=== design 1 ===
design_1/layer_met1.png
Drawn at 3 px/µm. Supply wires on this layer in grey.
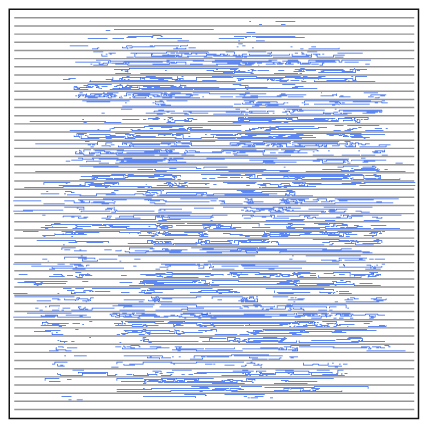
design_1/layer_met2.png
Drawn at 2 px/µm.
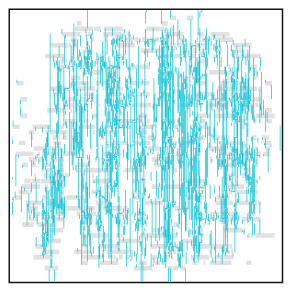
design_1/layer_met3.png
Drawn at 3 px/µm.
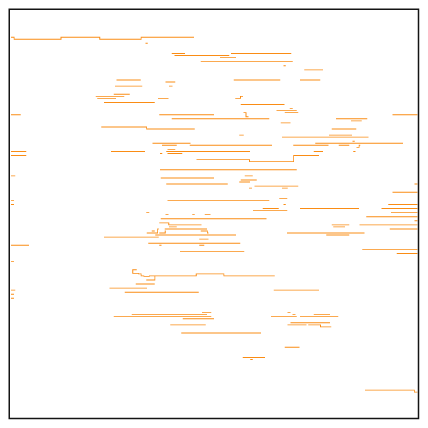
## src/rtl/fifo_nw_pkg.sv

```systemverilog
// rtl/fifo_nw_pkg.sv - shared helpers for the multi-write FIFO
// Purpose: ceiling-log2 helper used to size pointers and counters, and the
//          "no element" fill value returned when the FIFO has nothing to show.
// Ports:   none (package).
package fifo_nw_pkg;

    // Ceiling log2; clogb2(1) = 0, clogb2(8) = 3, clogb2(9) = 4.
    function automatic int clogb2(input int value);
        int res;
        res = 0;
        while ((1 << res) < value) begin
            res = res + 1;
        end
        return res;
    endfunction

    // Empty-slot / no-data marker is all ones at any entry width.
    localparam logic ELEM_NONE_BIT = 1'b1;

endpackage

```

## src/rtl/fifo_nw_compact.sv

```systemverilog
// rtl/fifo_nw_compact.sv - lane compaction for the multi-write FIFO
// Purpose: turns a sparse per-lane write request into a dense run of slots
//          starting at tail, limited by free space.
// Ports:   w_val/w_data   - per-lane requests and data (lane 0 oldest)
//          free/tail      - free slot count and current write pointer
//          w_acc/n_acc    - accepted lanes and their count
//          slot_we/wdata  - per-memory-slot write enable and data
//          byp_data       - lowest valid lane's data (empty-FIFO bypass)
//          any_val        - at least one lane is requesting
module fifo_nw_compact
    import fifo_nw_pkg::*;
#(
    parameter int NUM_W      = 2,
    parameter int FIFO_WIDTH = 8,
    parameter int FIFO_DEPTH = 8,
    parameter int CNT_WIDTH  = clogb2(FIFO_DEPTH) + 1,
    parameter int AW         = clogb2(FIFO_DEPTH)
) (
    input  logic [NUM_W-1:0]                      w_val,
    input  logic [NUM_W*FIFO_WIDTH-1:0]           w_data,
    input  logic [CNT_WIDTH-1:0]                  free,
    input  logic [AW-1:0]                         tail,
    output logic [NUM_W-1:0]                      w_acc,
    output logic [CNT_WIDTH-1:0]                  n_acc,
    output logic [FIFO_DEPTH-1:0]                 slot_we,
    output logic [FIFO_DEPTH-1:0][FIFO_WIDTH-1:0] slot_wdata,
    output logic [FIFO_WIDTH-1:0]                 byp_data,
    output logic                                  any_val
);

    // prefix[i] = number of valid lanes below lane i, i.e. lane i's offset
    // from tail once the valid lanes are packed together.
    logic [CNT_WIDTH-1:0] prefix [NUM_W];

    always_comb begin
        logic [CNT_WIDTH-1:0] cnt;
        logic [CNT_WIDTH-1:0] acc_cnt;
        cnt     = '0;
        acc_cnt = '0;
        w_acc   = '0;
        for (int i = 0; i < NUM_W; i++) begin
            prefix[i] = cnt;
            if (w_val[i]) begin
                // Only the first 'free' valid lanes fit; the rest are refused.
                if (cnt < free) begin
                    w_acc[i] = 1'b1;
                    acc_cnt  = acc_cnt + 1'b1;
                end
                cnt = cnt + 1'b1;
            end
        end
        n_acc = acc_cnt;
    end

    always_comb begin
        byp_data = {FIFO_WIDTH{ELEM_NONE_BIT}};
        any_val  = |w_val;
        // Walk downward so the lowest valid lane wins.
        for (int i = NUM_W - 1; i >= 0; i--) begin
            if (w_val[i]) begin
                byp_data = w_data[i*FIFO_WIDTH +: FIFO_WIDTH];
            end
        end
    end

    // NUM_W never exceeds FIFO_DEPTH, so accepted lanes never alias one slot.
    always_comb begin
        for (int s = 0; s < FIFO_DEPTH; s++) begin
            slot_we[s]    = 1'b0;
            slot_wdata[s] = {FIFO_WIDTH{ELEM_NONE_BIT}};
            for (int i = 0; i < NUM_W; i++) begin
                if (w_acc[i] && ((tail + AW'(prefix[i])) == AW'(s))) begin
                    slot_we[s]    = 1'b1;
                    slot_wdata[s] = w_data[i*FIFO_WIDTH +: FIFO_WIDTH];
                end
            end
        end
    end

endmodule

```

## src/rtl/fifo_nw.sv

```systemverilog
// rtl/fifo_nw.sv - multi-lane write, single-read first-word fall-through FIFO
// Purpose: accepts up to NUM_W entries per cycle (compacted in lane order),
//          pops one per cycle, and bypasses the lowest valid lane to r_data
//          when empty.
// Ports:   clk, rst_n            - clock, async active-low reset
//          w_val/w_data/w_acc    - per-lane write request/data/accept
//          r_val/r_data          - pop request and head data
//          data_avail            - r_data is valid this cycle
//          size/full/afull       - registered occupancy and flags
module fifo_nw
    import fifo_nw_pkg::*;
#(
    parameter int FIFO_WIDTH = 8,
    parameter int FIFO_DEPTH = 8,
    parameter int NUM_W      = 2,
    parameter int AFULL_LVL  = FIFO_DEPTH - 2,
    parameter int CNT_WIDTH  = clogb2(FIFO_DEPTH) + 1
) (
    input  logic                          clk,
    input  logic                          rst_n,
    input  logic [NUM_W-1:0]              w_val,
    input  logic [NUM_W*FIFO_WIDTH-1:0]   w_data,
    output logic [NUM_W-1:0]              w_acc,
    input  logic                          r_val,
    output logic [FIFO_WIDTH-1:0]         r_data,
    output logic                          data_avail,
    output logic [CNT_WIDTH-1:0]          size,
    output logic                          full,
    output logic                          afull
);

    localparam int AW = clogb2(FIFO_DEPTH);

    logic [FIFO_WIDTH-1:0] mem_q [FIFO_DEPTH];
    logic [FIFO_WIDTH-1:0] mem_d [FIFO_DEPTH];
    logic [AW-1:0]         head_q, head_d;
    logic [AW-1:0]         tail_q, tail_d;
    logic [CNT_WIDTH-1:0]  size_q, size_d;
    logic                  full_q, full_d;
    logic                  afull_q, afull_d;

    logic [CNT_WIDTH-1:0]                  free;
    logic [NUM_W-1:0]                      acc_raw;
    logic [CNT_WIDTH-1:0]                  n_acc;
    logic [FIFO_DEPTH-1:0]                 slot_we;
    logic [FIFO_DEPTH-1:0][FIFO_WIDTH-1:0] slot_wdata;
    logic [FIFO_WIDTH-1:0]                 byp_data;
    logic                                  any_val;
    logic                                  empty;
    logic                                  pop;

    // Free space uses registered size only: a same-cycle pop does not make
    // room for writes, which keeps the accept path off the pop logic.
    assign free  = CNT_WIDTH'(FIFO_DEPTH) - size_q;
    assign empty = (size_q == '0);

    fifo_nw_compact #(
        .NUM_W      (NUM_W),
        .FIFO_WIDTH (FIFO_WIDTH),
        .FIFO_DEPTH (FIFO_DEPTH),
        .CNT_WIDTH  (CNT_WIDTH),
        .AW         (AW)
    ) u_compact (
        .w_val      (w_val),
        .w_data     (w_data),
        .free       (free),
        .tail       (tail_q),
        .w_acc      (acc_raw),
        .n_acc      (n_acc),
        .slot_we    (slot_we),
        .slot_wdata (slot_wdata),
        .byp_data   (byp_data),
        .any_val    (any_val)
    );

    // Accept and availability are held low while reset is asserted so the
    // producer never sees a handshake that the reset is about to discard.
    assign w_acc      = rst_n ? acc_raw : '0;
    assign data_avail = rst_n & (~empty | any_val);
    assign pop        = r_val & data_avail;

    always_comb begin
        r_data = {FIFO_WIDTH{ELEM_NONE_BIT}};
        if (!empty) begin
            r_data = mem_q[head_q];
        end else if (rst_n && any_val) begin
            r_data = byp_data;
        end
    end

    // A bypassed entry is still written at tail (== head when empty) and
    // head steps past it on the pop, so it is consumed without being seen
    // again; the remaining accepted lanes follow it in order.
    always_comb begin
        mem_d = mem_q;
        for (int s = 0; s < FIFO_DEPTH; s++) begin
            if (slot_we[s]) begin
                mem_d[s] = slot_wdata[s];
            end
        end
        tail_d  = tail_q + n_acc[AW-1:0];
        head_d  = head_q + AW'(pop);
        size_d  = size_q + n_acc - CNT_WIDTH'(pop);
        full_d  = (size_d == CNT_WIDTH'(FIFO_DEPTH));
        afull_d = (size_d >= CNT_WIDTH'(AFULL_LVL));
    end

    always_ff @(posedge clk or negedge rst_n) begin
        if (!rst_n) begin
            for (int s = 0; s < FIFO_DEPTH; s++) begin
                mem_q[s] <= {FIFO_WIDTH{ELEM_NONE_BIT}};
            end
            head_q  <= '0;
            tail_q  <= '0;
            size_q  <= '0;
            full_q  <= 1'b0;
            afull_q <= (AFULL_LVL == 0);
        end else begin
            mem_q   <= mem_d;
            head_q  <= head_d;
            tail_q  <= tail_d;
            size_q  <= size_d;
            full_q  <= full_d;
            afull_q <= afull_d;
        end
    end

    assign size  = size_q;
    assign full  = full_q;
    assign afull = afull_q;

endmodule

```

## config.mk

```make
export PLATFORM = sky130hd
export DESIGN_NAME = fifo_nw
export DESIGN_NICKNAME = d
export VERILOG_FILES = /design/src/rtl/fifo_nw_pkg.sv /design/src/rtl/fifo_nw_compact.sv /design/src/rtl/fifo_nw.sv
export SDC_FILE = /design/constraint.sdc
export NUM_CORES = 1
export LEC_CHECK = 0
export ABC_AREA = 1
export CORE_UTILIZATION = 30
export DETAILED_ROUTE_END_ITERATION = 12
export PLACE_DENSITY_LB_ADDON = 0.05
export SETUP_SLACK_MARGIN = 0.3
export SKIP_LAST_GASP = 1
export SLEW_MARGIN = 20
export SYNTH_ARGS = -nofsm -noshare
export SYNTH_HDL_FRONTEND = slang
export SYNTH_SLANG_ARGS = --single-unit
```

## constraint.sdc

```tcl
create_clock -name clk -period 3.3 [get_ports clk]
set_input_delay 0.66 -clock clk [delete_from_list [all_inputs] [get_ports clk]]
set_output_delay 0.66 -clock clk [all_outputs]
set_load 0.03 [all_outputs]
```

==> impl_metrics.csv <==
group,metric,value,unit
clock_tree,clkTransAtPathRegs,0.06,ns
setup_path,critPathLaunchType,"flip-flop",
synth,edf_count,0,
clock_tree,clk_path_buf_depth,2,
synth,synthesis.area,5378,µm²
global_routing,grt_overflow,0,
status,outcome,"completed",
timing,hold_ws,0.1676,ns
setup_path,reg2reg_from,"size[1]$_DFF_PN0_",
drt,wl_met2,9250,µm
drt,wl_per_cell,21.37,µm
synth,ys_top_logic_family,"simple AND/OR/NAND/NOR gates",
finish,areaGrowthSynthToFinish,21.54,%
finish,postLayoutCellArea,6536,µm²
clock_tree,hold_buffers,0,
timing,slew_viol_final,0,
synth,synth.area.top_cells,"dfstp_2 31%, nand3_1 15%, nand2_1 13%",
finish,final_nets,803,
clock_tree,cts_sinks,76,
setup_path,path_class,"flip-flop to flip-flop",
## Picture notes: design_1/layer_met1.png
nets with wire on the layer: 728
main direction: horizontal
longest straight run: 59.3 µm
share of all routed wire: 47%
wire length on this layer: 10100 µm
met1 Use GR: 0.3471
DR vias: 5512
WL final: 21290 µm

## Picture notes: design_1/layer_met2.png
share of all routed wire: 43%
nets with wire on the layer: 630
wire length on this layer: 9250 µm
main direction: vertical
met2 usage: 0.3424

## Picture notes: design_1/layer_met3.png
longest straight run: 45.3 µm
wire length on this layer: 1440 µm
nets with wire on the layer: 98
share of all routed wire: 6.7%
main direction: horizontal
GR Util met3: 0.04251

[final cells by class]
cell class                 instances  area (µm²)
tap                              225       281.5
timing repair buffer              75       638.1
inverter                          49       193.9
clock buffer                      13       281.5
sequential                        76        1986
multi-input combinational        555        3090
fill                            1835       10880
clock inverter                     3       65.06
[state kept, by name, summed over array words and instances (netlist names)]
name and cells:
mem_q 64, tail_q 3, afull 1, full 1, size 4, head_q 3
[layout by cell type (no fill, tap or decap), drive strengths merged]
cell type and n:
nand2 181, nor2 47, xor2 1, dfrtp 12
o31ai 13, o22ai 4, nand3 172, dlygate4sd2 1
clkdlybuf4s50 24, o21bai 1, nor3 9, buf 50
a21oi 9, o21ai 17, clkinv 1, nor4 1
or2 13, inv 49, clkbuf 13, fa 2
a211oi 6, ha 14, a31oi 1, and2 2
nand4 45, dfstp 64, bufinv 2, xnor2 4
o211ai 13
[where the power goes]
part	internal [mW]	total [mW]	switching, mW
sequential	1.69	2.12	0.431
combinational	1.52	4.20	2.68
clock	0.750	1.17	0.419
[worst max-delay path: cells and delay by family, from the launching register on]
family	cells	cell delay, ns
fa+ha+maj	5	1.33
compound gates	1	0.08
simple gates	6	0.65
flops	1	0.44
buf+inv	6	0.33

=== design 2 ===
design_2/layer_met1.png
Drawn at 6 px/µm. Supply wires on this layer in grey.
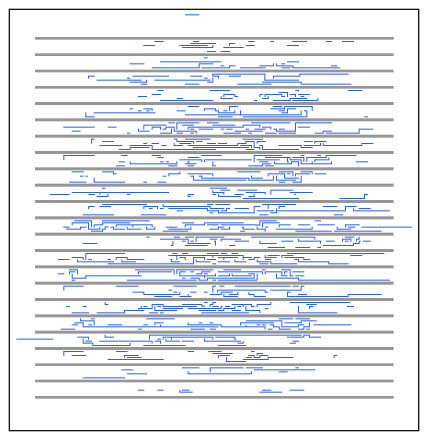
--- src/rtl/bcd_pkg.sv ---
// bcd_pkg -- shared definitions for the BCD to Excess-3 sequencer.
//   state_t     : FSM state encoding (2 bits)
//   XS3_OFFSET  : value added to a legal BCD digit
//   BCD_MAX     : largest legal BCD digit
//   CNT_W       : digit counter width (covers up to 8 digits)
package bcd_pkg;

  typedef enum logic [1:0] {
    ST_IDLE = 2'd0,
    ST_CONV = 2'd1,
    ST_DONE = 2'd2
  } state_t;

  localparam logic [3:0] XS3_OFFSET = 4'd3;
  localparam logic [3:0] BCD_MAX    = 4'd9;
  localparam int         CNT_W      = 3;

endpackage

--- src/rtl/bcd_xs3_digit.sv ---
// bcd_xs3_digit -- combinational single-digit BCD to Excess-3 converter.
//   d   : input BCD nibble
//   x   : Excess-3 nibble (d+3 for 0..9, 0 for an illegal nibble)
//   err : high when d is not a legal BCD digit
module bcd_xs3_digit
  import bcd_pkg::*;
(
  input  logic [3:0] d,
  output logic [3:0] x,
  output logic       err
);

  always_comb begin
    err = (d > BCD_MAX);
    // 4-bit add, carry discarded; legal digits never overflow anyway.
    x   = err ? 4'd0 : (d + XS3_OFFSET);
  end

endmodule

--- src/rtl/bcd_xs3_sequencer.sv ---
// bcd_xs3_sequencer -- converts a packed BCD word into packed Excess-3,
// one digit per clock, using a single time-shared digit converter.
//   clk       : clock, rising edge
//   rst_n     : asynchronous active-low reset
//   in_valid  : upstream word present
//   in_ready  : block accepts a word this cycle (high only in IDLE)
//   in_bcd    : packed BCD word, digit 0 in bits [3:0]
//   out_valid : result present (high only in DONE)
//   out_ready : downstream takes the result this cycle
//   out_xs3   : packed Excess-3 result, digit 0 in bits [3:0]
//   out_err   : at least one input nibble was above 9
// Timing: counting the accepting edge as edge 1, out_valid rises on edge
// NDIG+1; with the DONE handshake and one IDLE cycle a word can be taken
// every NDIG+2 cycles.
module bcd_xs3_sequencer
  import bcd_pkg::*;
#(
  parameter int NDIG = 4
) (
  input  logic              clk,
  input  logic              rst_n,
  input  logic              in_valid,
  output logic              in_ready,
  input  logic [4*NDIG-1:0] in_bcd,
  output logic              out_valid,
  input  logic              out_ready,
  output logic [4*NDIG-1:0] out_xs3,
  output logic              out_err
);

  localparam int W = 4 * NDIG;
  localparam logic [CNT_W-1:0] LAST_IDX = CNT_W'(NDIG - 1);

  state_t           state_reg, state_next;
  logic [CNT_W-1:0] cnt_reg, cnt_next;
  logic [W-1:0]     operand_reg, operand_next;
  logic [W-1:0]     result_reg, result_next;
  logic             err_reg, err_next;

  logic [3:0]       cur_d;
  logic [3:0]       cur_x;
  logic             cur_err;

  // Select the operand digit addressed by the counter.
  always_comb begin
    cur_d = 4'd0;
    for (int i = 0; i < NDIG; i++) begin
      if (cnt_reg == CNT_W'(i)) cur_d = operand_reg[4*i +: 4];
    end
  end

  bcd_xs3_digit u_digit (
    .d   (cur_d),
    .x   (cur_x),
    .err (cur_err)
  );

  // Next-state and datapath update.
  always_comb begin
    state_next   = state_reg;
    cnt_next     = cnt_reg;
    operand_next = operand_reg;
    result_next  = result_reg;
    err_next     = err_reg;
    unique case (state_reg)
      ST_IDLE: begin
        if (in_valid) begin
          operand_next = in_bcd;
          cnt_next     = '0;
          result_next  = '0;
          err_next     = 1'b0;
          state_next   = ST_CONV;
        end
      end
      ST_CONV: begin
        for (int i = 0; i < NDIG; i++) begin
          if (cnt_reg == CNT_W'(i)) result_next[4*i +: 4] = cur_x;
        end
        // Error flag is sticky for the rest of the word.
        err_next = err_reg | cur_err;
        if (cnt_reg == LAST_IDX) state_next = ST_DONE;
        else                     cnt_next   = cnt_reg + 1'b1;
      end
      ST_DONE: begin
        // Returning to IDLE here means no word is taken on the handshake edge.
        if (out_ready) state_next = ST_IDLE;
      end
      default: state_next = ST_IDLE;
    endcase
  end

  // Single clocked process for all state.
  always_ff @(posedge clk or negedge rst_n) begin
    if (!rst_n) begin
      state_reg   <= ST_IDLE;
      cnt_reg     <= '0;
      operand_reg <= '0;
      result_reg  <= '0;
      err_reg     <= 1'b0;
    end else begin
      state_reg   <= state_next;
      cnt_reg     <= cnt_next;
      operand_reg <= operand_next;
      result_reg  <= result_next;
      err_reg     <= err_next;
    end
  end

  // Handshake flags decode from state only.
  always_comb begin
    in_ready  = (state_reg == ST_IDLE);
    out_valid = (state_reg == ST_DONE);
  end

  assign out_xs3 = result_reg;
  assign out_err = err_reg;

endmodule

--- config.mk ---
export PLATFORM = sky130hd
export DESIGN_NAME = bcd_xs3_sequencer
export DESIGN_NICKNAME = d
export VERILOG_FILES = /design/src/rtl/bcd_pkg.sv /design/src/rtl/bcd_xs3_digit.sv /design/src/rtl/bcd_xs3_sequencer.sv
export SDC_FILE = /design/constraint.sdc
export NUM_CORES = 1
export LEC_CHECK = 0
export ABC_AREA = 1
export CORE_AREA = 4 4 64 66
export DETAILED_ROUTE_END_ITERATION = 8
export DIE_AREA = 0 0 68 70
export PLACE_DENSITY = 0.91
export SETUP_SLACK_MARGIN = 0.1
export SYNTH_ARGS = -nofsm -noshare
export SYNTH_HDL_FRONTEND = slang
export SYNTH_SLANG_ARGS = --single-unit
--- constraint.sdc ---
create_clock -name clk -period 4.9 [get_ports clk]
set_input_delay 0.735 -clock clk [delete_from_list [all_inputs] [get_ports clk]]
set_output_delay 0.735 -clock clk [all_outputs]
set_load 0.05 [all_outputs]
==> impl_metrics.csv <==
group,metric,value,unit
setup_path,critical-path-slowest-cell,"dfrtp_1",
setup_path,reg2reg_from,"cnt_reg[2]$_DFFE_PN0P_",
clock_tree,cts_sinks,38,
synth,ys_seq_frac,0.4971,
setup_path,cp-end-kind,"flip-flop",
drt,met3_length,250,µm
clock_tree,clkTransAtPathRegs,0.13,ns
setup_path,path_buffers,4,
drt,vias_per_cell,4.985,
clock_tree,cts_root_buf,"clkbuf_4",
setup_path,rr_endpoint,"out_xs3[7]$_DFFE_PN0P_",
clock_tree,cts_buffers,5,
drt,wl_per_cell,13.02,µm
timing,hold_ws,0.4929,ns
setup_path,crit_top_cell,"inv_2",
status,outcome,"completed",
die,die-area,4760,µm²
clock_tree,cts.repair.resized,0,
setup_path,path_class,"flip-flop to flip-flop",
global_routing,grt_pass1_wl,7010,µm
die,n_tap_cell,48,
global_routing,grt_pass1_vias,1536,
place,place.gp.congestion,0.8472,
setup_path,cp-startpoint,"cnt_reg[2]$_DFFE_PN0P_",
timing,finalSetupViolCount,0,
setup_path,r2r_slack,2.35,ns
setup_path,critPathTopFamily,"simple AND/OR/NAND/NOR gates",
global_routing,grt_max_degree,39,
finish,areaGrowthSynthToFinish,27.08,%
synth,adder_share,0.04578,
synth,ff_type,"dfrtp_1",
finish,inv_count,26,
clock_tree,worstSkewPairLatency,0.36,ns
setup_path,cp.depth,13,
synth,synthesis.area,1913,µm²
drt,top_layer_used,"met4",
setup_path,path_cells,"inv_2, ha_1, inv_2, nand2_1, inv_1, a21boi_2, inv_2, ha_1, or2_2, nand3_4, nand3_1, nand4_1, nand2_1",
timing,finalClockPeriodUsage,0.5197,
synth,top_area_cell,"dfrtp_1",
finish,sh_comb_area,0.3505,
finish,largest_class,"sequential cells",
drt,drcViolationCount,0,
clock_tree,post_cts_buffers,0,
timing,final.setup.tns,0,ns
setup_path,critPathLaunchType,"flip-flop",
global_routing,gr-max-usage-layer,"met2",
finish,seq_cells,38,
global_routing,grt_overflow,0,
finish,buffers,39,
setup_path,cp_max_fo,7,
timing,rsz0062_at_grt,"no",
setup_path,slowest_delay,0.46,ns
global_routing,antenna_found_initial,0,
synth,synthArstFlopShare,1.000,
finish,final_nets,304,
synth,synth-simple-area-share,0.3381,
timing,min_period,2.546,ns
## Picture notes: design_2/layer_met1.png
nets with wire on the layer: 263
share of all routed wire: 43%
longest straight run: 25.3 µm
WL final: 4243 µm
DR vias: 1625
met1 Use GR: 0.2562

==> cells in the final DEF (no fill, tap or decap) <==
cell type,count
nand3_1,11
nand2_1,102
nor2_1,10
o22ai_1,1
buf_4,1
nand3_4,1
nand3_2,1
a21oi_1,3
o21ai_0,8
nand2_4,3
clkdlybuf4s50_1,38
o21ai_1,1
a21oi_4,1
o31ai_1,1
ha_1,7
nand2_2,3
clkinvlp_4,2
bufinv_16,1
nand3b_1,1
inv_1,18
nor2_4,3
dfrtp_1,38
xnor2_2,1
inv_2,8
nand4_1,5
or2_2,2
a21boi_2,1
clkbuf_4,5
nor2_2,1
==> through the flow <==
stage	util	instance area, µm²	instances
finish	0.6794	2431	326
global route	0.6794	2431	326
CTS	0.6794	2431	326
detailed placement	0.6563	2349	318
global placement	0.6563	2349	318
floorplan	-	1913	234
==> worst reg2reg max path, delay by kind of cell, from the launching register on <==
family / cells / cell delay [ns]
compound gates: 1 / 0.20
simple gates: 6 / 0.94
fa+ha+maj: 2 / 0.46
flops: 1 / 0.46
buf+inv: 4 / 0.38

=== design 3 ===
### src/rtl/uart_pkg.sv
// Shared definitions for the memory-mapped UART transmitter: FSM states,
// register offsets, STATUS bit layout and the baud divisor helper.
package uart_pkg;

    typedef enum logic [1:0] {
        ST_IDLE  = 2'd0,
        ST_START = 2'd1,
        ST_DATA  = 2'd2,
        ST_STOP  = 2'd3
    } tx_state_e;

    localparam logic [1:0] UART_DATA_OFS   = 2'd0;
    localparam logic [1:0] UART_STATUS_OFS = 2'd2;

    localparam int STAT_FULL_BIT  = 0;
    localparam int STAT_EMPTY_BIT = 1;
    localparam int STAT_IDLE_BIT  = 2;
    localparam int STAT_OVF_BIT   = 3;
    localparam int STAT_CNT_LSB   = 4;

    // Rounded clocks-per-bit so the bit period error stays within half a clock.
    function automatic int uart_div(input int clk_hz, input int baud);
        return (clk_hz + baud / 2) / baud;
    endfunction

endpackage

### src/rtl/uart_tx_fifo.sv
// Synchronous byte FIFO with show-ahead output. Pushes while full and pops
// while empty are ignored, so callers need no extra guarding.
module uart_tx_fifo #(
    parameter int DEPTH = 8
) (
    input  logic                     clk,
    input  logic                     rst,
    input  logic                     push,
    input  logic                     pop,
    input  logic [7:0]               din,
    output logic [7:0]               dout,
    output logic                     full,
    output logic                     empty,
    output logic [$clog2(DEPTH):0]   count
);

    localparam int PW = $clog2(DEPTH);
    localparam logic [PW:0] DEPTH_C = (PW + 1)'(DEPTH);

    logic [PW-1:0] wr_ptr_q, wr_ptr_d;
    logic [PW-1:0] rd_ptr_q, rd_ptr_d;
    logic [PW:0]   count_q, count_d;
    logic [7:0]    mem_q [DEPTH];
    logic          do_push_s;
    logic          do_pop_s;

    assign full      = (count_q == DEPTH_C);
    assign empty     = (count_q == (PW + 1)'(0));
    assign count     = count_q;
    assign dout      = mem_q[rd_ptr_q];
    assign do_push_s = push & ~full;
    assign do_pop_s  = pop & ~empty;

    // Pointer and occupancy next-state; pointers wrap naturally at DEPTH.
    always_comb begin
        wr_ptr_d = wr_ptr_q;
        rd_ptr_d = rd_ptr_q;
        count_d  = count_q;
        if (do_push_s) begin
            wr_ptr_d = wr_ptr_q + PW'(1);
        end else begin
            wr_ptr_d = wr_ptr_q;
        end
        if (do_pop_s) begin
            rd_ptr_d = rd_ptr_q + PW'(1);
        end else begin
            rd_ptr_d = rd_ptr_q;
        end
        case ({do_push_s, do_pop_s})
            2'b10:   count_d = count_q + (PW + 1)'(1);
            2'b01:   count_d = count_q - (PW + 1)'(1);
            default: count_d = count_q;
        endcase
    end

    // Pointer and count registers.
    always_ff @(posedge clk) begin
        if (rst) begin
            wr_ptr_q <= PW'(0);
            rd_ptr_q <= PW'(0);
            count_q  <= (PW + 1)'(0);
        end else begin
            wr_ptr_q <= wr_ptr_d;
            rd_ptr_q <= rd_ptr_d;
            count_q  <= count_d;
        end
    end

    // Storage array; contents are don't-care until written.
    always_ff @(posedge clk) begin
        if (do_push_s) begin
            mem_q[wr_ptr_q] <= din;
        end
    end

endmodule

### src/rtl/uart_tx_io.sv
// Memory-mapped 8N1 UART transmitter: IO-bus register interface, byte FIFO,
// baud counter and framing FSM driving a registered tx pin.
module uart_tx_io
    import uart_pkg::*;
#(
    parameter int CLK_FREQ_HZ = 23000000,
    parameter int BAUD        = 115200,
    parameter int FIFO_DEPTH  = 8
) (
    input  logic        uartclk,
    input  logic        uartrst,
    input  logic        uartcs,
    input  logic        uartwrite,
    input  logic        uartread,
    input  logic [1:0]  uartaddr,
    input  logic [15:0] uartwdata,
    output logic [15:0] uartrdata,
    output logic        tx,
    output logic        busy
);

    localparam int DIV = uart_div(CLK_FREQ_HZ, BAUD);
    localparam int CW  = (DIV > 2) ? $clog2(DIV) : 1;
    localparam int FW  = $clog2(FIFO_DEPTH);
    localparam logic [CW-1:0] BAUD_LAST = CW'(DIV - 1);

    if (DIV < 2) begin : g_div_chk
        $error("uart_tx_io: baud divisor must be at least 2");
    end
    if (FIFO_DEPTH < 2 || FIFO_DEPTH > 16 || (FIFO_DEPTH & (FIFO_DEPTH - 1)) != 0) begin : g_depth_chk
        $error("uart_tx_io: FIFO_DEPTH must be a power of two in 2..16");
    end

    tx_state_e     state_q, state_d;
    logic [CW-1:0] baud_cnt_q, baud_cnt_d;
    logic [2:0]    bit_idx_q, bit_idx_d;
    logic [7:0]    shift_q, shift_d;
    logic          tx_q, tx_d;
    logic          overflow_q, overflow_d;

    logic          wr_data_s;
    logic          rd_status_s;
    logic          bit_end_s;
    logic          fifo_pop_s;
    logic [7:0]    fifo_dout_s;
    logic          fifo_full_s;
    logic          fifo_empty_s;
    logic [FW:0]   fifo_count_s;
    logic [3:0]    count4_s;
    logic [15:0]   status_s;
    logic          unused_wdata_s;

    assign wr_data_s      = uartcs & uartwrite & (uartaddr == UART_DATA_OFS);
    assign rd_status_s    = uartcs & uartread & (uartaddr == UART_STATUS_OFS);
    assign bit_end_s      = (baud_cnt_q == BAUD_LAST);
    assign count4_s       = 4'(fifo_count_s);
    assign unused_wdata_s = ^uartwdata[15:8];

    uart_tx_fifo #(
        .DEPTH (FIFO_DEPTH)
    ) u_fifo (
        .clk   (uartclk),
        .rst   (uartrst),
        .push  (wr_data_s),
        .pop   (fifo_pop_s),
        .din   (uartwdata[7:0]),
        .dout  (fifo_dout_s),
        .full  (fifo_full_s),
        .empty (fifo_empty_s),
        .count (fifo_count_s)
    );

    // Framing FSM; STOP pops straight into START so queued frames abut.
    always_comb begin
        state_d    = state_q;
        baud_cnt_d = baud_cnt_q;
        bit_idx_d  = bit_idx_q;
        shift_d    = shift_q;
        fifo_pop_s = 1'b0;
        case (state_q)
            ST_IDLE: begin
                baud_cnt_d = CW'(0);
                bit_idx_d  = 3'd0;
                if (!fifo_empty_s) begin
                    fifo_pop_s = 1'b1;
                    shift_d    = fifo_dout_s;
                    state_d    = ST_START;
                end else begin
                    state_d    = ST_IDLE;
                end
            end
            ST_START: begin
                if (bit_end_s) begin
                    baud_cnt_d = CW'(0);
                    bit_idx_d  = 3'd0;
                    state_d    = ST_DATA;
                end else begin
                    baud_cnt_d = baud_cnt_q + CW'(1);
                end
            end
            ST_DATA: begin
                if (bit_end_s) begin
                    baud_cnt_d = CW'(0);
                    shift_d    = {1'b0, shift_q[7:1]};
                    if (bit_idx_q == 3'd7) begin
                        bit_idx_d = 3'd0;
                        state_d   = ST_STOP;
                    end else begin
                        bit_idx_d = bit_idx_q + 3'd1;
                    end
                end else begin
                    baud_cnt_d = baud_cnt_q + CW'(1);
                end
            end
            ST_STOP: begin
                if (bit_end_s) begin
                    baud_cnt_d = CW'(0);
                    if (!fifo_empty_s) begin
                        fifo_pop_s = 1'b1;
                        shift_d    = fifo_dout_s;
                        state_d    = ST_START;
                    end else begin
                        state_d    = ST_IDLE;
                    end
                end else begin
                    baud_cnt_d = baud_cnt_q + CW'(1);
                end
            end
            default: begin
                state_d    = ST_IDLE;
                baud_cnt_d = CW'(0);
                bit_idx_d  = 3'd0;
            end
        endcase
    end

    // Line level follows the current state one clock later, keeping tx glitch-free.
    always_comb begin
        tx_d = 1'b1;
        case (state_q)
            ST_IDLE:  tx_d = 1'b1;
            ST_START: tx_d = 1'b0;
            ST_DATA:  tx_d = shift_q[0];
            ST_STOP:  tx_d = 1'b1;
            default:  tx_d = 1'b1;
        endcase
    end

    // Sticky overflow; a dropped write on the same edge beats a clearing read.
    always_comb begin
        overflow_d = overflow_q;
        if (wr_data_s && fifo_full_s) begin
            overflow_d = 1'b1;
        end else if (rd_status_s) begin
            overflow_d = 1'b0;
        end else begin
            overflow_d = overflow_q;
        end
    end

    // STATUS word and combinational read mux.
    always_comb begin
        status_s                     = 16'h0000;
        status_s[STAT_FULL_BIT]      = fifo_full_s;
        status_s[STAT_EMPTY_BIT]     = fifo_empty_s;
        status_s[STAT_IDLE_BIT]      = (state_q == ST_IDLE) & fifo_empty_s;
        status_s[STAT_OVF_BIT]       = overflow_q;
        status_s[STAT_CNT_LSB +: 4]  = count4_s;
        uartrdata                    = 16'h0000;
        if (uartcs && uartread) begin
            case (uartaddr)
                UART_STATUS_OFS: uartrdata = status_s;
                default:         uartrdata = 16'h0000;
            endcase
        end else begin
            uartrdata = 16'h0000;
        end
    end

    // State, counters and output registers.
    always_ff @(posedge uartclk) begin
        if (uartrst) begin
            state_q    <= ST_IDLE;
            baud_cnt_q <= CW'(0);
            bit_idx_q  <= 3'd0;
            shift_q    <= 8'h00;
            tx_q       <= 1'b1;
            overflow_q <= 1'b0;
        end else begin
            state_q    <= state_d;
            baud_cnt_q <= baud_cnt_d;
            bit_idx_q  <= bit_idx_d;
            shift_q    <= shift_d;
            tx_q       <= tx_d;
            overflow_q <= overflow_d;
        end
    end

    assign tx   = tx_q;
    assign busy = ~((state_q == ST_IDLE) & fifo_empty_s);

endmodule

### config.mk
export PLATFORM = sky130hd
export DESIGN_NAME = uart_tx_io
export DESIGN_NICKNAME = d
export VERILOG_FILES = /design/src/rtl/uart_pkg.sv /design/src/rtl/uart_tx_fifo.sv /design/src/rtl/uart_tx_io.sv
export SDC_FILE = /design/constraint.sdc
export NUM_CORES = 1
export LEC_CHECK = 0
export CAP_MARGIN = 30
export CORE_MARGIN = 4
export CORE_UTILIZATION = 35
export CTS_BUF_LIST = sky130_fd_sc_hd__clkbuf_8
export DETAILED_ROUTE_END_ITERATION = 12
export GPL_TIMING_DRIVEN = 0
export SETUP_SLACK_MARGIN = 0.2
export SYNTH_ARGS = -nofsm -noshare
export SYNTH_HDL_FRONTEND = slang
export SYNTH_SLANG_ARGS = --single-unit
export TNS_END_PERCENT = 1
### constraint.sdc
create_clock -name uartclk -period 9.6 [get_ports uartclk]
set_clock_uncertainty 0.15 [all_clocks]
set_input_delay 2.88 -clock uartclk [delete_from_list [all_inputs] [get_ports uartclk]]
set_output_delay 2.88 -clock uartclk [all_outputs]
set_load 0.02 [all_outputs]
design_3/layer_met1.png
Drawn at 3 px/µm. Supply wires on this layer in grey.
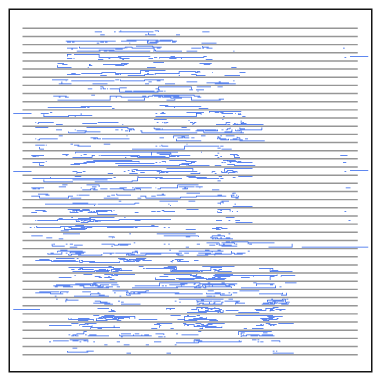
longest straight run: 34.0 µm
wire length on this layer: 3400 µm
met1 Use GR: 0.1471
WL final: 7712 µm

==> impl_metrics.csv <==
group,metric,value,unit
synth,synthDistinctLibCells,53,
setup_path,path_class,"input pin to output pin",
setup_path,rr_worst_depth,12,
timing,worst_pin_slew,0.9174,ns
drt,firstDrtPassIters,4,
worst_hold_path,hp-class,"flip-flop to flip-flop",
run,max_cap_violations,0,
clock_tree,cts.repair.resized,0,
synth,synthCells,308,
drt,top_layer_used,"met4",
clock_tree,cts_buffers,9,
status,outcome,"completed",
timing,finalSetupViolCount,0,
synth,ys_cells,308,
global_routing,grt_overflow,0,
setup_path,slowest_delay,0.60,ns
die,fp_util,0.3632,
finish,final_nets,388,
synth,ys_seq_frac,0.5983,
global_routing,grtUsageTotal,0.1135,
drt,drt-met1-wl,3401,µm
die,die-area,14480,µm²
clock_tree,clkTransAtPathRegs,0.09,ns
pwr,vdd_ir_drop_max,0.09187,mV
pwr,power.switching,315.9,µW
pwr,p_leak,1.785,nW
clock_tree,cts_root_buf,"clkbuf_8",
global_routing,grt_pass1_wl,12660,µm
design_3/layer_met2.png
Drawn at 2 px/µm.
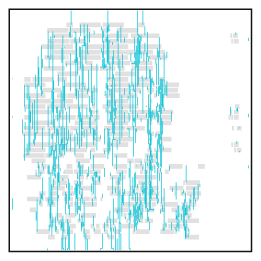
wire length on this layer: 3710 µm
nets with wire on the layer: 308
met2 usage: 0.1826
DR vias: 2513

layout make-up:
type / instances / area (µm²)
clock buffer: 11 / 151.4
inverter: 4 / 15.01
sequential: 100 / 2643
multi-input combinational: 189 / 1650
clock inverter: 5 / 83.83
timing repair buffer: 26 / 250.2
buffer: 22 / 151.4
tap: 168 / 210.2
fill: 1102 / 7007
cell families after synthesis:
| logic type | after synthesis | share of synthesized area |
|---|---|---|
| AOI/OAI and AO/OA | 29 | 0.05099 |
| adders and majority gates | 13 | 0.03683 |
| xor gates and xnor gates | 11 | 0.02181 |
| and+or+nand+nor | 97 | 0.1295 |
| muxes | 31 | 0.1241 |
| DFF | 100 | 0.5983 |
| other | 1 | 0.0008490 |
| buffers and inverters | 26 | 0.03767 |
per-layer routing:
| metal | vias to the layer above | GRT usage |
|---|---|---|
| li1 | 1241 | - |
| met1 | 1202 | 0.1471 |
| met2 | 59 | 0.1826 |
| met3 | 11 | 0.02245 |
| met4 | 0 | 0.05524 |
| met5 | - | 0 |
critical path, delay by kind of cell:
| family | cells | cell delay [ns] |
|---|---|---|
| buffers and inverters | 2 | 1.06 |
| and+or+nand+nor | 3 | 0.59 |

=== design 4 ===
design_4/layer_met1.png
Drawn at 1.5 px/µm. Supply wires on this layer in grey.
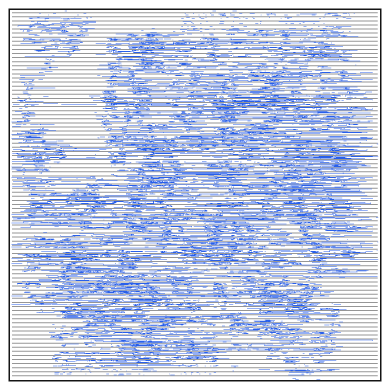
design_4/layer_met2.png
Drawn at 1 px/µm.
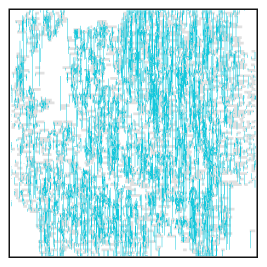
$ cat src/rtl/udp_40g_traffic_gen.sv
// Synthetic UDP payload generator: numbered, self-describing frames on a 128-bit
// AXI4-Stream master with runtime length, count and inter-packet gap.
module udp_40g_traffic_gen #(
  parameter int unsigned DATA_W  = 128,
  parameter int unsigned MAX_LEN = 8192,
  parameter int unsigned MIN_LEN = 16
) (
  input  logic                  sys_clk,
  input  logic                  sys_reset_n,
  input  logic                  cfg_start,
  input  logic                  cfg_stop,
  input  logic [15:0]           cfg_pkt_len,
  input  logic [31:0]           cfg_pkt_count,
  input  logic [7:0]            cfg_gap,
  output logic [DATA_W-1:0]     m_axis_tdata,
  output logic [DATA_W/8-1:0]   m_axis_tkeep,
  output logic                  m_axis_tvalid,
  output logic                  m_axis_tlast,
  input  logic                  m_axis_tready,
  output logic                  busy,
  output logic                  done,
  output logic [31:0]           tx_pkt_cnt,
  output logic [47:0]           tx_byte_cnt
);

  localparam int unsigned KEEP_W = DATA_W / 8;
  localparam int unsigned OFF_W  = $clog2(KEEP_W);
  localparam int unsigned LEN_W  = 16;
  localparam int unsigned BEAT_W = 10;

  typedef enum logic [1:0] {S_IDLE, S_DATA, S_GAP} state_e;

  function automatic logic [LEN_W-1:0] clamp_len(input logic [LEN_W-1:0] l);
    if (l < LEN_W'(MIN_LEN)) return LEN_W'(MIN_LEN);
    if (l > LEN_W'(MAX_LEN)) return LEN_W'(MAX_LEN);
    return l;
  endfunction

  function automatic logic [BEAT_W-1:0] last_beat(input logic [LEN_W-1:0] l);
    return BEAT_W'((32'(l) + KEEP_W - 1) / KEEP_W - 1);
  endfunction

  // Header (seq, len, A5 5A marker) then (index + seq) ramp; bytes past len are zero.
  function automatic logic [DATA_W-1:0] gen_data(input logic [BEAT_W-1:0] b,
                                                 input logic [31:0] s,
                                                 input logic [LEN_W-1:0] l);
    logic [DATA_W-1:0] d;
    logic [LEN_W-1:0]  i;
    logic [7:0]        v;
    d = '0;
    for (int j = 0; j < KEEP_W; j++) begin
      i = LEN_W'(32'(b) * KEEP_W + 32'(j));
      if (i >= l) v = 8'h00;
      else begin
        case (i)
          16'd0:   v = s[7:0];
          16'd1:   v = s[15:8];
          16'd2:   v = s[23:16];
          16'd3:   v = s[31:24];
          16'd4:   v = l[7:0];
          16'd5:   v = l[15:8];
          16'd6:   v = 8'hA5;
          16'd7:   v = 8'h5A;
          default: v = i[7:0] + s[7:0];
        endcase
      end
      d[8*j +: 8] = v;
    end
    return d;
  endfunction

  function automatic logic [KEEP_W-1:0] gen_keep(input logic [BEAT_W-1:0] b,
                                                 input logic [BEAT_W-1:0] lb,
                                                 input logic [LEN_W-1:0] l);
    logic [KEEP_W:0] m;
    if (b != lb || l[OFF_W-1:0] == '0) return '1;
    m    = '0;
    m[0] = 1'b1;
    m    = m << l[OFF_W-1:0];
    m    = m - 1'b1;
    return m[KEEP_W-1:0];
  endfunction

  state_e              state_q, state_d;
  logic [LEN_W-1:0]    len_q, len_d;
  logic [BEAT_W-1:0]   last_q, last_d;
  logic [BEAT_W-1:0]   beat_q, beat_d;
  logic [31:0]         count_q, count_d;
  logic [7:0]          gap_q, gap_d;
  logic [7:0]          gap_cnt_q, gap_cnt_d;
  logic [31:0]         seq_q, seq_d;
  logic                stop_pend_q, stop_pend_d;
  logic                busy_q, busy_d;
  logic                done_q, done_d;
  logic [31:0]         pkt_cnt_q, pkt_cnt_d;
  logic [47:0]         byte_cnt_q, byte_cnt_d;
  logic                tvalid_q, tvalid_d;
  logic                tlast_q, tlast_d;
  logic [DATA_W-1:0]   tdata_q, tdata_d;
  logic [KEEP_W-1:0]   tkeep_q, tkeep_d;

  logic [LEN_W-1:0]    cfg_len_c;
  logic [BEAT_W-1:0]   cfg_last_c;
  logic [31:0]         pkt_cnt_inc_c;
  logic                ld_c;
  logic [BEAT_W-1:0]   ld_beat_c, ld_last_c;
  logic [31:0]         ld_seq_c;
  logic [LEN_W-1:0]    ld_len_c;

  assign cfg_len_c     = clamp_len(cfg_pkt_len);
  assign cfg_last_c    = last_beat(cfg_len_c);
  assign pkt_cnt_inc_c = pkt_cnt_q + 32'd1;

  // Next-state: ld_c requests a fresh beat to be built into the output register.
  always_comb begin
    state_d     = state_q;
    len_d       = len_q;
    last_d      = last_q;
    beat_d      = beat_q;
    count_d     = count_q;
    gap_d       = gap_q;
    gap_cnt_d   = gap_cnt_q;
    seq_d       = seq_q;
    stop_pend_d = stop_pend_q;
    busy_d      = busy_q;
    done_d      = 1'b0;
    pkt_cnt_d   = pkt_cnt_q;
    byte_cnt_d  = byte_cnt_q;
    tvalid_d    = tvalid_q;
    tlast_d     = tlast_q;
    tdata_d     = tdata_q;
    tkeep_d     = tkeep_q;
    ld_c        = 1'b0;
    ld_beat_c   = beat_q;
    ld_last_c   = last_q;
    ld_seq_c    = seq_q;
    ld_len_c    = len_q;

    case (state_q)
      S_IDLE: begin
        if (cfg_start && !cfg_stop) begin
          len_d       = cfg_len_c;
          last_d      = cfg_last_c;
          count_d     = cfg_pkt_count;
          gap_d       = cfg_gap;
          pkt_cnt_d   = '0;
          byte_cnt_d  = '0;
          seq_d       = '0;
          stop_pend_d = 1'b0;
          busy_d      = 1'b1;
          state_d     = S_DATA;
          ld_c        = 1'b1;
          ld_beat_c   = '0;
          ld_last_c   = cfg_last_c;
          ld_seq_c    = '0;
          ld_len_c    = cfg_len_c;
        end
      end
      S_DATA: begin
        if (cfg_stop) stop_pend_d = 1'b1;
        if (tvalid_q && m_axis_tready) begin
          if (!tlast_q) begin
            ld_c      = 1'b1;
            ld_beat_c = beat_q + 1'b1;
          end else begin
            pkt_cnt_d  = pkt_cnt_inc_c;
            byte_cnt_d = byte_cnt_q + 48'(len_q);
            seq_d      = seq_q + 32'd1;
            tvalid_d   = 1'b0;
            tlast_d    = 1'b0;
            tdata_d    = '0;
            tkeep_d    = '0;
            if ((count_q != '0 && pkt_cnt_inc_c == count_q) || stop_pend_q || cfg_stop) begin
              state_d = S_IDLE;
              busy_d  = 1'b0;
              done_d  = 1'b1;
            end else if (gap_q != '0) begin
              state_d   = S_GAP;
              gap_cnt_d = gap_q;
            end else begin
              ld_c      = 1'b1;
              ld_beat_c = '0;
              ld_seq_c  = seq_q + 32'd1;
            end
          end
        end
      end
      S_GAP: begin
        if (cfg_stop) begin
          state_d = S_IDLE;
          busy_d  = 1'b0;
          done_d  = 1'b1;
        end else if (gap_cnt_q == 8'd1) begin
          state_d   = S_DATA;
          ld_c      = 1'b1;
          ld_beat_c = '0;
        end else begin
          gap_cnt_d = gap_cnt_q - 8'd1;
        end
      end
      default: state_d = S_IDLE;
    endcase

    if (ld_c) begin
      beat_d   = ld_beat_c;
      tvalid_d = 1'b1;
      tlast_d  = (ld_beat_c == ld_last_c);
      tdata_d  = gen_data(ld_beat_c, ld_seq_c, ld_len_c);
      tkeep_d  = gen_keep(ld_beat_c, ld_last_c, ld_len_c);
    end
  end

  always_ff @(posedge sys_clk or negedge sys_reset_n) begin
    if (!sys_reset_n) begin
      state_q     <= S_IDLE;
      len_q       <= '0;
      last_q      <= '0;
      beat_q      <= '0;
      count_q     <= '0;
      gap_q       <= '0;
      gap_cnt_q   <= '0;
      seq_q       <= '0;
      stop_pend_q <= 1'b0;
      busy_q      <= 1'b0;
      done_q      <= 1'b0;
      pkt_cnt_q   <= '0;
      byte_cnt_q  <= '0;
      tvalid_q    <= 1'b0;
      tlast_q     <= 1'b0;
      tdata_q     <= '0;
      tkeep_q     <= '0;
    end else begin
      state_q     <= state_d;
      len_q       <= len_d;
      last_q      <= last_d;
      beat_q      <= beat_d;
      count_q     <= count_d;
      gap_q       <= gap_d;
      gap_cnt_q   <= gap_cnt_d;
      seq_q       <= seq_d;
      stop_pend_q <= stop_pend_d;
      busy_q      <= busy_d;
      done_q      <= done_d;
      pkt_cnt_q   <= pkt_cnt_d;
      byte_cnt_q  <= byte_cnt_d;
      tvalid_q    <= tvalid_d;
      tlast_q     <= tlast_d;
      tdata_q     <= tdata_d;
      tkeep_q     <= tkeep_d;
    end
  end

  assign m_axis_tdata  = tdata_q;
  assign m_axis_tkeep  = tkeep_q;
  assign m_axis_tvalid = tvalid_q;
  assign m_axis_tlast  = tlast_q;
  assign busy          = busy_q;
  assign done          = done_q;
  assign tx_pkt_cnt    = pkt_cnt_q;
  assign tx_byte_cnt   = byte_cnt_q;

endmodule

$ cat config.mk
export PLATFORM = sky130hd
export DESIGN_NAME = udp_40g_traffic_gen
export DESIGN_NICKNAME = d
export VERILOG_FILES = /design/src/rtl/udp_40g_traffic_gen.sv
export SDC_FILE = /design/constraint.sdc
export NUM_CORES = 1
export LEC_CHECK = 0
export ABC_AREA = 0
export CAP_MARGIN = 20
export CORE_UTILIZATION = 35
export CTS_CLUSTER_SIZE = 30
export DETAILED_ROUTE_END_ITERATION = 7
export PLACE_DENSITY = 0.51
export SKIP_CTS_REPAIR_TIMING = 1
export SLEW_MARGIN = 20
export SYNTH_ARGS = -nofsm -noshare
export SYNTH_HDL_FRONTEND = slang
export SYNTH_SLANG_ARGS = --single-unit
$ cat constraint.sdc
create_clock -name sys_clk -period 6.2 [get_ports sys_clk]
set_input_delay 1.24 -clock sys_clk [delete_from_list [all_inputs] [get_ports sys_clk]]
set_output_delay 1.24 -clock sys_clk [all_outputs]
set_load 0.1 [all_outputs]
==> impl_metrics.csv <==
group,metric,value,unit
status,outcome,"completed",
setup_path,cp.depth,18,
setup_path,critPathCapture,"m_axis_tdata[31]$_DFFE_PN0P_",
clock_tree,clkTransAtPathRegs,0.06,ns
finish,final_cell_mix,"350 x nand2_1, 347 x dfrtp_1, 287 x clkdlybuf4s50_1",
global_routing,grt_overflow,0,
finish,final_cells,3474,
synth,ys_warn_count,0,
timing,finalClockPeriodUsage,0.9649,
worst_hold_path,hp-class,"flip-flop to flip-flop",
timing,final.setup.tns,0,ns
finish,postLayoutCoreUtil,0.4470,
pwr,power.share.clock,0.199,
timing,relSlewSlack,0.2906,
pwr,power.group.top,"combinational cells",
timing,postLayoutSetupSlackWorst,0.2178,ns
synth,edf_count,0,
pwr,vdd_ir_drop_max,0.6535,mV
setup_path,path_cells,"ha_1, nand4_1, or4_1, nor4_4, xnor2_1, nand2_1, or4_4, o21a_1, o21a_1, inv_2, ha_1, and3_1, and2_1, nand2_1, o21ai_0, a21oi_2, a32oi_1, o21ai_0",
finish,largest_reg_flops,128,
drt,met3_length,4102,µm
pwr,power.switching,6.672,mW
die,io_pins,289,
setup_path,path_buffers,1,
drt,top_layer_used,"met5",
global_routing,grtUsageTotal,0.2407,
drt,vias_per_cell,5.631,
setup_path,slowest_delay,0.69,ns
pwr,pg_clk,2.59,mW
clock_tree,cts_root_buf,"clkbuf_16",
worst_hold_path,hold_depth,2,
clock_tree,h-tree-depth,2,
clock_tree,clk_path_buf_depth,3,
setup_path,critPathTopFamily,"simple AND/OR/NAND/NOR gates",
synth,ff_type,"dfrtp_1",
pwr,pwr-share-seq,0.252,
synth,synth.avg_cell_area,8.704,µm²
setup_path,cp-end-kind,"flip-flop",
place,dpl-instance-area,24910,µm²
setup_path,path_class,"flip-flop to flip-flop",
synth,yosysTopAreaCellShare,0.4146,
timing,rsz0062_at_grt,"yes",
drt,wl_per_cell,21.20,µm
drt,ant_nets,0,
clock_tree,cts_tree,"done",
setup_path,rr_worst_depth,18,
pwr,p_seq,3.27,mW
finish,drive_gt1_frac,0.08219,
setup_path,critPathLaunchType,"flip-flop",
finish,postLayoutCellArea,26380,µm²
global_routing,grt_pass1_vias,19040,
finish,final_nets,2786,
synth,synth_chip_area,20940,µm²
die,std_cell_rows,89,
synth,ys_seq_frac,0.4146,
timing,hold_viol_final,0,
finish,mostFrequentLayoutCell,"nand2_1",
setup_path,rr_endpoint,"m_axis_tdata[31]$_DFFE_PN0P_",
run,warnings,44,
finish,areaGrowthSynthToFinish,25.96,%
setup_path,critical-path-slowest-cell,"or4_1",
drt,drt_iter0_markers,1412,
synth,synth.area.top_cells,"dfrtp_1 41%, nand2_1 6.3%, o21ai_0 5.2%",
die,die-height,246.6,µm
pwr,cellPowerDensity,493.5,nW/µm²
setup_path,cp.required,6.65,ns
setup_path,cp_max_fo,10,
## Picture notes: design_4/layer_met1.png
longest straight run: 59.8 µm
share of all routed wire: 46%
wire length on this layer: 33.8 mm
WL final: 73650 µm
met1 Use GR: 0.3379
DR vias: 19560

## Picture notes: design_4/layer_met2.png
longest straight run: 73.1 µm
main direction: vertical
share of all routed wire: 46%
wire length on this layer: 33.7 mm
met2 usage: 0.3803

## cells by family (layout without fill, tap and decap cells)
kind of cell / count (synthesis) / count (layout) / share of synthesized area
compound gates: 720 / 720 / 0.2273
buf+inv: 222 / 517 / 0.04272
flops: 347 / 347 / 0.4146
xor+xnor: 168 / 168 / 0.07127
simple gates: 871 / 871 / 0.1985
fa+ha+maj: 56 / 56 / 0.03453
mux: 22 / 22 / 0.01099
## routing by layer
metal / vias up / GRT usage
met2: 616 / 0.3803
met5: - / 0
met4: 2 / 0.06863
li1: 9206 / -
met1: 9627 / 0.3379
met3: 110 / 0.03824
## cell type report
| class | instances | area [µm²] | share of cell area |
|---|---|---|---|
| well taps | 773 | 967.2 | 0.03666 |
| clock buffers | 62 | 1246 | 0.04724 |
| multi-input cells | 1837 | 11440 | 0.4336 |
| repair buffers | 372 | 3593 | 0.1362 |
| flip-flops and latches | 347 | 8683 | 0.3292 |
| inverters | 69 | 259.0 | 0.009818 |
| clock inverters | 14 | 191.4 | 0.007257 |

=== design 5 ===
design_5/layer_met1.png
Drawn at 4 px/µm. Supply wires on this layer in grey.
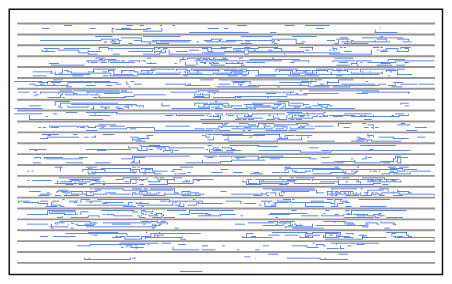
<file path="src/rtl/stopwatch_pkg.sv">
// Shared definitions for the stopwatch run-flag controller.
// Contents:
//   BCD_W     - width of one BCD digit
//   jkCmd_e   - {J,K} command encoding for the run-flag JK flip-flop
//   state_e   - controller FSM states
//   bcdInc    - increments a 4-digit BCD value, reports the 99.99 -> 00.00 wrap
package stopwatch_pkg;

  localparam int BCD_W = 4;

  typedef enum logic [1:0] {
    JK_HOLD   = 2'b00,
    JK_RESET  = 2'b01,
    JK_SET    = 2'b10,   // reserved, never issued by the controller
    JK_TOGGLE = 2'b11
  } jkCmd_e;

  typedef enum logic [2:0] {
    ST_INIT  = 3'd0,
    ST_CHK   = 3'd1,
    ST_IDLE  = 3'd2,
    ST_RUN   = 3'd3,
    ST_PAUSE = 3'd4,
    ST_FAULT = 3'd5
  } state_e;

  // Returns {wrap, next}: next = value + 1 hundredth with decimal carries,
  // wrap = 1 when the carry ripples out of the tens-of-seconds digit.
  function automatic logic [16:0] bcdInc(input logic [15:0] value);
    logic [15:0] result;
    logic        carry;
    result = value;
    carry  = 1'b1;
    for (int i = 0; i < 4; i++) begin
      if (carry) begin
        if (value[i*BCD_W +: BCD_W] == 4'd9) begin
          result[i*BCD_W +: BCD_W] = 4'd0;
          carry = 1'b1;
        end else begin
          result[i*BCD_W +: BCD_W] = value[i*BCD_W +: BCD_W] + 4'd1;
          carry = 1'b0;
        end
      end else begin
        result[i*BCD_W +: BCD_W] = value[i*BCD_W +: BCD_W];
      end
    end
    return {carry, result};
  endfunction

endpackage

</file>
<file path="src/rtl/button_debounce.sv">
// Button conditioner: 2-flop synchronizer, debounce counter, press pulse.
// Ports:
//   clk        - clock
//   rst        - synchronous active-high reset (level returns to released)
//   btnRaw     - asynchronous raw button level
//   pressPulse - 1-cycle pulse when the debounced level goes 0 -> 1
module button_debounce #(
  parameter int unsigned DEBOUNCE_CYCLES = 4
) (
  input  logic clk,
  input  logic rst,
  input  logic btnRaw,
  output logic pressPulse
);

  localparam int CNT_W = 16;

  logic             sync1_r;
  logic             sync2_r;
  logic             level_r;
  logic [CNT_W-1:0] cnt_r;
  logic             differ_s;
  logic             settle_s;

  // cnt_r counts consecutive synchronized samples that disagree with the
  // accepted level; the Nth such sample flips the level.
  assign differ_s = (sync2_r != level_r);
  assign settle_s = differ_s && (cnt_r == CNT_W'(DEBOUNCE_CYCLES - 1));

  // Synchronizer, debounce counter, accepted level and press pulse.
  always_ff @(posedge clk) begin
    if (rst) begin
      sync1_r    <= 1'b0;
      sync2_r    <= 1'b0;
      level_r    <= 1'b0;
      cnt_r      <= '0;
      pressPulse <= 1'b0;
    end else begin
      sync1_r    <= btnRaw;
      sync2_r    <= sync1_r;
      pressPulse <= settle_s && sync2_r;
      if (settle_s) begin
        level_r <= sync2_r;
        cnt_r   <= '0;
      end else if (differ_s) begin
        cnt_r <= cnt_r + 16'd1;
      end else begin
        cnt_r <= '0;
      end
    end
  end

endmodule

</file>
<file path="src/rtl/stopwatch_jk_ctrl.sv">
// Stopwatch run-flag controller. Drives J/K of the external run-flag JK
// flip-flop with single-cycle commands, checks Q one cycle after each
// command, and runs an SS.cc BCD counter while running.
// Ports:
//   CP       - clock, rising edge
//   RST      - synchronous active-high reset
//   BTN_SS   - raw start/stop button
//   BTN_CLR  - raw clear button
//   TICK     - 100 Hz single-cycle strobe
//   Q        - JK flip-flop output, fed back
//   J, K     - JK command outputs (registered)
//   RUNNING  - high in the RUN state
//   ERR      - sticky flag: Q did not follow a command
//   DIGITS   - BCD time {tens s, s, tenths, hundredths}
//   WRAP     - 1-cycle pulse on 99.99 -> 00.00
module stopwatch_jk_ctrl
  import stopwatch_pkg::*;
#(
  parameter int unsigned DEBOUNCE_CYCLES = 4
) (
  input  logic        CP,
  input  logic        RST,
  input  logic        BTN_SS,
  input  logic        BTN_CLR,
  input  logic        TICK,
  input  logic        Q,
  output logic        J,
  output logic        K,
  output logic        RUNNING,
  output logic        ERR,
  output logic [15:0] DIGITS,
  output logic        WRAP
);

  state_e      state_r;
  state_e      target_r;     // state to enter if the check passes
  logic        expQ_r;       // Q value the pending check expects
  logic        cmdWait_r;    // 1 during the command cycle, 0 in the sample cycle
  logic        ssPulse_s;
  logic        clrPulse_s;
  logic [16:0] incr_s;

  button_debounce #(.DEBOUNCE_CYCLES(DEBOUNCE_CYCLES)) ssDebounce (
    .clk        (CP),
    .rst        (RST),
    .btnRaw     (BTN_SS),
    .pressPulse (ssPulse_s)
  );

  button_debounce #(.DEBOUNCE_CYCLES(DEBOUNCE_CYCLES)) clrDebounce (
    .clk        (CP),
    .rst        (RST),
    .btnRaw     (BTN_CLR),
    .pressPulse (clrPulse_s)
  );

  assign incr_s = bcdInc(DIGITS);

  // Controller FSM with registered J/K, status flags and BCD counter.
  // CHK spans two cycles: the command cycle (cmdWait_r=1), in which the
  // flip-flop takes the command, then the cycle in which Q is compared.
  always_ff @(posedge CP) begin
    if (RST) begin
      state_r   <= ST_INIT;
      target_r  <= ST_IDLE;
      expQ_r    <= 1'b0;
      cmdWait_r <= 1'b0;
      {J, K}    <= JK_RESET;
      RUNNING   <= 1'b0;
      ERR       <= 1'b0;
      DIGITS    <= 16'h0000;
      WRAP      <= 1'b0;
    end else begin
      {J, K} <= JK_HOLD;
      WRAP   <= 1'b0;
      case (state_r)
        ST_INIT: begin
          {J, K}    <= JK_RESET;
          expQ_r    <= 1'b0;
          target_r  <= ST_IDLE;
          cmdWait_r <= 1'b1;
          state_r   <= ST_CHK;
        end
        ST_CHK: begin
          if (cmdWait_r) begin
            cmdWait_r <= 1'b0;
          end else if (Q == expQ_r) begin
            state_r <= target_r;
            RUNNING <= (target_r == ST_RUN);
          end else begin
            state_r <= ST_FAULT;
            ERR     <= 1'b1;
            RUNNING <= 1'b0;
          end
        end
        ST_IDLE, ST_RUN, ST_PAUSE: begin
          // Clear wins over start/stop; its cycle also swallows any TICK.
          if (clrPulse_s) begin
            {J, K}    <= JK_RESET;
            DIGITS    <= 16'h0000;
            expQ_r    <= 1'b0;
            target_r  <= ST_IDLE;
            cmdWait_r <= 1'b1;
            state_r   <= ST_CHK;
            RUNNING   <= 1'b0;
          end else begin
            if ((state_r == ST_RUN) && TICK && Q) begin
              DIGITS <= incr_s[15:0];
              WRAP   <= incr_s[16];
            end
            if (ssPulse_s) begin
              {J, K}    <= JK_TOGGLE;
              expQ_r    <= (state_r != ST_RUN);
              target_r  <= (state_r == ST_RUN) ? ST_PAUSE : ST_RUN;
              cmdWait_r <= 1'b1;
              state_r   <= ST_CHK;
              RUNNING   <= 1'b0;
            end
          end
        end
        ST_FAULT: begin
          RUNNING <= 1'b0;
        end
        default: begin
          state_r <= ST_FAULT;
          ERR     <= 1'b1;
          RUNNING <= 1'b0;
        end
      endcase
    end
  end

endmodule

</file>
<file path="config.mk">
export PLATFORM = sky130hd
export DESIGN_NAME = stopwatch_jk_ctrl
export DESIGN_NICKNAME = d
export VERILOG_FILES = /design/src/rtl/stopwatch_pkg.sv /design/src/rtl/button_debounce.sv /design/src/rtl/stopwatch_jk_ctrl.sv
export SDC_FILE = /design/constraint.sdc
export NUM_CORES = 1
export LEC_CHECK = 0
export ABC_AREA = 1
export CORE_ASPECT_RATIO = 0.6
export CORE_MARGIN = 1.5
export CORE_UTILIZATION = 50
export DETAILED_ROUTE_END_ITERATION = 6
export PLACE_DENSITY = 0.68
export SLEW_MARGIN = 20
export SYNTH_ARGS = -nofsm -noshare
export SYNTH_HDL_FRONTEND = slang
export SYNTH_SLANG_ARGS = --single-unit
</file>
<file path="constraint.sdc">
create_clock -name CP -period 2.4 [get_ports CP]
set_clock_uncertainty 0.15 [all_clocks]
set_input_delay 0.48 -clock CP [delete_from_list [all_inputs] [get_ports CP]]
set_output_delay 0.48 -clock CP [all_outputs]
set_load 0.005 [all_outputs]
</file>
==> impl_metrics.csv <==
group,metric,value,unit
clock_tree,cts_root_buf,"clkbuf_8",
drt,drt_iter0_markers,234,
synth,edf_count,0,
timing,relSlewSlack,0.6976,
global_routing,grt_pass1_vias,2565,
pwr,intPower,1.862,mW
synth,ff_type,"dfxtp_1",
clock_tree,cts_buffers,9,
synth,ys_top_logic_family,"simple AND/OR/NAND/NOR gates",
finish,final_cells,593,
global_routing,gr-max-usage-layer,"met1",
setup_path,critPathTopFamily,"buffers and inverters",
pwr,pg_comb,467,µW
synth,xor_share,0.04244,
timing,hold_viol_final,0,
setup_path,cp.depth,1,
setup_path,path_cells,"clkdlybuf4s50_1",
synth,ys_cells,468,
synth,synthesis.area,3302,µm²
pwr,cellPowerDensity,686.3,nW/µm²
synth,top_area_cell,"dfxtp_1",
drt,drcViolationCount,0,
clock_tree,clkTransAtPathRegs,0.08,ns
setup_path,critical-path-slowest-cell,"clkdlybuf4s50_1",
setup_path,path_class,"flip-flop to output pin",
finish,drive_gt1_frac,0.07466,
setup_path,cp-end-kind,"output pin",
global_routing,grt.met2_usage,0.3041,
synth,yosysMostFrequentCell,"nand2_1",
status,outcome,"completed",
timing,max_freq,510.6,MHz
setup_path,rr_worst_depth,8,
clock_tree,cts_tree,"done",
pwr,power.group.top,"registers",
pwr,power,2.662,mW
pwr,p_leak,1.490,nW
setup_path,critPathLaunchType,"flip-flop",
place,place_ws,0.1449,ns
synth,synthTopCellsByCount,"95 x nand2_1, 68 x dfxtp_1, 65 x inv_1, 63 x nor2_1, 40 x nand3_1",
synth,synth-simple-area-share,0.3304,
finish,postLayoutCellArea,3879,µm²
timing,min_period,1.959,ns
synth,synthArstFlopShare,0,
synth,synthDistinctLibCells,32,
synth,ys_warn_count,0,
die,std_cell_rows,22,
clock_tree,cts_sinks,68,
die,die_w,107.9,µm
setup_path,cp_max_fo,6,
finish,postLayoutCoreUtil,0.6207,
setup_path,cp.required,1.77,ns
pwr,pwr-share-comb,0.175,
synth,synth_nets,485,
synth,yosysTopAreaCellShare,0.4123,
global_routing,antenna_found_initial,0,
Notes on design_5/layer_met1.png above:
longest straight run: 22.5 µm
nets with wire on the layer: 485
share of all routed wire: 54%
main direction: horizontal
met1 Use GR: 0.3157
DR vias: 3015
WL final: 7027 µm

==> worst paths after layout <==
check                           startpoint                       endpoint  slack, ns
max                DIGITS[12]$_SDFFE_PP0P_                     DIGITS[12]       0.44
min          ssDebounce.sync1_r$_SDFF_PP0_  ssDebounce.sync2_r$_SDFF_PP0_       0.25
max reg2reg         DIGITS[4]$_SDFFE_PP0P_         DIGITS[8]$_SDFFE_PP0P_       0.56
min reg2reg  ssDebounce.sync1_r$_SDFF_PP0_  ssDebounce.sync2_r$_SDFF_PP0_       0.25
==> metal layers <==
metal	wire [µm]	vias up
li1	-	1577
met1	3763	1347
met2	2747	85
met3	456	6
met4	60	0
met5	0	-
==> layout by cell type, fill, tap and decap left out, drive strengths merged, types with 5 or more instances in the layout <==
cell             n
nand4           20
inv             68
clkbuf          10
o21ai           14
ha              11
nor2            66
nor3            13
nand2          100
buf              5
clkdlybuf4s50   26
xor2            13
dfxtp           68
nand3           41
a21oi           35
==> cell type report <==
cell class                 instances  area (µm²)
clock buffer                      10       137.6
clock inverter                     6       63.81
fill                             584        2370
inverter                          69       259.0
multi-input combinational        325        1654
sequential                        68        1361
tap                               84       105.1
timing repair buffer              31       297.8

=== design 6 ===
design_6/layer_met1.png
Drawn at 3 px/µm. Supply wires on this layer in grey.
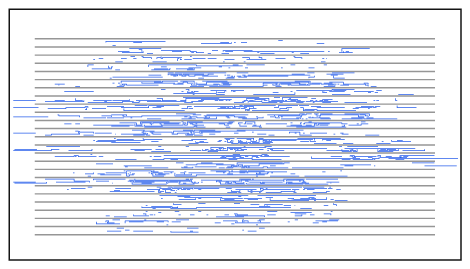
design_6/layer_met2.png
Drawn at 2 px/µm.
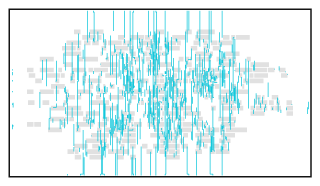
design_6/layer_met3.png
Drawn at 3 px/µm.
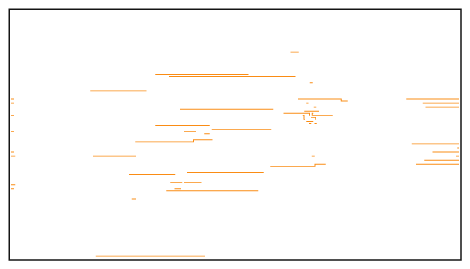
<file path="src/rtl/irq_prio_pkg.sv">
// Shared types and width helpers for the prioritised interrupt controller.
package irq_prio_pkg;

  typedef enum logic [1:0] {
    IDLE    = 2'd0,
    PRESENT = 2'd1,
    SERVICE = 2'd2
  } irq_state_e;

  // Index width for n items, never narrower than one bit.
  function automatic int clogMin1(input int n);
    return (n <= 2) ? 1 : $clog2(n);
  endfunction

endpackage

</file>
<file path="src/rtl/irq_prio_ctrl_prio_pick.sv">
// Lowest-index-wins priority encoder over a W-bit vector.
module prio_pick
  import irq_prio_pkg::*;
#(
  parameter int W  = 8,
  parameter int IW = clogMin1(W)
) (
  input  logic [W-1:0]  vec,
  output logic          any,
  output logic [IW-1:0] idx
);

  // Scan downwards so the lowest set bit is the last one written.
  always_comb begin
    any = |vec;
    idx = '0;
    for (int i = W - 1; i >= 0; i--) begin
      if (vec[i]) idx = IW'(i);
    end
  end

endmodule

</file>
<file path="src/rtl/irq_prio_ctrl.sv">
// Registered grouped interrupt controller: pending latch, two-level arbitration,
// valid/ready presentation and in-service tracking until end-of-interrupt.
module irq_prio_ctrl
  import irq_prio_pkg::*;
#(
  parameter int NCH  = 9,
  parameter int NGRP = 3,
  parameter int EDGE = 1,
  parameter int CW   = clogMin1(NCH),
  parameter int GW   = clogMin1(NGRP)
) (
  input  logic                 clk,
  input  logic                 rst_n,
  input  logic [NCH-1:0]       en,
  input  logic [NGRP*NCH-1:0]  req,
  output logic [NGRP-1:0]      grp_act,
  output logic                 irq_valid,
  input  logic                 irq_ready,
  output logic [GW-1:0]        irq_grp,
  output logic [CW-1:0]        irq_chan,
  output logic                 busy,
  input  logic                 eoi
);

  localparam int N = NGRP * NCH;

  logic [N-1:0]    r_pend;
  logic [N-1:0]    r_reqQ;
  logic [N-1:0]    w_clr;
  irq_state_e      r_state;
  irq_state_e      w_stateNext;
  logic [NCH-1:0]  w_elig [NGRP];
  logic [NGRP-1:0] w_chanAny;
  logic [CW-1:0]   w_chanIdx [NGRP];
  logic            w_grpAny;
  logic [GW-1:0]   w_grpIdx;
  logic [CW-1:0]   w_winChan;
  logic            w_accept;

  for (genvar g = 0; g < NGRP; g++) begin : g_chanPick
    assign w_elig[g] = r_pend[g*NCH +: NCH] & en;
    prio_pick #(.W(NCH), .IW(CW)) u_chanPick (
      .vec (w_elig[g]),
      .any (w_chanAny[g]),
      .idx (w_chanIdx[g])
    );
  end

  prio_pick #(.W(NGRP), .IW(GW)) u_grpPick (
    .vec (w_chanAny),
    .any (w_grpAny),
    .idx (w_grpIdx)
  );

  always_comb begin
    w_winChan = '0;
    for (int g = 0; g < NGRP; g++) begin
      if (w_grpIdx == GW'(g)) w_winChan = w_chanIdx[g];
    end
  end

  assign w_accept = (r_state == PRESENT) && irq_ready;

  always_comb begin
    w_clr = '0;
    for (int g = 0; g < NGRP; g++) begin
      for (int c = 0; c < NCH; c++) begin
        if (w_accept && irq_grp == GW'(g) && irq_chan == CW'(c)) w_clr[g*NCH+c] = 1'b1;
      end
    end
  end

  // A fresh edge outranks the acceptance clear so a re-request is never lost.
  always_ff @(posedge clk) begin
    r_reqQ <= req;
    if (!rst_n) begin
      r_pend  <= '0;
      grp_act <= '0;
    end else begin
      if (EDGE != 0) r_pend <= (r_pend & ~w_clr) | (req & ~r_reqQ);
      else           r_pend <= req;
      grp_act <= w_chanAny;
    end
  end

  always_ff @(posedge clk) begin
    if (!rst_n) r_state <= IDLE;
    else        r_state <= w_stateNext;
  end

  always_comb begin
    w_stateNext = r_state;
    case (r_state)
      IDLE:    if (w_grpAny) w_stateNext = PRESENT;
      PRESENT: if (irq_ready) w_stateNext = SERVICE;
      SERVICE: if (eoi) w_stateNext = IDLE;
      default: w_stateNext = IDLE;
    endcase
  end

  always_comb begin
    irq_valid = (r_state == PRESENT);
    busy      = (r_state == SERVICE);
  end

  // The winner is captured only from IDLE, freezing it through PRESENT and SERVICE.
  always_ff @(posedge clk) begin
    if (!rst_n) begin
      irq_grp  <= '0;
      irq_chan <= '0;
    end else if (r_state == IDLE && w_grpAny) begin
      irq_grp  <= w_grpIdx;
      irq_chan <= w_winChan;
    end
  end

endmodule

</file>
<file path="config.mk">
export PLATFORM = sky130hd
export DESIGN_NAME = irq_prio_ctrl
export DESIGN_NICKNAME = d
export VERILOG_FILES = /design/src/rtl/irq_prio_pkg.sv /design/src/rtl/irq_prio_ctrl_prio_pick.sv /design/src/rtl/irq_prio_ctrl.sv
export SDC_FILE = /design/constraint.sdc
export NUM_CORES = 1
export LEC_CHECK = 0
export CAP_MARGIN = 20
export CELL_PAD_IN_SITES_DETAIL_PLACEMENT = 0
export CELL_PAD_IN_SITES_GLOBAL_PLACEMENT = 2
export CORE_ASPECT_RATIO = 0.5
export CORE_MARGIN = 8
export CORE_UTILIZATION = 28
export DETAILED_ROUTE_END_ITERATION = 12
export MAX_ROUTING_LAYER = met4
export PLACE_DENSITY = 0.8
export REMOVE_ABC_BUFFERS = 1
export SLEW_MARGIN = 10
export SYNTH_ARGS = -nofsm -noshare
export SYNTH_HDL_FRONTEND = slang
export SYNTH_SLANG_ARGS = --single-unit
</file>
<file path="constraint.sdc">
create_clock -name clk -period 1.6 [get_ports clk]
set_input_delay 0.24 -clock clk [delete_from_list [all_inputs] [get_ports clk]]
set_output_delay 0.24 -clock clk [all_outputs]
set_load 0.005 [all_outputs]
</file>
==> impl_metrics.csv <==
group,metric,value,unit
timing,finalSetupViolCount,7,
drt,top_layer_used,"met4",
setup_path,cp-end-kind,"flip-flop",
setup_path,critPathCapture,"irq_grp[0]$_SDFFE_PN0P_",
setup_path,cp.required,1.87,ns
timing,finalClockSkew,0.007055,ns
clock_tree,clkTransAtPathRegs,0.05,ns
drt,wl_met2,3249,µm
status,outcome,"finished, violations left",
setup_path,worstPathArrival,1.90,ns
worst_hold_path,hold_depth,1,
status,violations,"setup timing",
timing,postLayoutSetupSlackWorst,-0.03048,ns
clock_tree,hold_buffers,0,
setup_path,reg2reg_from,"r_pend[1]$_SDFF_PN0_",
finish,mostFrequentLayoutCell,"dfxtp_1",
synth,ys_cells,271,
synth,ys_sh_aoi,0.2619,
global_routing,grt_max_degree,40,
Notes on design_6/layer_met1.png above:
longest straight run: 42.8 µm
wire length on this layer: 3840 µm
main direction: horizontal
met1 Use GR: 0.1739
DR vias: 2340
WL final: 7718 µm

Notes on design_6/layer_met2.png above:
nets with wire on the layer: 343
main direction: vertical
share of all routed wire: 42%
longest straight run: 33.3 µm
met2 usage: 0.1825

Notes on design_6/layer_met3.png above:
nets with wire on the layer: 36
share of all routed wire: 6.3%
wire length on this layer: 488 µm
main direction: horizontal
GR Util met3: 0.04221

==> synth_stat cells (all sizes together) <==
master	n	share of area
o21a	1	0.0030
nor4	1	0.0084
nor2b	6	0.015
o2bb2ai	1	0.0035
a22o	5	0.017
o21ai	36	0.072
a21oi	6	0.012
o22ai	1	0.0025
nand4	1	0.0025
nand3b	1	0.0030
and4	2	0.0070
a21o	1	0.0030
o31ai	1	0.0030
nand2	36	0.055
a21boi	29	0.088
a22oi	10	0.030
or3	1	0.0025
nand2b	29	0.075
buf	2	0.0040
and2	5	0.012
dfxtp	65	0.52
a31oi	4	0.0099
clkbuf	5	0.0075
nor2	8	0.012
o31a	1	0.0035
inv	1	0.0015
o2111ai	1	0.0035
nand3	8	0.016
a32o	2	0.0080
a32oi	1	0.0035
==> critical path, cell delays in order (launching register included) <==
cell	delay (ns)
dfxtp_1	0.31
a22o_1	0.27
nor4_4	0.29
nand2_2	0.10
o31a_1	0.32
nand2b_4	0.17
a21boi_2	0.10
==> state kept, by name (all words and copies together) (netlist names) <==
signal,flops
grp_act,3
irq_grp,2
irq_chan,4
r_pend,27
r_state,2
r_reqQ,27

=== design 7 ===
design_7/layer_met1.png
Drawn at 4 px/µm. Supply wires on this layer in grey.
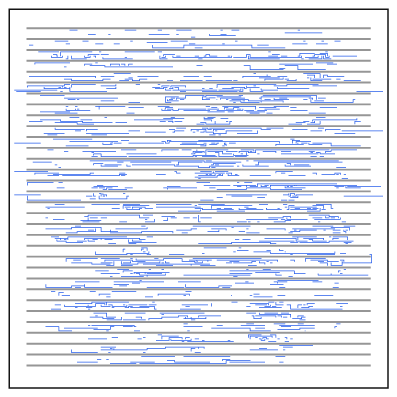
<file path="src/rtl/melody_sequencer_if.sv">
// ---------------------------------------------------------------------------
// melody_sequencer_if
//
// Purpose: groups the melody ROM bus and the tone generator handshake used by
// melody_sequencer.
//
// Signals:
//   rom_addr    [ADDR_W-1:0] melody ROM address (sequencer -> ROM)
//   rom_data    [19:0]       ROM word, one cycle after rom_addr changes
//                            ([19:8] half-period, [7:0] duration ticks)
//   tone_period [11:0]       half-period presented to the tone generator
//   tone_valid               tone_period valid
//   tone_ready               generator accepts tone_period
//   tone_en                  generator output enable (audible)
//
// Modports: master = sequencer side, slave = ROM / tone generator side.
// ---------------------------------------------------------------------------
interface melody_sequencer_if #(
    parameter int ADDR_W = 6
);
    logic [ADDR_W-1:0] rom_addr;
    logic [19:0]       rom_data;
    logic [11:0]       tone_period;
    logic              tone_valid;
    logic              tone_ready;
    logic              tone_en;

    modport master (
        output rom_addr,
        input  rom_data,
        output tone_period,
        output tone_valid,
        input  tone_ready,
        output tone_en
    );

    modport slave (
        input  rom_addr,
        output rom_data,
        input  tone_period,
        input  tone_valid,
        output tone_ready,
        input  tone_en
    );
endinterface

</file>
<file path="src/rtl/melody_sequencer.sv">
// ---------------------------------------------------------------------------
// melody_sequencer
//
// Purpose: steps through a melody table in an external synchronous ROM and
// schedules each note onto the square-wave tone generator. Each note loads a
// half-period over a valid/ready handshake, holds the tone for a number of
// duration ticks, then inserts a silent gap. A word with duration 0 ends the
// song; a word with period 0 and nonzero duration is a silent rest.
//
// Parameters:
//   ADDR_W     melody ROM address width
//   TICK_DIV   clk_100m cycles per duration tick (>= 2)
//   GAP_TICKS  silent ticks after each note (0 = no gap)
//
// Ports:
//   clk_100m   system clock
//   btn_rst    asynchronous active-high reset
//   start      one-cycle pulse: begin playback at address 0
//   stop       one-cycle pulse: abort playback
//   bus        melody_sequencer_if.master (ROM bus + tone generator handshake)
//   busy       high whenever not idle
//   note_idx   address of the note currently loaded/playing
//   song_done  one-cycle pulse at end of song
//
// Optional feature: define MELODY_LOOP_EN to replay the song from address 0
// after every end of song instead of returning to idle.
// ---------------------------------------------------------------------------
module melody_sequencer #(
    parameter int ADDR_W    = 6,
    parameter int TICK_DIV  = 1562500,
    parameter int GAP_TICKS = 1
) (
    input  logic                 clk_100m,
    input  logic                 btn_rst,
    input  logic                 start,
    input  logic                 stop,
    melody_sequencer_if.master   bus,
    output logic                 busy,
    output logic [ADDR_W-1:0]    note_idx,
    output logic                 song_done
);

    localparam int                TICK_W    = $clog2(TICK_DIV);
    localparam logic [TICK_W-1:0] TICK_LAST = TICK_W'(TICK_DIV - 1);
    localparam bit                HAS_GAP   = (GAP_TICKS > 0);
    localparam logic [7:0]        GAP_LAST  = 8'(HAS_GAP ? GAP_TICKS - 1 : 0);
    localparam logic [ADDR_W-1:0] ADDR_LAST = '1;

    typedef enum logic [2:0] {
        S_IDLE,
        S_FETCH,
        S_DECODE,
        S_LOAD,
        S_PLAY,
        S_GAP,
        S_NEXT,
        S_DONE
    } state_t;

    state_t             state;
    state_t             next_state;
    logic [ADDR_W-1:0]  rom_addr_q;
    logic [11:0]        period_q;
    logic [7:0]         note_dur;
    logic               is_rest;
    logic [TICK_W-1:0]  tick_cnt;
    logic [7:0]         dur_cnt;

    logic [11:0]        rom_period;
    logic [7:0]         rom_dur;
    logic               tick_wrap;
    logic               play_last;
    logic               gap_last;

    assign rom_period = bus.rom_data[19:8];
    assign rom_dur    = bus.rom_data[7:0];

    // A tick ends when the cycle counter wraps; a phase ends on the wrap of
    // its final tick, so PLAY lasts exactly duration*TICK_DIV cycles.
    assign tick_wrap = (tick_cnt == TICK_LAST);
    assign play_last = tick_wrap && (dur_cnt == note_dur - 8'd1);
    assign gap_last  = tick_wrap && (dur_cnt == GAP_LAST);

    assign bus.rom_addr    = rom_addr_q;
    assign bus.tone_period = period_q;

    // Next-state logic and state-decoded outputs. stop overrides every
    // transition out of a non-idle state, which is also the only way
    // tone_valid can fall without a completed handshake.
    always_comb begin
        next_state     = state;
        busy           = 1'b0;
        bus.tone_valid = 1'b0;
        bus.tone_en    = 1'b0;
        song_done      = 1'b0;

        unique case (state)
            S_IDLE: begin
                if (start && !stop) next_state = S_FETCH;
            end
            S_FETCH: begin
                next_state = S_DECODE;
            end
            S_DECODE: begin
                if (rom_dur == 8'd0)           next_state = S_DONE;
                else if (rom_period == 12'd0)  next_state = S_PLAY;
                else                           next_state = S_LOAD;
            end
            S_LOAD: begin
                if (bus.tone_ready) next_state = S_PLAY;
            end
            S_PLAY: begin
                if (play_last) next_state = HAS_GAP ? S_GAP : S_NEXT;
            end
            S_GAP: begin
                if (gap_last) next_state = S_NEXT;
            end
            S_NEXT: begin
                // The last ROM entry ends the song rather than wrapping to 0.
                if (rom_addr_q == ADDR_LAST) next_state = S_DONE;
                else                         next_state = S_FETCH;
            end
            S_DONE: begin
`ifdef MELODY_LOOP_EN
                next_state = S_FETCH;
`else
                next_state = S_IDLE;
`endif
            end
            default: next_state = S_IDLE;
        endcase

        if (stop && state != S_IDLE) next_state = S_IDLE;

        busy           = (state != S_IDLE);
        bus.tone_valid = (state == S_LOAD);
        bus.tone_en    = (state == S_PLAY) && !is_rest;
        song_done      = (state == S_DONE);
    end

    // State register, ROM addressing, note latch and tick/duration counters.
    always_ff @(posedge clk_100m or posedge btn_rst) begin
        if (btn_rst) begin
            state      <= S_IDLE;
            rom_addr_q <= '0;
            period_q   <= '0;
            note_idx   <= '0;
            note_dur   <= '0;
            is_rest    <= 1'b0;
            tick_cnt   <= '0;
            dur_cnt    <= '0;
        end else begin
            state <= next_state;

            // A fresh pass (from idle or from a looping end of song) starts at 0.
            if (next_state == S_FETCH && (state == S_IDLE || state == S_DONE))
                rom_addr_q <= '0;
            else if (state == S_NEXT && next_state == S_FETCH)
                rom_addr_q <= rom_addr_q + 1'b1;

            // Rests keep the previous period so tone_period never glitches.
            if (state == S_DECODE) begin
                note_idx <= rom_addr_q;
                note_dur <= rom_dur;
                is_rest  <= (rom_period == 12'd0);
                if (rom_period != 12'd0) period_q <= rom_period;
            end

            // Counters only run while staying in PLAY or GAP; any transition
            // clears them so each timed phase starts from zero.
            if ((state == S_PLAY || state == S_GAP) && next_state == state) begin
                if (tick_wrap) begin
                    tick_cnt <= '0;
                    dur_cnt  <= dur_cnt + 8'd1;
                end else begin
                    tick_cnt <= tick_cnt + 1'b1;
                end
            end else begin
                tick_cnt <= '0;
                dur_cnt  <= '0;
            end
        end
    end

endmodule

</file>
<file path="src/flat_wrapper.sv">
// flat-port wrapper written by rule: the top's interface ports become plain ports
module melody_sequencer_flat 
#(
    parameter int ADDR_W    = 6,
    parameter int TICK_DIV  = 1562500,
    parameter int GAP_TICKS = 1
)
  (clk_100m, btn_rst, start, stop, busy, note_idx, song_done, bus_rom_addr, bus_rom_data, bus_tone_period, bus_tone_valid, bus_tone_ready, bus_tone_en);
  melody_sequencer_if #(.ADDR_W(ADDR_W)) bus_i ();
  input  logic clk_100m;
  input  logic btn_rst;
  input  logic start;
  input  logic stop;
  output logic busy;
  output logic [ADDR_W-1:0] note_idx;
  output logic song_done;
  output wire logic [$bits(bus_i.rom_addr)-1:0] bus_rom_addr;
  input wire logic [$bits(bus_i.rom_data)-1:0] bus_rom_data;
  output wire logic [$bits(bus_i.tone_period)-1:0] bus_tone_period;
  output wire logic [$bits(bus_i.tone_valid)-1:0] bus_tone_valid;
  input wire logic [$bits(bus_i.tone_ready)-1:0] bus_tone_ready;
  output wire logic [$bits(bus_i.tone_en)-1:0] bus_tone_en;
  assign bus_rom_addr = bus_i.rom_addr;
  assign bus_i.rom_data = bus_rom_data;
  assign bus_tone_period = bus_i.tone_period;
  assign bus_tone_valid = bus_i.tone_valid;
  assign bus_i.tone_ready = bus_tone_ready;
  assign bus_tone_en = bus_i.tone_en;
  melody_sequencer #(.ADDR_W(ADDR_W), .TICK_DIV(TICK_DIV), .GAP_TICKS(GAP_TICKS)) u_core (.clk_100m(clk_100m), .btn_rst(btn_rst), .start(start), .stop(stop), .bus(bus_i), .busy(busy), .note_idx(note_idx), .song_done(song_done));
endmodule
</file>
<file path="config.mk">
export PLATFORM = sky130hd
export DESIGN_NAME = melody_sequencer_flat
export DESIGN_NICKNAME = d
export VERILOG_FILES = /design/src/rtl/melody_sequencer_if.sv /design/src/rtl/melody_sequencer.sv /design/src/flat_wrapper.sv
export SDC_FILE = /design/constraint.sdc
export NUM_CORES = 1
export LEC_CHECK = 0
export CORE_MARGIN = 4
export CORE_UTILIZATION = 45
export CTS_BUF_LIST = sky130_fd_sc_hd__clkbuf_16
export CTS_CLUSTER_SIZE = 16
export DETAILED_ROUTE_END_ITERATION = 12
export GPL_TIMING_DRIVEN = 0
export HOLD_SLACK_MARGIN = 0.1
export PLACE_DENSITY_LB_ADDON = 0.05
export SLEW_MARGIN = 5
export SYNTH_ARGS = -nofsm -noshare
export SYNTH_HDL_FRONTEND = slang
export SYNTH_SLANG_ARGS = --single-unit
</file>
<file path="constraint.sdc">
create_clock -name clk_100m -period 2.9 [get_ports clk_100m]
set_input_delay 0.29 -clock clk_100m [delete_from_list [all_inputs] [get_ports clk_100m]]
set_output_delay 0.29 -clock clk_100m [all_outputs]
set_load 0.1 [all_outputs]
</file>
==> impl_metrics.csv <==
group,metric,value,unit
status,outcome,"completed",
setup_path,cp-startpoint,"u_core.state[1]$_DFF_PP0_",
global_routing,grtUsageTotal,0.1835,
setup_path,cp-end-kind,"output pin",
setup_path,slowest_delay,1.16,ns
timing,min_period,2.715,ns
finish,sh_seq_area,0.3810,
drt,top_layer_used,"met4",
global_routing,antenna_found_initial,0,
finish,n_clock_buffer,9,
finish,fillers,661,
finish,seq_area,1627,µm²
synth,synth_chip_area,3352,µm²
global_routing,grt_pass1_vias,2670,
global_routing,grt_max_degree,66,
die,io_pins,53,
run,warnings,27,
setup_path,r2r_slack,0.21,ns
synth,top_area_cell,"dfrtp_1",
global_routing,grt_pass1_wl,12630,µm
drt,wl_met2,3356,µm
place,dpl.hpwl,5273,µm
synth,synth.area.top_cells,"dfrtp_1 49%, nand2_1 8.5%, nor2_1 5.4%",
synth,synthDistinctLibCells,49,
drt,drt-met1-wl,3546,µm
clock_tree,clk_path_buf_depth,2,
synth,edf_count,0,
finish,antenna_cells,0,
die,die_w,94.31,µm
pwr,vdd_ir_drop_max,0.7837,mV
worst_hold_path,hp-class,"input pin to async pin",
setup_path,reg2reg_from,"u_core.tick_cnt[0]$_DFF_PP0_",
synth,synth_nets,394,
setup_path,cp.depth,3,
timing,worst_pin_slew,0.9947,ns
die,die-area,8893,µm²
About design_7/layer_met1.png:
nets with wire on the layer: 409
main direction: horizontal
met1 Use GR: 0.2455
DR vias: 2730
WL final: 7482 µm

[metal layers]
layer | GRT usage | vias up
li1 | - | 1377
met1 | 0.2455 | 1284
met2 | 0.2861 | 58
met3 | 0.03926 | 11
met4 | 0.08303 | 0
met5 | 0 | -
[logic make-up after synthesis]
logic type      synth area share
fa+ha+maj                0.01866
compound gates           0.07988
mux                      0.02277
xor+xnor                 0.08623
flops                     0.4853
simple gates              0.2856
buf+inv                  0.02165
[timing repair]
| item | 4_1_cts | 5_1_grt |
|---|---|---|
| hold buffers | 0 | 0 |
| hold endpoints to repair | 0 | 0 |
| endpoints found under the setup margin | 0 | 9 |
| resized | 0 | 1 |
[per-stage QoR]
step	cell area (µm²)	total power [mW]	hold slack (ns)
finish	4269	4.066	0.4659
global route	4269	4.291	0.4959
CTS	4259	4.085	0.4746
detailed placement	4004	3.123	0.4618
global placement	4001	3.110	0.4576
floorplan	3357	2.671	0.3556
[where the power goes]
group | leakage, nW | switching (mW) | internal, mW
clock network | 0.136 | 0.379 | 0.560
logic | 0.761 | 1.40 | 0.527
registers | 0.872 | 0.130 | 1.07
total | 1.77 | 1.91 | 2.16

=== design 8 ===
design_8/layer_met1.png
Drawn at 3 px/µm. Supply wires on this layer in grey.
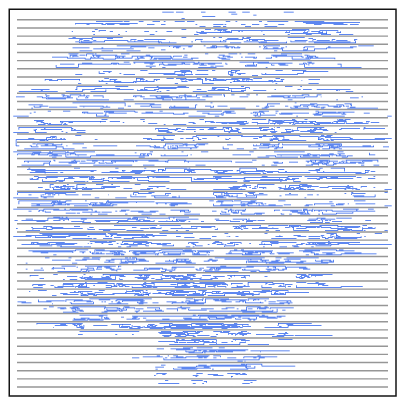
design_8/layer_met2.png
Drawn at 2 px/µm.
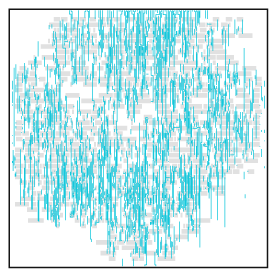
[src/rtl/controle_preco.sv]
// controle_preco - sequencing controller for the preco multiplier of the scale.
//
// Waits for the load-cell sample stream to settle and takes the price per kg from the
// price register. It then drives the two preco operands and captures total_price
// MUL_LAT cycles later. The result is presented on a valid/ready handshake.
//
// Optional feature: define TARE_EN to enable tare capture. With TARE_EN, tare_req in IDLE
// while stable stores the current weight as tare, and the net weight is gross minus tare,
// saturating at zero. Without it, tare_req is ignored and the net weight equals the gross weight.
//
// Ports:
//   clk, rst                    clock, synchronous active-high reset
//   sample_valid/sample_weight  load-cell sample stream (gross weight)
//   price_valid/price_in        price per kg load
//   tare_req                    tare capture request (TARE_EN only)
//   start                       single-cycle request for one pricing transaction
//   weight_kg/price_per_kg      operands to preco, held between transactions
//   total_price                 product from preco
//   result_valid/result_ready   result handshake
//   result_price/result_weight  captured price and net weight
//   stable, busy                status
//   err_no_price, err_timeout   single-cycle error pulses
`timescale 1ns/1ps

module controle_preco #(
    parameter int W          = 16,
    parameter int STABLE_CNT = 4,
    parameter int TOL        = 2,
    parameter int MUL_LAT    = 1,
    parameter int TIMEOUT    = 1000
) (
    input  logic         clk,
    input  logic         rst,
    input  logic         sample_valid,
    input  logic [W-1:0] sample_weight,
    input  logic         price_valid,
    input  logic [W-1:0] price_in,
    input  logic         tare_req,
    input  logic         start,
    output logic [W-1:0] weight_kg,
    output logic [W-1:0] price_per_kg,
    input  logic [W-1:0] total_price,
    output logic         result_valid,
    input  logic         result_ready,
    output logic [W-1:0] result_price,
    output logic [W-1:0] result_weight,
    output logic         stable,
    output logic         busy,
    output logic         err_no_price,
    output logic         err_timeout
);

    localparam int CW = $clog2(STABLE_CNT + 1);
    localparam int TW = $clog2(TIMEOUT + 1);
    localparam int LW = $clog2(MUL_LAT + 1);
    localparam logic [CW-1:0] STAB_MAX   = CW'(STABLE_CNT);
    localparam logic [TW-1:0] TIMER_LAST = TW'(TIMEOUT - 1);
    localparam logic [LW-1:0] WAIT_LAST  = LW'(MUL_LAT - 1);
    localparam logic [W-1:0]  TOL_W      = W'(TOL);

    typedef enum logic [2:0] {
        S_IDLE,
        S_SETTLE,
        S_LOAD,
        S_WAIT,
        S_DONE
    } state_t;

    state_t        state;
    logic [W-1:0]  prev_sample;
    logic [W-1:0]  diff;
    logic [CW-1:0] stab_cnt;
    logic [CW-1:0] stab_cnt_next;
    logic [W-1:0]  price_reg;
    logic          price_loaded;
    logic [TW-1:0] settle_timer;
    logic [LW-1:0] wait_cnt;
    logic [W-1:0]  net_weight;

    // Absolute step between consecutive samples and the next stability count.
    always_comb begin
        diff          = (sample_weight >= prev_sample) ? (sample_weight - prev_sample)
                                                       : (prev_sample - sample_weight);
        stab_cnt_next = stab_cnt;
        if (sample_valid) begin
            if (diff <= TOL_W) begin
                stab_cnt_next = (stab_cnt == STAB_MAX) ? stab_cnt : stab_cnt + 1'b1;
            end else begin
                stab_cnt_next = '0;
            end
        end
    end

    // stable is registered from the next count so it lines up with the counter update.
    always_ff @(posedge clk) begin
        if (rst) begin
            prev_sample <= '0;
            stab_cnt    <= '0;
            stable      <= 1'b0;
        end else begin
            if (sample_valid) begin
                prev_sample <= sample_weight;
            end
            stab_cnt <= stab_cnt_next;
            stable   <= (stab_cnt_next == STAB_MAX);
        end
    end

    // A price load in any state affects only the next LOAD; the operands are held separately.
    always_ff @(posedge clk) begin
        if (rst) begin
            price_reg    <= '0;
            price_loaded <= 1'b0;
        end else if (price_valid) begin
            price_reg    <= price_in;
            price_loaded <= 1'b1;
        end
    end

`ifdef TARE_EN
    logic [W-1:0] tare;

    always_ff @(posedge clk) begin
        if (rst) begin
            tare <= '0;
        end else if (state == S_IDLE && stable && tare_req) begin
            tare <= prev_sample;
        end
    end

    // A tare larger than the gross weight clamps to zero rather than wrapping.
    assign net_weight = (prev_sample >= tare) ? (prev_sample - tare) : '0;
`else
    logic unused_tare_req;

    assign unused_tare_req = tare_req;
    assign net_weight      = prev_sample;
`endif

    always_ff @(posedge clk) begin
        if (rst) begin
            state         <= S_IDLE;
            busy          <= 1'b0;
            err_no_price  <= 1'b0;
            err_timeout   <= 1'b0;
            result_valid  <= 1'b0;
            result_price  <= '0;
            result_weight <= '0;
            weight_kg     <= '0;
            price_per_kg  <= '0;
            settle_timer  <= '0;
            wait_cnt      <= '0;
        end else begin
            err_no_price <= 1'b0;
            err_timeout  <= 1'b0;
            case (state)
                S_IDLE: begin
                    if (start) begin
                        if (!price_loaded) begin
                            err_no_price <= 1'b1;
                        end else begin
                            state        <= S_SETTLE;
                            busy         <= 1'b1;
                            settle_timer <= '0;
                        end
                    end
                end
                S_SETTLE: begin
                    if (stable) begin
                        state <= S_LOAD;
                    end else if (settle_timer == TIMER_LAST) begin
                        err_timeout <= 1'b1;
                        state       <= S_IDLE;
                        busy        <= 1'b0;
                    end else begin
                        settle_timer <= settle_timer + 1'b1;
                    end
                end
                S_LOAD: begin
                    weight_kg    <= net_weight;
                    price_per_kg <= price_reg;
                    wait_cnt     <= '0;
                    state        <= S_WAIT;
                end
                S_WAIT: begin
                    // weight_kg still holds the net weight that produced total_price.
                    if (wait_cnt == WAIT_LAST) begin
                        result_price  <= total_price;
                        result_weight <= weight_kg;
                        result_valid  <= 1'b1;
                        state         <= S_DONE;
                    end else begin
                        wait_cnt <= wait_cnt + 1'b1;
                    end
                end
                S_DONE: begin
                    if (result_ready) begin
                        result_valid <= 1'b0;
                        state        <= S_IDLE;
                        busy         <= 1'b0;
                    end
                end
                default: begin
                    state <= S_IDLE;
                    busy  <= 1'b0;
                end
            endcase
        end
    end

endmodule
[config.mk]
export PLATFORM = sky130hd
export DESIGN_NAME = controle_preco
export DESIGN_NICKNAME = d
export VERILOG_FILES = /design/src/rtl/controle_preco.sv
export SDC_FILE = /design/constraint.sdc
export NUM_CORES = 1
export LEC_CHECK = 0
export CAP_MARGIN = 25
export CORE_MARGIN = 2
export CORE_UTILIZATION = 40
export CTS_CLUSTER_SIZE = 28
export DETAILED_ROUTE_END_ITERATION = 8
export PLACE_DENSITY = 0.75
export SLEW_MARGIN = 0
export SYNTH_ARGS = -nofsm -noshare
export SYNTH_HDL_FRONTEND = slang
export SYNTH_SLANG_ARGS = --single-unit
[constraint.sdc]
create_clock -name clk -period 3.1 [get_ports clk]
set_input_delay 0.465 -clock clk [delete_from_list [all_inputs] [get_ports clk]]
set_output_delay 0.465 -clock clk [all_outputs]
set_load 0.02 [all_outputs]
==> impl_metrics.csv <==
group,metric,value,unit
pwr,power.share.clock,0.451,
synth,ys_seq_frac,0.3816,
setup_path,cp_max_fo,4,
pwr,p_seq,1.58,mW
setup_path,worstPathArrival,3.44,ns
synth,synth.area.top_cells,"dfxtp_1 38%, nand2_1 8.8%, a21oi_1 7.7%",
clock_tree,clkTransAtPathRegs,0.06,ns
pwr,swShare,0.2518,
finish,final_cell_mix,"145 x nand2_1, 117 x dfxtp_1, 114 x clkdlybuf4s50_1",
clock_tree,clk_path_buf_depth,2,
drt,ant_nets,0,
timing,final.setup.tns,0,ns
pwr,vdd_ir_drop_max,0.3918,mV
die,die-height,128.4,µm
timing,hold_viol_final,0,
clock_tree,cts_sinks,118,
pwr,power.switching,1.082,mW
status,outcome,"completed",
setup_path,slowest_delay,0.41,ns
finish,largest_class,"multi-input combinational cells",
drt,drt_iter0_markers,321,
clock_tree,hold_buffers,0,
drt,drcViolationCount,0,
finish,logic_area,3797,µm²
timing,max_freq,324.0,MHz
synth,synthTopCellsByCount,"145 x nand2_1, 118 x dfxtp_1, 95 x a21oi_1, 68 x nor2_1, 39 x inv_1",
finish,areaGrowthSynthToFinish,48.05,%
setup_path,path_class,"flip-flop to flip-flop",
## Picture notes: design_8/layer_met1.png
wire length on this layer: 7850 µm
nets with wire on the layer: 975
share of all routed wire: 44%
main direction: horizontal
longest straight run: 31.7 µm
met1 Use GR: 0.2707
DR vias: 6099

## Picture notes: design_8/layer_met2.png
longest straight run: 49.0 µm
share of all routed wire: 49%
nets with wire on the layer: 893
main direction: vertical
WL final: 17690 µm
met2 usage: 0.3623

-- worst max-delay path by stage --
stage                                     from  depth (start not counted)                endpoint
finish              net_weight[0]$_SDFFE_PP0P_                         15  stab_cnt[1]$_SDFF_PP0_
global route        net_weight[0]$_SDFFE_PP0P_                         15  stab_cnt[1]$_SDFF_PP0_
CTS                           sample_weight[3]                         15  stab_cnt[1]$_SDFF_PP0_
detailed placement            sample_weight[0]                         14  stab_cnt[1]$_SDFF_PP0_
global placement              sample_weight[0]                         15  stab_cnt[1]$_SDFF_PP0_
floorplan                     sample_weight[0]                         14  stab_cnt[1]$_SDFF_PP0_
-- through the flow --
stage	hold slack, ns	worst slack, ns
after floorplan	0.4312	-0.02431
after global placement	0.4371	-0.6682
after detailed placement	0.4438	-0.7457
after CTS	0.4528	0.007276
after global routing	0.4660	-0.1554
final	0.4410	0.01366
-- cell families (layout without fill, tap and decap cells) --
kind of cell	count (synthesis)	after routing	share of synthesized area
AND-OR/OR-AND	179	179	0.1801
XOR/XNOR	23	23	0.03254
adder cells (fa/ha/maj)	36	36	0.07520
buffers and inverters	91	298	0.06024
flip-flops	118	118	0.3816
multiplexers	36	36	0.05862
AND/OR/NAND/NOR	293	293	0.2116

=== design 9 ===
--- src/rtl/mult_accumulator.sv ---
// Batch accumulator for unsigned 2x2-bit multiplier products: sums N_PRODUCTS
// accepted products into an ACC_W-bit total and hands it downstream with valid/ready.
module mult_accumulator #(
  parameter int N_PRODUCTS = 4,
  parameter int ACC_W      = 8
) (
  input  logic             clk,
  input  logic             rst_n,
  input  logic             start,
  input  logic [3:0]       product,
  input  logic             in_valid,
  output logic             in_ready,
  output logic [ACC_W-1:0] sum,
  output logic             sum_valid,
  input  logic             sum_ready,
  output logic             overflow,
  output logic             busy
);

  localparam int CNT_W = $clog2(N_PRODUCTS + 1);

  typedef enum logic [1:0] {
    IDLE  = 2'd0,
    ACCUM = 2'd1,
    DONE  = 2'd2
  } state_t;

  state_t             state_r;
  logic [ACC_W-1:0]   acc_r;
  logic [CNT_W-1:0]   count_r;
  logic               ovf_r;
  logic               in_ready_r;
  logic               sum_valid_r;
  logic               busy_r;

  logic [ACC_W:0]     add_s;
  logic               last_s;

  // Carry-extended sum of the running total and the incoming product.
  always_comb begin
    add_s  = {1'b0, acc_r} + {{(ACC_W - 3){1'b0}}, product};
    last_s = (count_r == CNT_W'(N_PRODUCTS - 1));
  end

  // Batch control FSM; the handshake flags are registered alongside the state.
  always_ff @(posedge clk) begin
    if (!rst_n) begin
      state_r     <= IDLE;
      acc_r       <= '0;
      count_r     <= '0;
      ovf_r       <= 1'b0;
      in_ready_r  <= 1'b0;
      sum_valid_r <= 1'b0;
      busy_r      <= 1'b0;
    end else begin
      case (state_r)
        IDLE: begin
          if (start) begin
            state_r    <= ACCUM;
            acc_r      <= '0;
            count_r    <= '0;
            ovf_r      <= 1'b0;
            in_ready_r <= 1'b1;
            busy_r     <= 1'b1;
          end
        end
        ACCUM: begin
          if (in_valid) begin
            acc_r   <= add_s[ACC_W-1:0];
            ovf_r   <= ovf_r | add_s[ACC_W];
            count_r <= count_r + CNT_W'(1);
            if (last_s) begin
              // Final product: result becomes visible on the very next cycle.
              state_r     <= DONE;
              in_ready_r  <= 1'b0;
              sum_valid_r <= 1'b1;
            end
          end
        end
        DONE: begin
          if (sum_ready) begin
            state_r     <= IDLE;
            sum_valid_r <= 1'b0;
            busy_r      <= 1'b0;
          end
        end
        default: begin
          state_r     <= IDLE;
          in_ready_r  <= 1'b0;
          sum_valid_r <= 1'b0;
          busy_r      <= 1'b0;
        end
      endcase
    end
  end

  assign in_ready  = in_ready_r;
  assign sum       = acc_r;
  assign sum_valid = sum_valid_r;
  assign overflow  = ovf_r;
  assign busy      = busy_r;

endmodule

--- config.mk ---
export PLATFORM = sky130hd
export DESIGN_NAME = mult_accumulator
export DESIGN_NICKNAME = d
export VERILOG_FILES = /design/src/rtl/mult_accumulator.sv
export SDC_FILE = /design/constraint.sdc
export NUM_CORES = 1
export LEC_CHECK = 0
export CAP_MARGIN = 20
export CORE_MARGIN = 4
export CORE_UTILIZATION = 59
export CTS_CLUSTER_SIZE = 14
export DETAILED_ROUTE_END_ITERATION = 7
export DONT_BUFFER_PORTS = 1
export HOLD_SLACK_MARGIN = 0.05
export PLACE_DENSITY = 0.79
export SETUP_SLACK_MARGIN = 0.02
export SYNTH_ARGS = -nofsm -noshare
export SYNTH_HDL_FRONTEND = slang
export SYNTH_SLANG_ARGS = --single-unit
--- constraint.sdc ---
create_clock -name clk -period 2.2 [get_ports clk]
set_input_delay 0.44 -clock clk [delete_from_list [all_inputs] [get_ports clk]]
set_output_delay 0.44 -clock clk [all_outputs]
set_load 0.01 [all_outputs]
design_9/layer_met1.png
Drawn at 8 px/µm. Supply wires on this layer in grey.
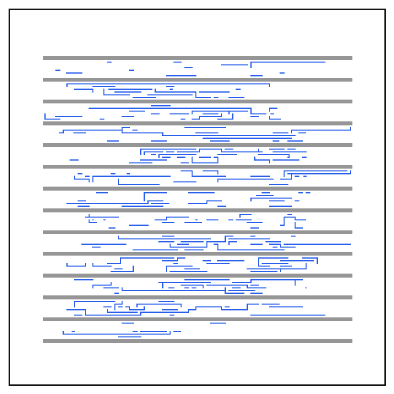
share of all routed wire: 46%
main direction: horizontal
wire length on this layer: 733 µm
longest straight run: 25.3 µm
nets with wire on the layer: 107
met1 Use GR: 0.2261
DR vias: 674
WL final: 1600 µm

==> impl_metrics.csv <==
group,metric,value,unit
status,outcome,"completed",
synth,ys_seq_frac,0.3831,
setup_path,cp_max_fo,5,
setup_path,path_class,"flip-flop to flip-flop",
synth,synthCells,97,
finish,final_cell_mix,"17 x dfxtp_1, 10 x a21oi_1, 10 x nor2b_1",
finish,bufAreaShareNonClock,0,
synth,synth.avg_cell_area,9.158,µm²
clock_tree,h-tree-depth,1,
finish,buffers,0,
clock_tree,clk_path_buf_depth,2,
setup_path,rr_worst_depth,6,
synth,ys_cells,97,
drt,drt_iter0_markers,9,
finish,mostFrequentLayoutCell,"dfxtp_1",
pwr,power,552.7,µW
clock_tree,clkTransAtPathRegs,0.10,ns
finish,logic_area,510.5,µm²
worst_hold_path,hp-class,"input pin to flip-flop",
finish,areaGrowthSynthToFinish,2.113,%
synth,yosysMostFrequentCell,"dfxtp_1",
synth,synth.area.top_cells,"dfxtp_1 38%, ha_1 8.5%, nor2b_1 7.0%",
run,warnings,26,
setup_path,cp-startpoint,"sum[0]$_SDFFE_PN0P_",
drt,firstDrtPassIters,4,
worst_hold_path,min_to,"sum_valid$_SDFFE_PN0P_",
die,die_w,46.81,µm
timing,max_freq,538.7,MHz
finish,antenna_cells,0,
global_routing,grt_overflow,0,
finish,sh_comb_area,0.5628,
finish,drive_gt1_frac,0.05208,
timing,finalClockPeriodUsage,0.8439,
synth,ys_warn_count,0,
die,fp_util,0.6502,
place,dpl-instance-area,880.8,µm²
global_routing,grtUsageTotal,0.1727,
timing,slew_viol_final,0,
die,die-area,2191,µm²
clock_tree,post_cts_buffers,0,
finish,postLayoutCoreUtil,0.6639,
timing,rsz0062_at_grt,"no",
drt,wl_per_cell,14.41,µm
synth,edf_count,0,
run,max_cap_violations,0,
timing,hold_viol_final,0,
place,place.gp.congestion,0.7747,
finish,sh_seq_area,0.3752,
worst_hold_path,hold_depth,1,
pwr,cellPowerDensity,609.3,nW/µm²
global_routing,grt.met2_usage,0.2656,
setup_path,critPathCapture,"overflow$_SDFFE_PN0P_",
clock_tree,cts_tree,"done",
setup_path,reg2reg_from,"sum[0]$_SDFFE_PN0P_",
pwr,p_leak,0.3583,nW
finish,nMultiInputCombCells,72,
clock_tree,cts_sinks,17,
finish,inv_count,3,
place,numPortBuffers,0,
synth,numSynthFlops,17,
synth,top_area_cell,"dfxtp_1",
synth,synthDistinctLibCells,30,
drt,drt-met1-wl,733,µm
clock_tree,hold_buffers,0,
die,core_area,1366,µm²
timing,relSlewSlack,0.6962,
drt,ant_nets,0,
finish,seq_area,340.3,µm²
critical path, stage by stage, from the launching register on:
cell	delay, ns
dfxtp_1	0.36
ha_1	0.24
fa_1	0.41
a21o_1	0.20
a21oi_1	0.29
nor3b_1	0.10
o21a_1	0.17
state kept, by name (all words and copies together), names as in the netlist:
signal,cells
state_r,2
overflow,1
busy,1
sum,8
in_ready,1
sum_valid,1
count_r,3
kinds of logic after synthesis:
group | share of synthesized area
AND-OR/OR-AND | 0.1958
XOR/XNOR | 0.009861
adder cells (fa/ha/maj) | 0.1070
buffers and inverters | 0.04225
flip-flops | 0.3831
multiplexers | 0.03380
AND/OR/NAND/NOR | 0.2282
stage by stage:
stage | std cells | hold slack, ns | setup slack [ns]
finish | 111 | 0.2639 | 0.3435
global route | 111 | 0.2573 | 0.2334
CTS | 111 | 0.2613 | 0.3386
detailed placement | 107 | 0.5179 | 0.2623
global placement | 107 | 0.4925 | 0.2965
floorplan | 97 | 0.4791 | 0.3823
where the power goes:
group	leakage [nW]	total [mW]	switching, mW	internal, mW
registers	0.138	0.329	0.0121	0.317
logic	0.205	0.0548	0.0299	0.0249
clock network	0.0150	0.169	0.0988	0.0704
total	0.358	0.553	0.141	0.412

=== design 10 ===
===== config.mk =====
export PLATFORM = sky130hd
export DESIGN_NAME = ram_1r1w_arbiter
export DESIGN_NICKNAME = d
export VERILOG_FILES = /design/src/rtl/ram_1r1w_arbiter.sv
export SDC_FILE = /design/constraint.sdc
export NUM_CORES = 1
export LEC_CHECK = 0
export ABC_AREA = 1
export CAP_MARGIN = 10
export CORE_AREA = 2 2 110 112
export DETAILED_ROUTE_END_ITERATION = 16
export DIE_AREA = 0 0 112 114
export MAX_ROUTING_LAYER = met4
export PLACE_DENSITY = 0.81
export SYNTH_ARGS = -nofsm -noshare
export SYNTH_HDL_FRONTEND = slang
export SYNTH_SLANG_ARGS = --single-unit

===== constraint.sdc =====
create_clock -name clk -period 1.6 [get_ports clk]
set_input_delay 0.4 -clock clk [delete_from_list [all_inputs] [get_ports clk]]
set_output_delay 0.4 -clock clk [all_outputs]
set_load 0.01 [all_outputs]

===== src/rtl/ram_1r1w_arbiter.sv =====
// Shares one ram_1r1w between N_RD read and N_WR write requesters over valid/ready handshakes.
// Define RAM_ARB_WR_PRIO_EN to give writes strict priority over reads; otherwise the classes alternate.
module ram_1r1w_arbiter #(
  parameter int DATA_WIDTH     = 32,
  parameter int SIZE           = 256,
  parameter int NUM_PARTITIONS = 4,
  parameter int ADDR_WIDTH     = 8,
  parameter int N_RD           = 2,
  parameter int N_WR           = 2
) (
  input  logic                           clk,
  input  logic                           rst,
  input  logic [N_RD-1:0]                rd_req_valid,
  output logic [N_RD-1:0]                rd_req_ready,
  input  logic [N_RD*ADDR_WIDTH-1:0]     rd_req_addr,
  input  logic [N_RD*NUM_PARTITIONS-1:0] rd_req_mask,
  output logic [N_RD-1:0]                rd_resp_valid,
  input  logic [N_RD-1:0]                rd_resp_ready,
  output logic [N_RD*DATA_WIDTH-1:0]     rd_resp_data,
  input  logic [N_WR-1:0]                wr_req_valid,
  output logic [N_WR-1:0]                wr_req_ready,
  input  logic [N_WR*ADDR_WIDTH-1:0]     wr_req_addr,
  input  logic [N_WR*DATA_WIDTH-1:0]     wr_req_data,
  input  logic [N_WR*NUM_PARTITIONS-1:0] wr_req_mask,
  output logic [N_WR-1:0]                wr_resp_valid,
  input  logic [N_WR-1:0]                wr_resp_ready,
  output logic                           ram_rd_en,
  output logic [ADDR_WIDTH-1:0]          ram_rd_addr,
  output logic [NUM_PARTITIONS-1:0]      ram_rd_mask,
  input  logic [DATA_WIDTH-1:0]          ram_rd_data,
  output logic                           ram_wr_en,
  output logic [ADDR_WIDTH-1:0]          ram_wr_addr,
  output logic [DATA_WIDTH-1:0]          ram_wr_data,
  output logic [NUM_PARTITIONS-1:0]      ram_wr_mask
);

  localparam int RD_W   = (N_RD > 1) ? $clog2(N_RD) : 1;
  localparam int WR_W   = (N_WR > 1) ? $clog2(N_WR) : 1;
  localparam int LANE_W = DATA_WIDTH / NUM_PARTITIONS;

  if ((DATA_WIDTH % NUM_PARTITIONS) != 0 || SIZE > (1 << ADDR_WIDTH)) begin : g_param_check
    $error("ram_1r1w_arbiter: inconsistent DATA_WIDTH/NUM_PARTITIONS or SIZE/ADDR_WIDTH");
  end

  logic [N_RD-1:0]           rd_slot_valid, rd_elig;
  logic [DATA_WIDTH-1:0]     rd_slot_data [N_RD];
  logic [N_WR-1:0]           wr_slot_valid, wr_elig;
  logic [RD_W-1:0]           rd_ptr, rd_pick, rd_pend_id;
  logic [WR_W-1:0]           wr_ptr, wr_pick;
  logic                      rd_found, wr_found, grant_rd, grant_wr;
  logic                      rd_pend_valid;
  logic [NUM_PARTITIONS-1:0] rd_pend_mask;
  logic [DATA_WIDTH-1:0]     rd_lane_mask;

  // A reader with a read in flight is busy even though its slot is not yet filled.
  always_comb begin
    for (int i = 0; i < N_RD; i++)
      rd_elig[i] = rd_req_valid[i] & ~rd_slot_valid[i] & ~(rd_pend_valid && rd_pend_id == RD_W'(i));
  end

  assign wr_elig = wr_req_valid & ~wr_slot_valid;

  always_comb begin
    rd_found = 1'b0;
    rd_pick  = '0;
    for (int k = 0; k < N_RD; k++)
      for (int j = 0; j < N_RD; j++)
        if (!rd_found && rd_elig[j] && j == (int'(rd_ptr) + 1 + k) % N_RD) begin
          rd_found = 1'b1;
          rd_pick  = RD_W'(j);
        end
  end

  always_comb begin
    wr_found = 1'b0;
    wr_pick  = '0;
    for (int k = 0; k < N_WR; k++)
      for (int j = 0; j < N_WR; j++)
        if (!wr_found && wr_elig[j] && j == (int'(wr_ptr) + 1 + k) % N_WR) begin
          wr_found = 1'b1;
          wr_pick  = WR_W'(j);
        end
  end

`ifdef RAM_ARB_WR_PRIO_EN
  assign grant_wr = rst & wr_found;
  assign grant_rd = rst & rd_found & ~wr_found;
`else
  logic read_first;

  assign grant_rd = rst & rd_found & (~wr_found | read_first);
  assign grant_wr = rst & wr_found & ~(rd_found & read_first);

  always_ff @(posedge clk or negedge rst) begin
    if (!rst)
      read_first <= 1'b1;
    else if (rd_found && wr_found)
      read_first <= ~read_first;
  end
`endif

  always_comb begin
    rd_req_ready = '0;
    wr_req_ready = '0;
    ram_rd_en    = 1'b0;
    ram_rd_addr  = '0;
    ram_rd_mask  = '0;
    ram_wr_en    = 1'b0;
    ram_wr_addr  = '0;
    ram_wr_data  = '0;
    ram_wr_mask  = '0;
    if (grant_rd) begin
      rd_req_ready[rd_pick] = 1'b1;
      ram_rd_en   = 1'b1;
      ram_rd_addr = rd_req_addr[rd_pick*ADDR_WIDTH +: ADDR_WIDTH];
      ram_rd_mask = rd_req_mask[rd_pick*NUM_PARTITIONS +: NUM_PARTITIONS];
    end
    if (grant_wr) begin
      wr_req_ready[wr_pick] = 1'b1;
      ram_wr_en   = 1'b1;
      ram_wr_addr = wr_req_addr[wr_pick*ADDR_WIDTH +: ADDR_WIDTH];
      ram_wr_data = wr_req_data[wr_pick*DATA_WIDTH +: DATA_WIDTH];
      ram_wr_mask = wr_req_mask[wr_pick*NUM_PARTITIONS +: NUM_PARTITIONS];
    end
  end

  always_comb begin
    for (int p = 0; p < NUM_PARTITIONS; p++)
      rd_lane_mask[p*LANE_W +: LANE_W] = {LANE_W{rd_pend_mask[p]}};
  end

  // The read id and mask ride one cycle behind the grant to meet the RAM's registered data.
  always_ff @(posedge clk or negedge rst) begin
    if (!rst) begin
      rd_ptr        <= '0;
      wr_ptr        <= '0;
      rd_pend_valid <= 1'b0;
      rd_pend_id    <= '0;
      rd_pend_mask  <= '0;
      rd_slot_valid <= '0;
      wr_slot_valid <= '0;
      for (int i = 0; i < N_RD; i++)
        rd_slot_data[i] <= '0;
    end else begin
      rd_pend_valid <= grant_rd;
      if (grant_rd) begin
        rd_ptr       <= rd_pick;
        rd_pend_id   <= rd_pick;
        rd_pend_mask <= ram_rd_mask;
      end
      if (grant_wr)
        wr_ptr <= wr_pick;
      for (int i = 0; i < N_RD; i++)
        if (rd_slot_valid[i] && rd_resp_ready[i])
          rd_slot_valid[i] <= 1'b0;
      if (rd_pend_valid) begin
        rd_slot_valid[rd_pend_id] <= 1'b1;
        rd_slot_data[rd_pend_id]  <= ram_rd_data & rd_lane_mask;
      end
      for (int i = 0; i < N_WR; i++)
        if (wr_slot_valid[i] && wr_resp_ready[i])
          wr_slot_valid[i] <= 1'b0;
      if (grant_wr)
        wr_slot_valid[wr_pick] <= 1'b1;
    end
  end

  assign rd_resp_valid = rd_slot_valid;
  assign wr_resp_valid = wr_slot_valid;

  always_comb begin
    for (int i = 0; i < N_RD; i++)
      rd_resp_data[i*DATA_WIDTH +: DATA_WIDTH] = rd_slot_data[i];
  end

endmodule

==> impl_metrics.csv <==
group,metric,value,unit
status,outcome,"finished, violations left",
status,violations,"setup timing",
finish,areaGrowthSynthToFinish,101.7,%
finish,mostFrequentLayoutCell,"nand2_1",
timing,max_freq,445.3,MHz
setup_path,cp-end-kind,"output pin",
pwr,cellPowerDensity,1404,nW/µm²
die,std_cell_rows,40,
synth,ff_type,"dfrtp_1",
setup_path,path_class,"flip-flop to output pin",
synth,synthTopCellsByCount,"240 x nand2_1, 75 x dfrtp_1, 66 x o21ai_0, 39 x a21oi_2, 25 x inv_1",
drt,vias_per_cell,4.808,
drt,wl_per_cell,16.22,µm
timing,finalClockSkew,0.008412,ns
setup_path,path_buffers,5,
die,fp_util,0.3476,
drt,firstDrtPassIters,4,
finish,seq_area,1903,µm²
setup_path,worstPathArrival,1.85,ns
clock_tree,clk_path_buf_depth,2,
synth,top_area_cell,"dfrtp_1",
synth,ys_warn_count,0,
timing,postLayoutSetupSlackWorst,-0.6455,ns
finish,fillers,912,
pwr,vdd_ir_drop_max,0.8251,mV
worst_hold_path,hp-class,"input pin to async pin",
timing,final.setup.tns,-32.80,ns
timing,finalSetupViolCount,64,
synth,synthArstFlopShare,1.000,
synth,synth-simple-area-share,0.2781,
pwr,power,11.53,mW
finish,sh_seq_area,0.2318,
setup_path,cp.required,1.20,ns
clock_tree,h-tree-depth,3,
finish,sh_comb_area,0.2644,
place,numPortBuffers,283,
synth,synth.area.top_cells,"dfrtp_1 46%, nand2_1 22%, a21oi_2 8.4%",
place,place.gp.congestion,0.8323,
synth,ys_sh_aoi,0.1739,
pwr,pwr-share-comb,0.551,
pwr,swShare,0.3916,
synth,yosysMostFrequentCell,"nand2_1",
finish,final_cell_mix,"217 x nand2_1, 148 x clkdlybuf4s50_1, 75 x dfrtp_1",
pwr,power.share.clock,0.169,
## routing by layer
layer	track usage	vias to the layer above	wire length [µm]
li1	-	2369	-
met1	0.3010	2333	6617
met2	0.4158	191	8665
met3	0.04251	35	895
met4	0.06911	0	447
met5	-	-	0
## power groups by stage
stage	registers (mW)	clock network [mW]	logic, mW
finish	3.22	1.95	6.36
global route	3.32	2.07	6.82
CTS	3.21	2.00	5.87
detailed placement	3.26	0	5.64
global placement	3.21	0	5.51
floorplan	3.42	0	2.22
## path summary, 6_finish.rpt
path / cells after the start / from / slack (ns) / end
max in group asynchronous: 2 / rst / 0.76 / rd_resp_data[45]$_DFFE_PN0P_
worst min register to register: 2 / rd_resp_data[6]$_DFFE_PN0P_ / 0.48 / rd_resp_data[6]$_DFFE_PN0P_
worst max-delay path: 9 / wr_resp_valid[1]$_DFF_PN0_ / -0.65 / ram_wr_mask[1]
worst min-delay path: 2 / rst / 0.02 / wr_resp_valid[1]$_DFF_PN0_
min in group clk: 2 / rd_resp_data[6]$_DFFE_PN0P_ / 0.48 / rd_resp_data[6]$_DFFE_PN0P_
worst max register to register: 12 / rd_pend_id$_DFFE_PN0P_ / -0.10 / rd_pend_mask[0]$_DFFE_PN0P_
design_10/layer_met1.png
Drawn at 3 px/µm. Supply wires on this layer in grey.
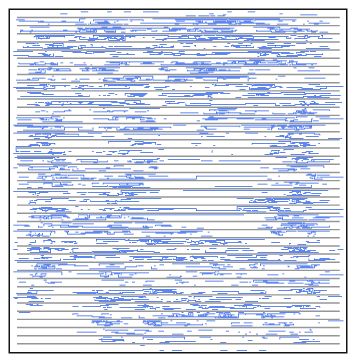
nets with wire on the layer: 892
share of all routed wire: 40%
longest straight run: 48.3 µm
wire length on this layer: 6620 µm
main direction: horizontal
DR vias: 4928
met1 Use GR: 0.3010
WL final: 16630 µm

design_10/layer_met2.png
Drawn at 2 px/µm.
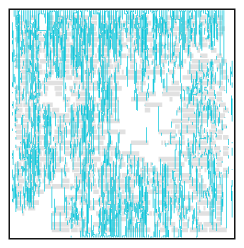
wire length on this layer: 8670 µm
share of all routed wire: 52%
met2 usage: 0.4158

design_10/layer_met3.png
Drawn at 3 px/µm.
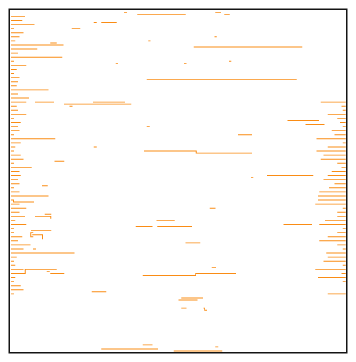
wire length on this layer: 896 µm
main direction: horizontal
longest straight run: 49.7 µm
nets with wire on the layer: 149
GR Util met3: 0.04251



==> gallery <==
M2 wires.
shot_01.png
Drawn at 4 px/µm.
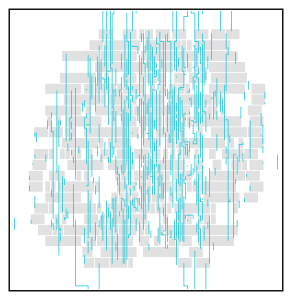
shot_02.png
Drawn at 6 px/µm.
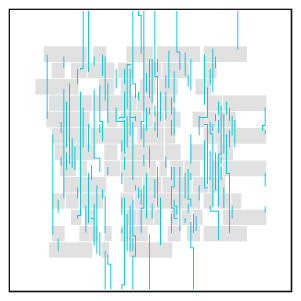
shot_03.png
Drawn at 3 px/µm.
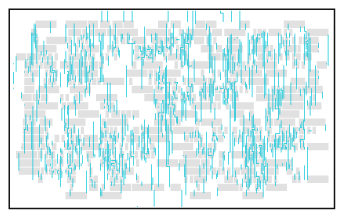
shot_04.png
Drawn at 3 px/µm.
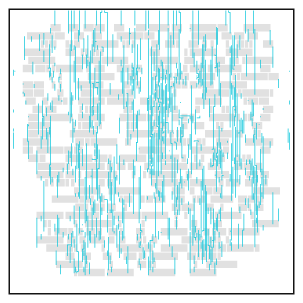
Design 2 is shot_01.png.
Design 7 is shot_04.png.
Design 9 is shot_02.png.
Design 5 is shot_03.png.
Of these, smallest die: shot_02.png
Of these, largest die: shot_04.png

Key to shot_01.png:
wire length on this layer: 2070 µm
longest straight run: 30.1 µm


==> gallery <==
Metal 3.
picture 1
Drawn at 3 px/µm.
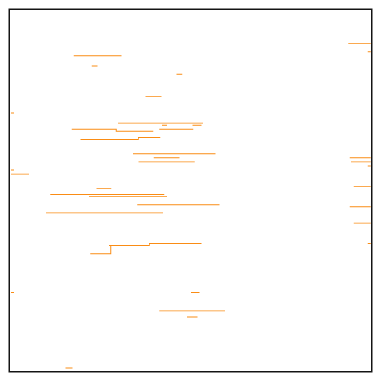
picture 2
Drawn at 4 px/µm.
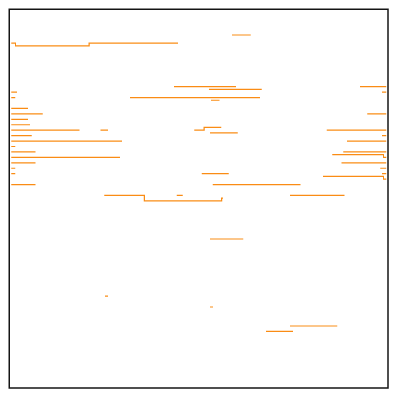
picture 3
Drawn at 1.5 px/µm.
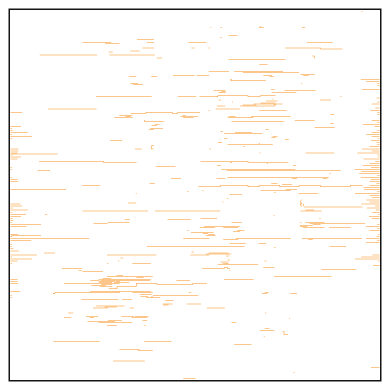
picture 4
Drawn at 8 px/µm.
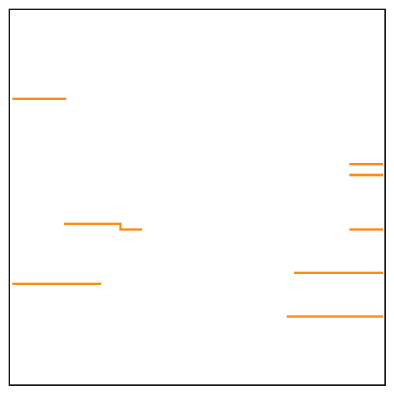
picture 5
Drawn at 3 px/µm.
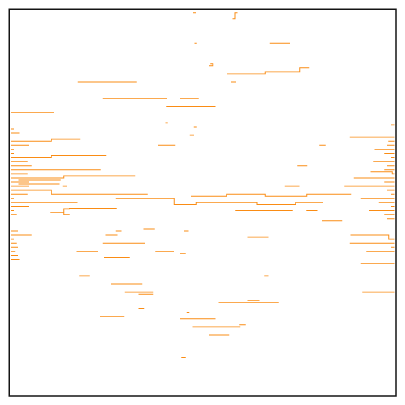
picture 6
Drawn at 6 px/µm.
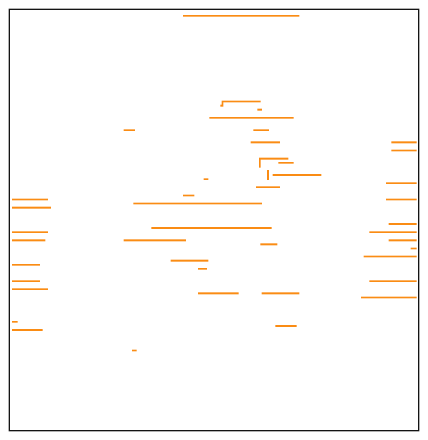
| from | picture |
|---|---|
| design 2 | picture 6 |
| design 9 | picture 4 |
| design 8 | picture 5 |
| design 3 | picture 1 |
| design 7 | picture 2 |
| design 4 | picture 3 |

No activity file was given, so power comes from the tool's default toggle rates.
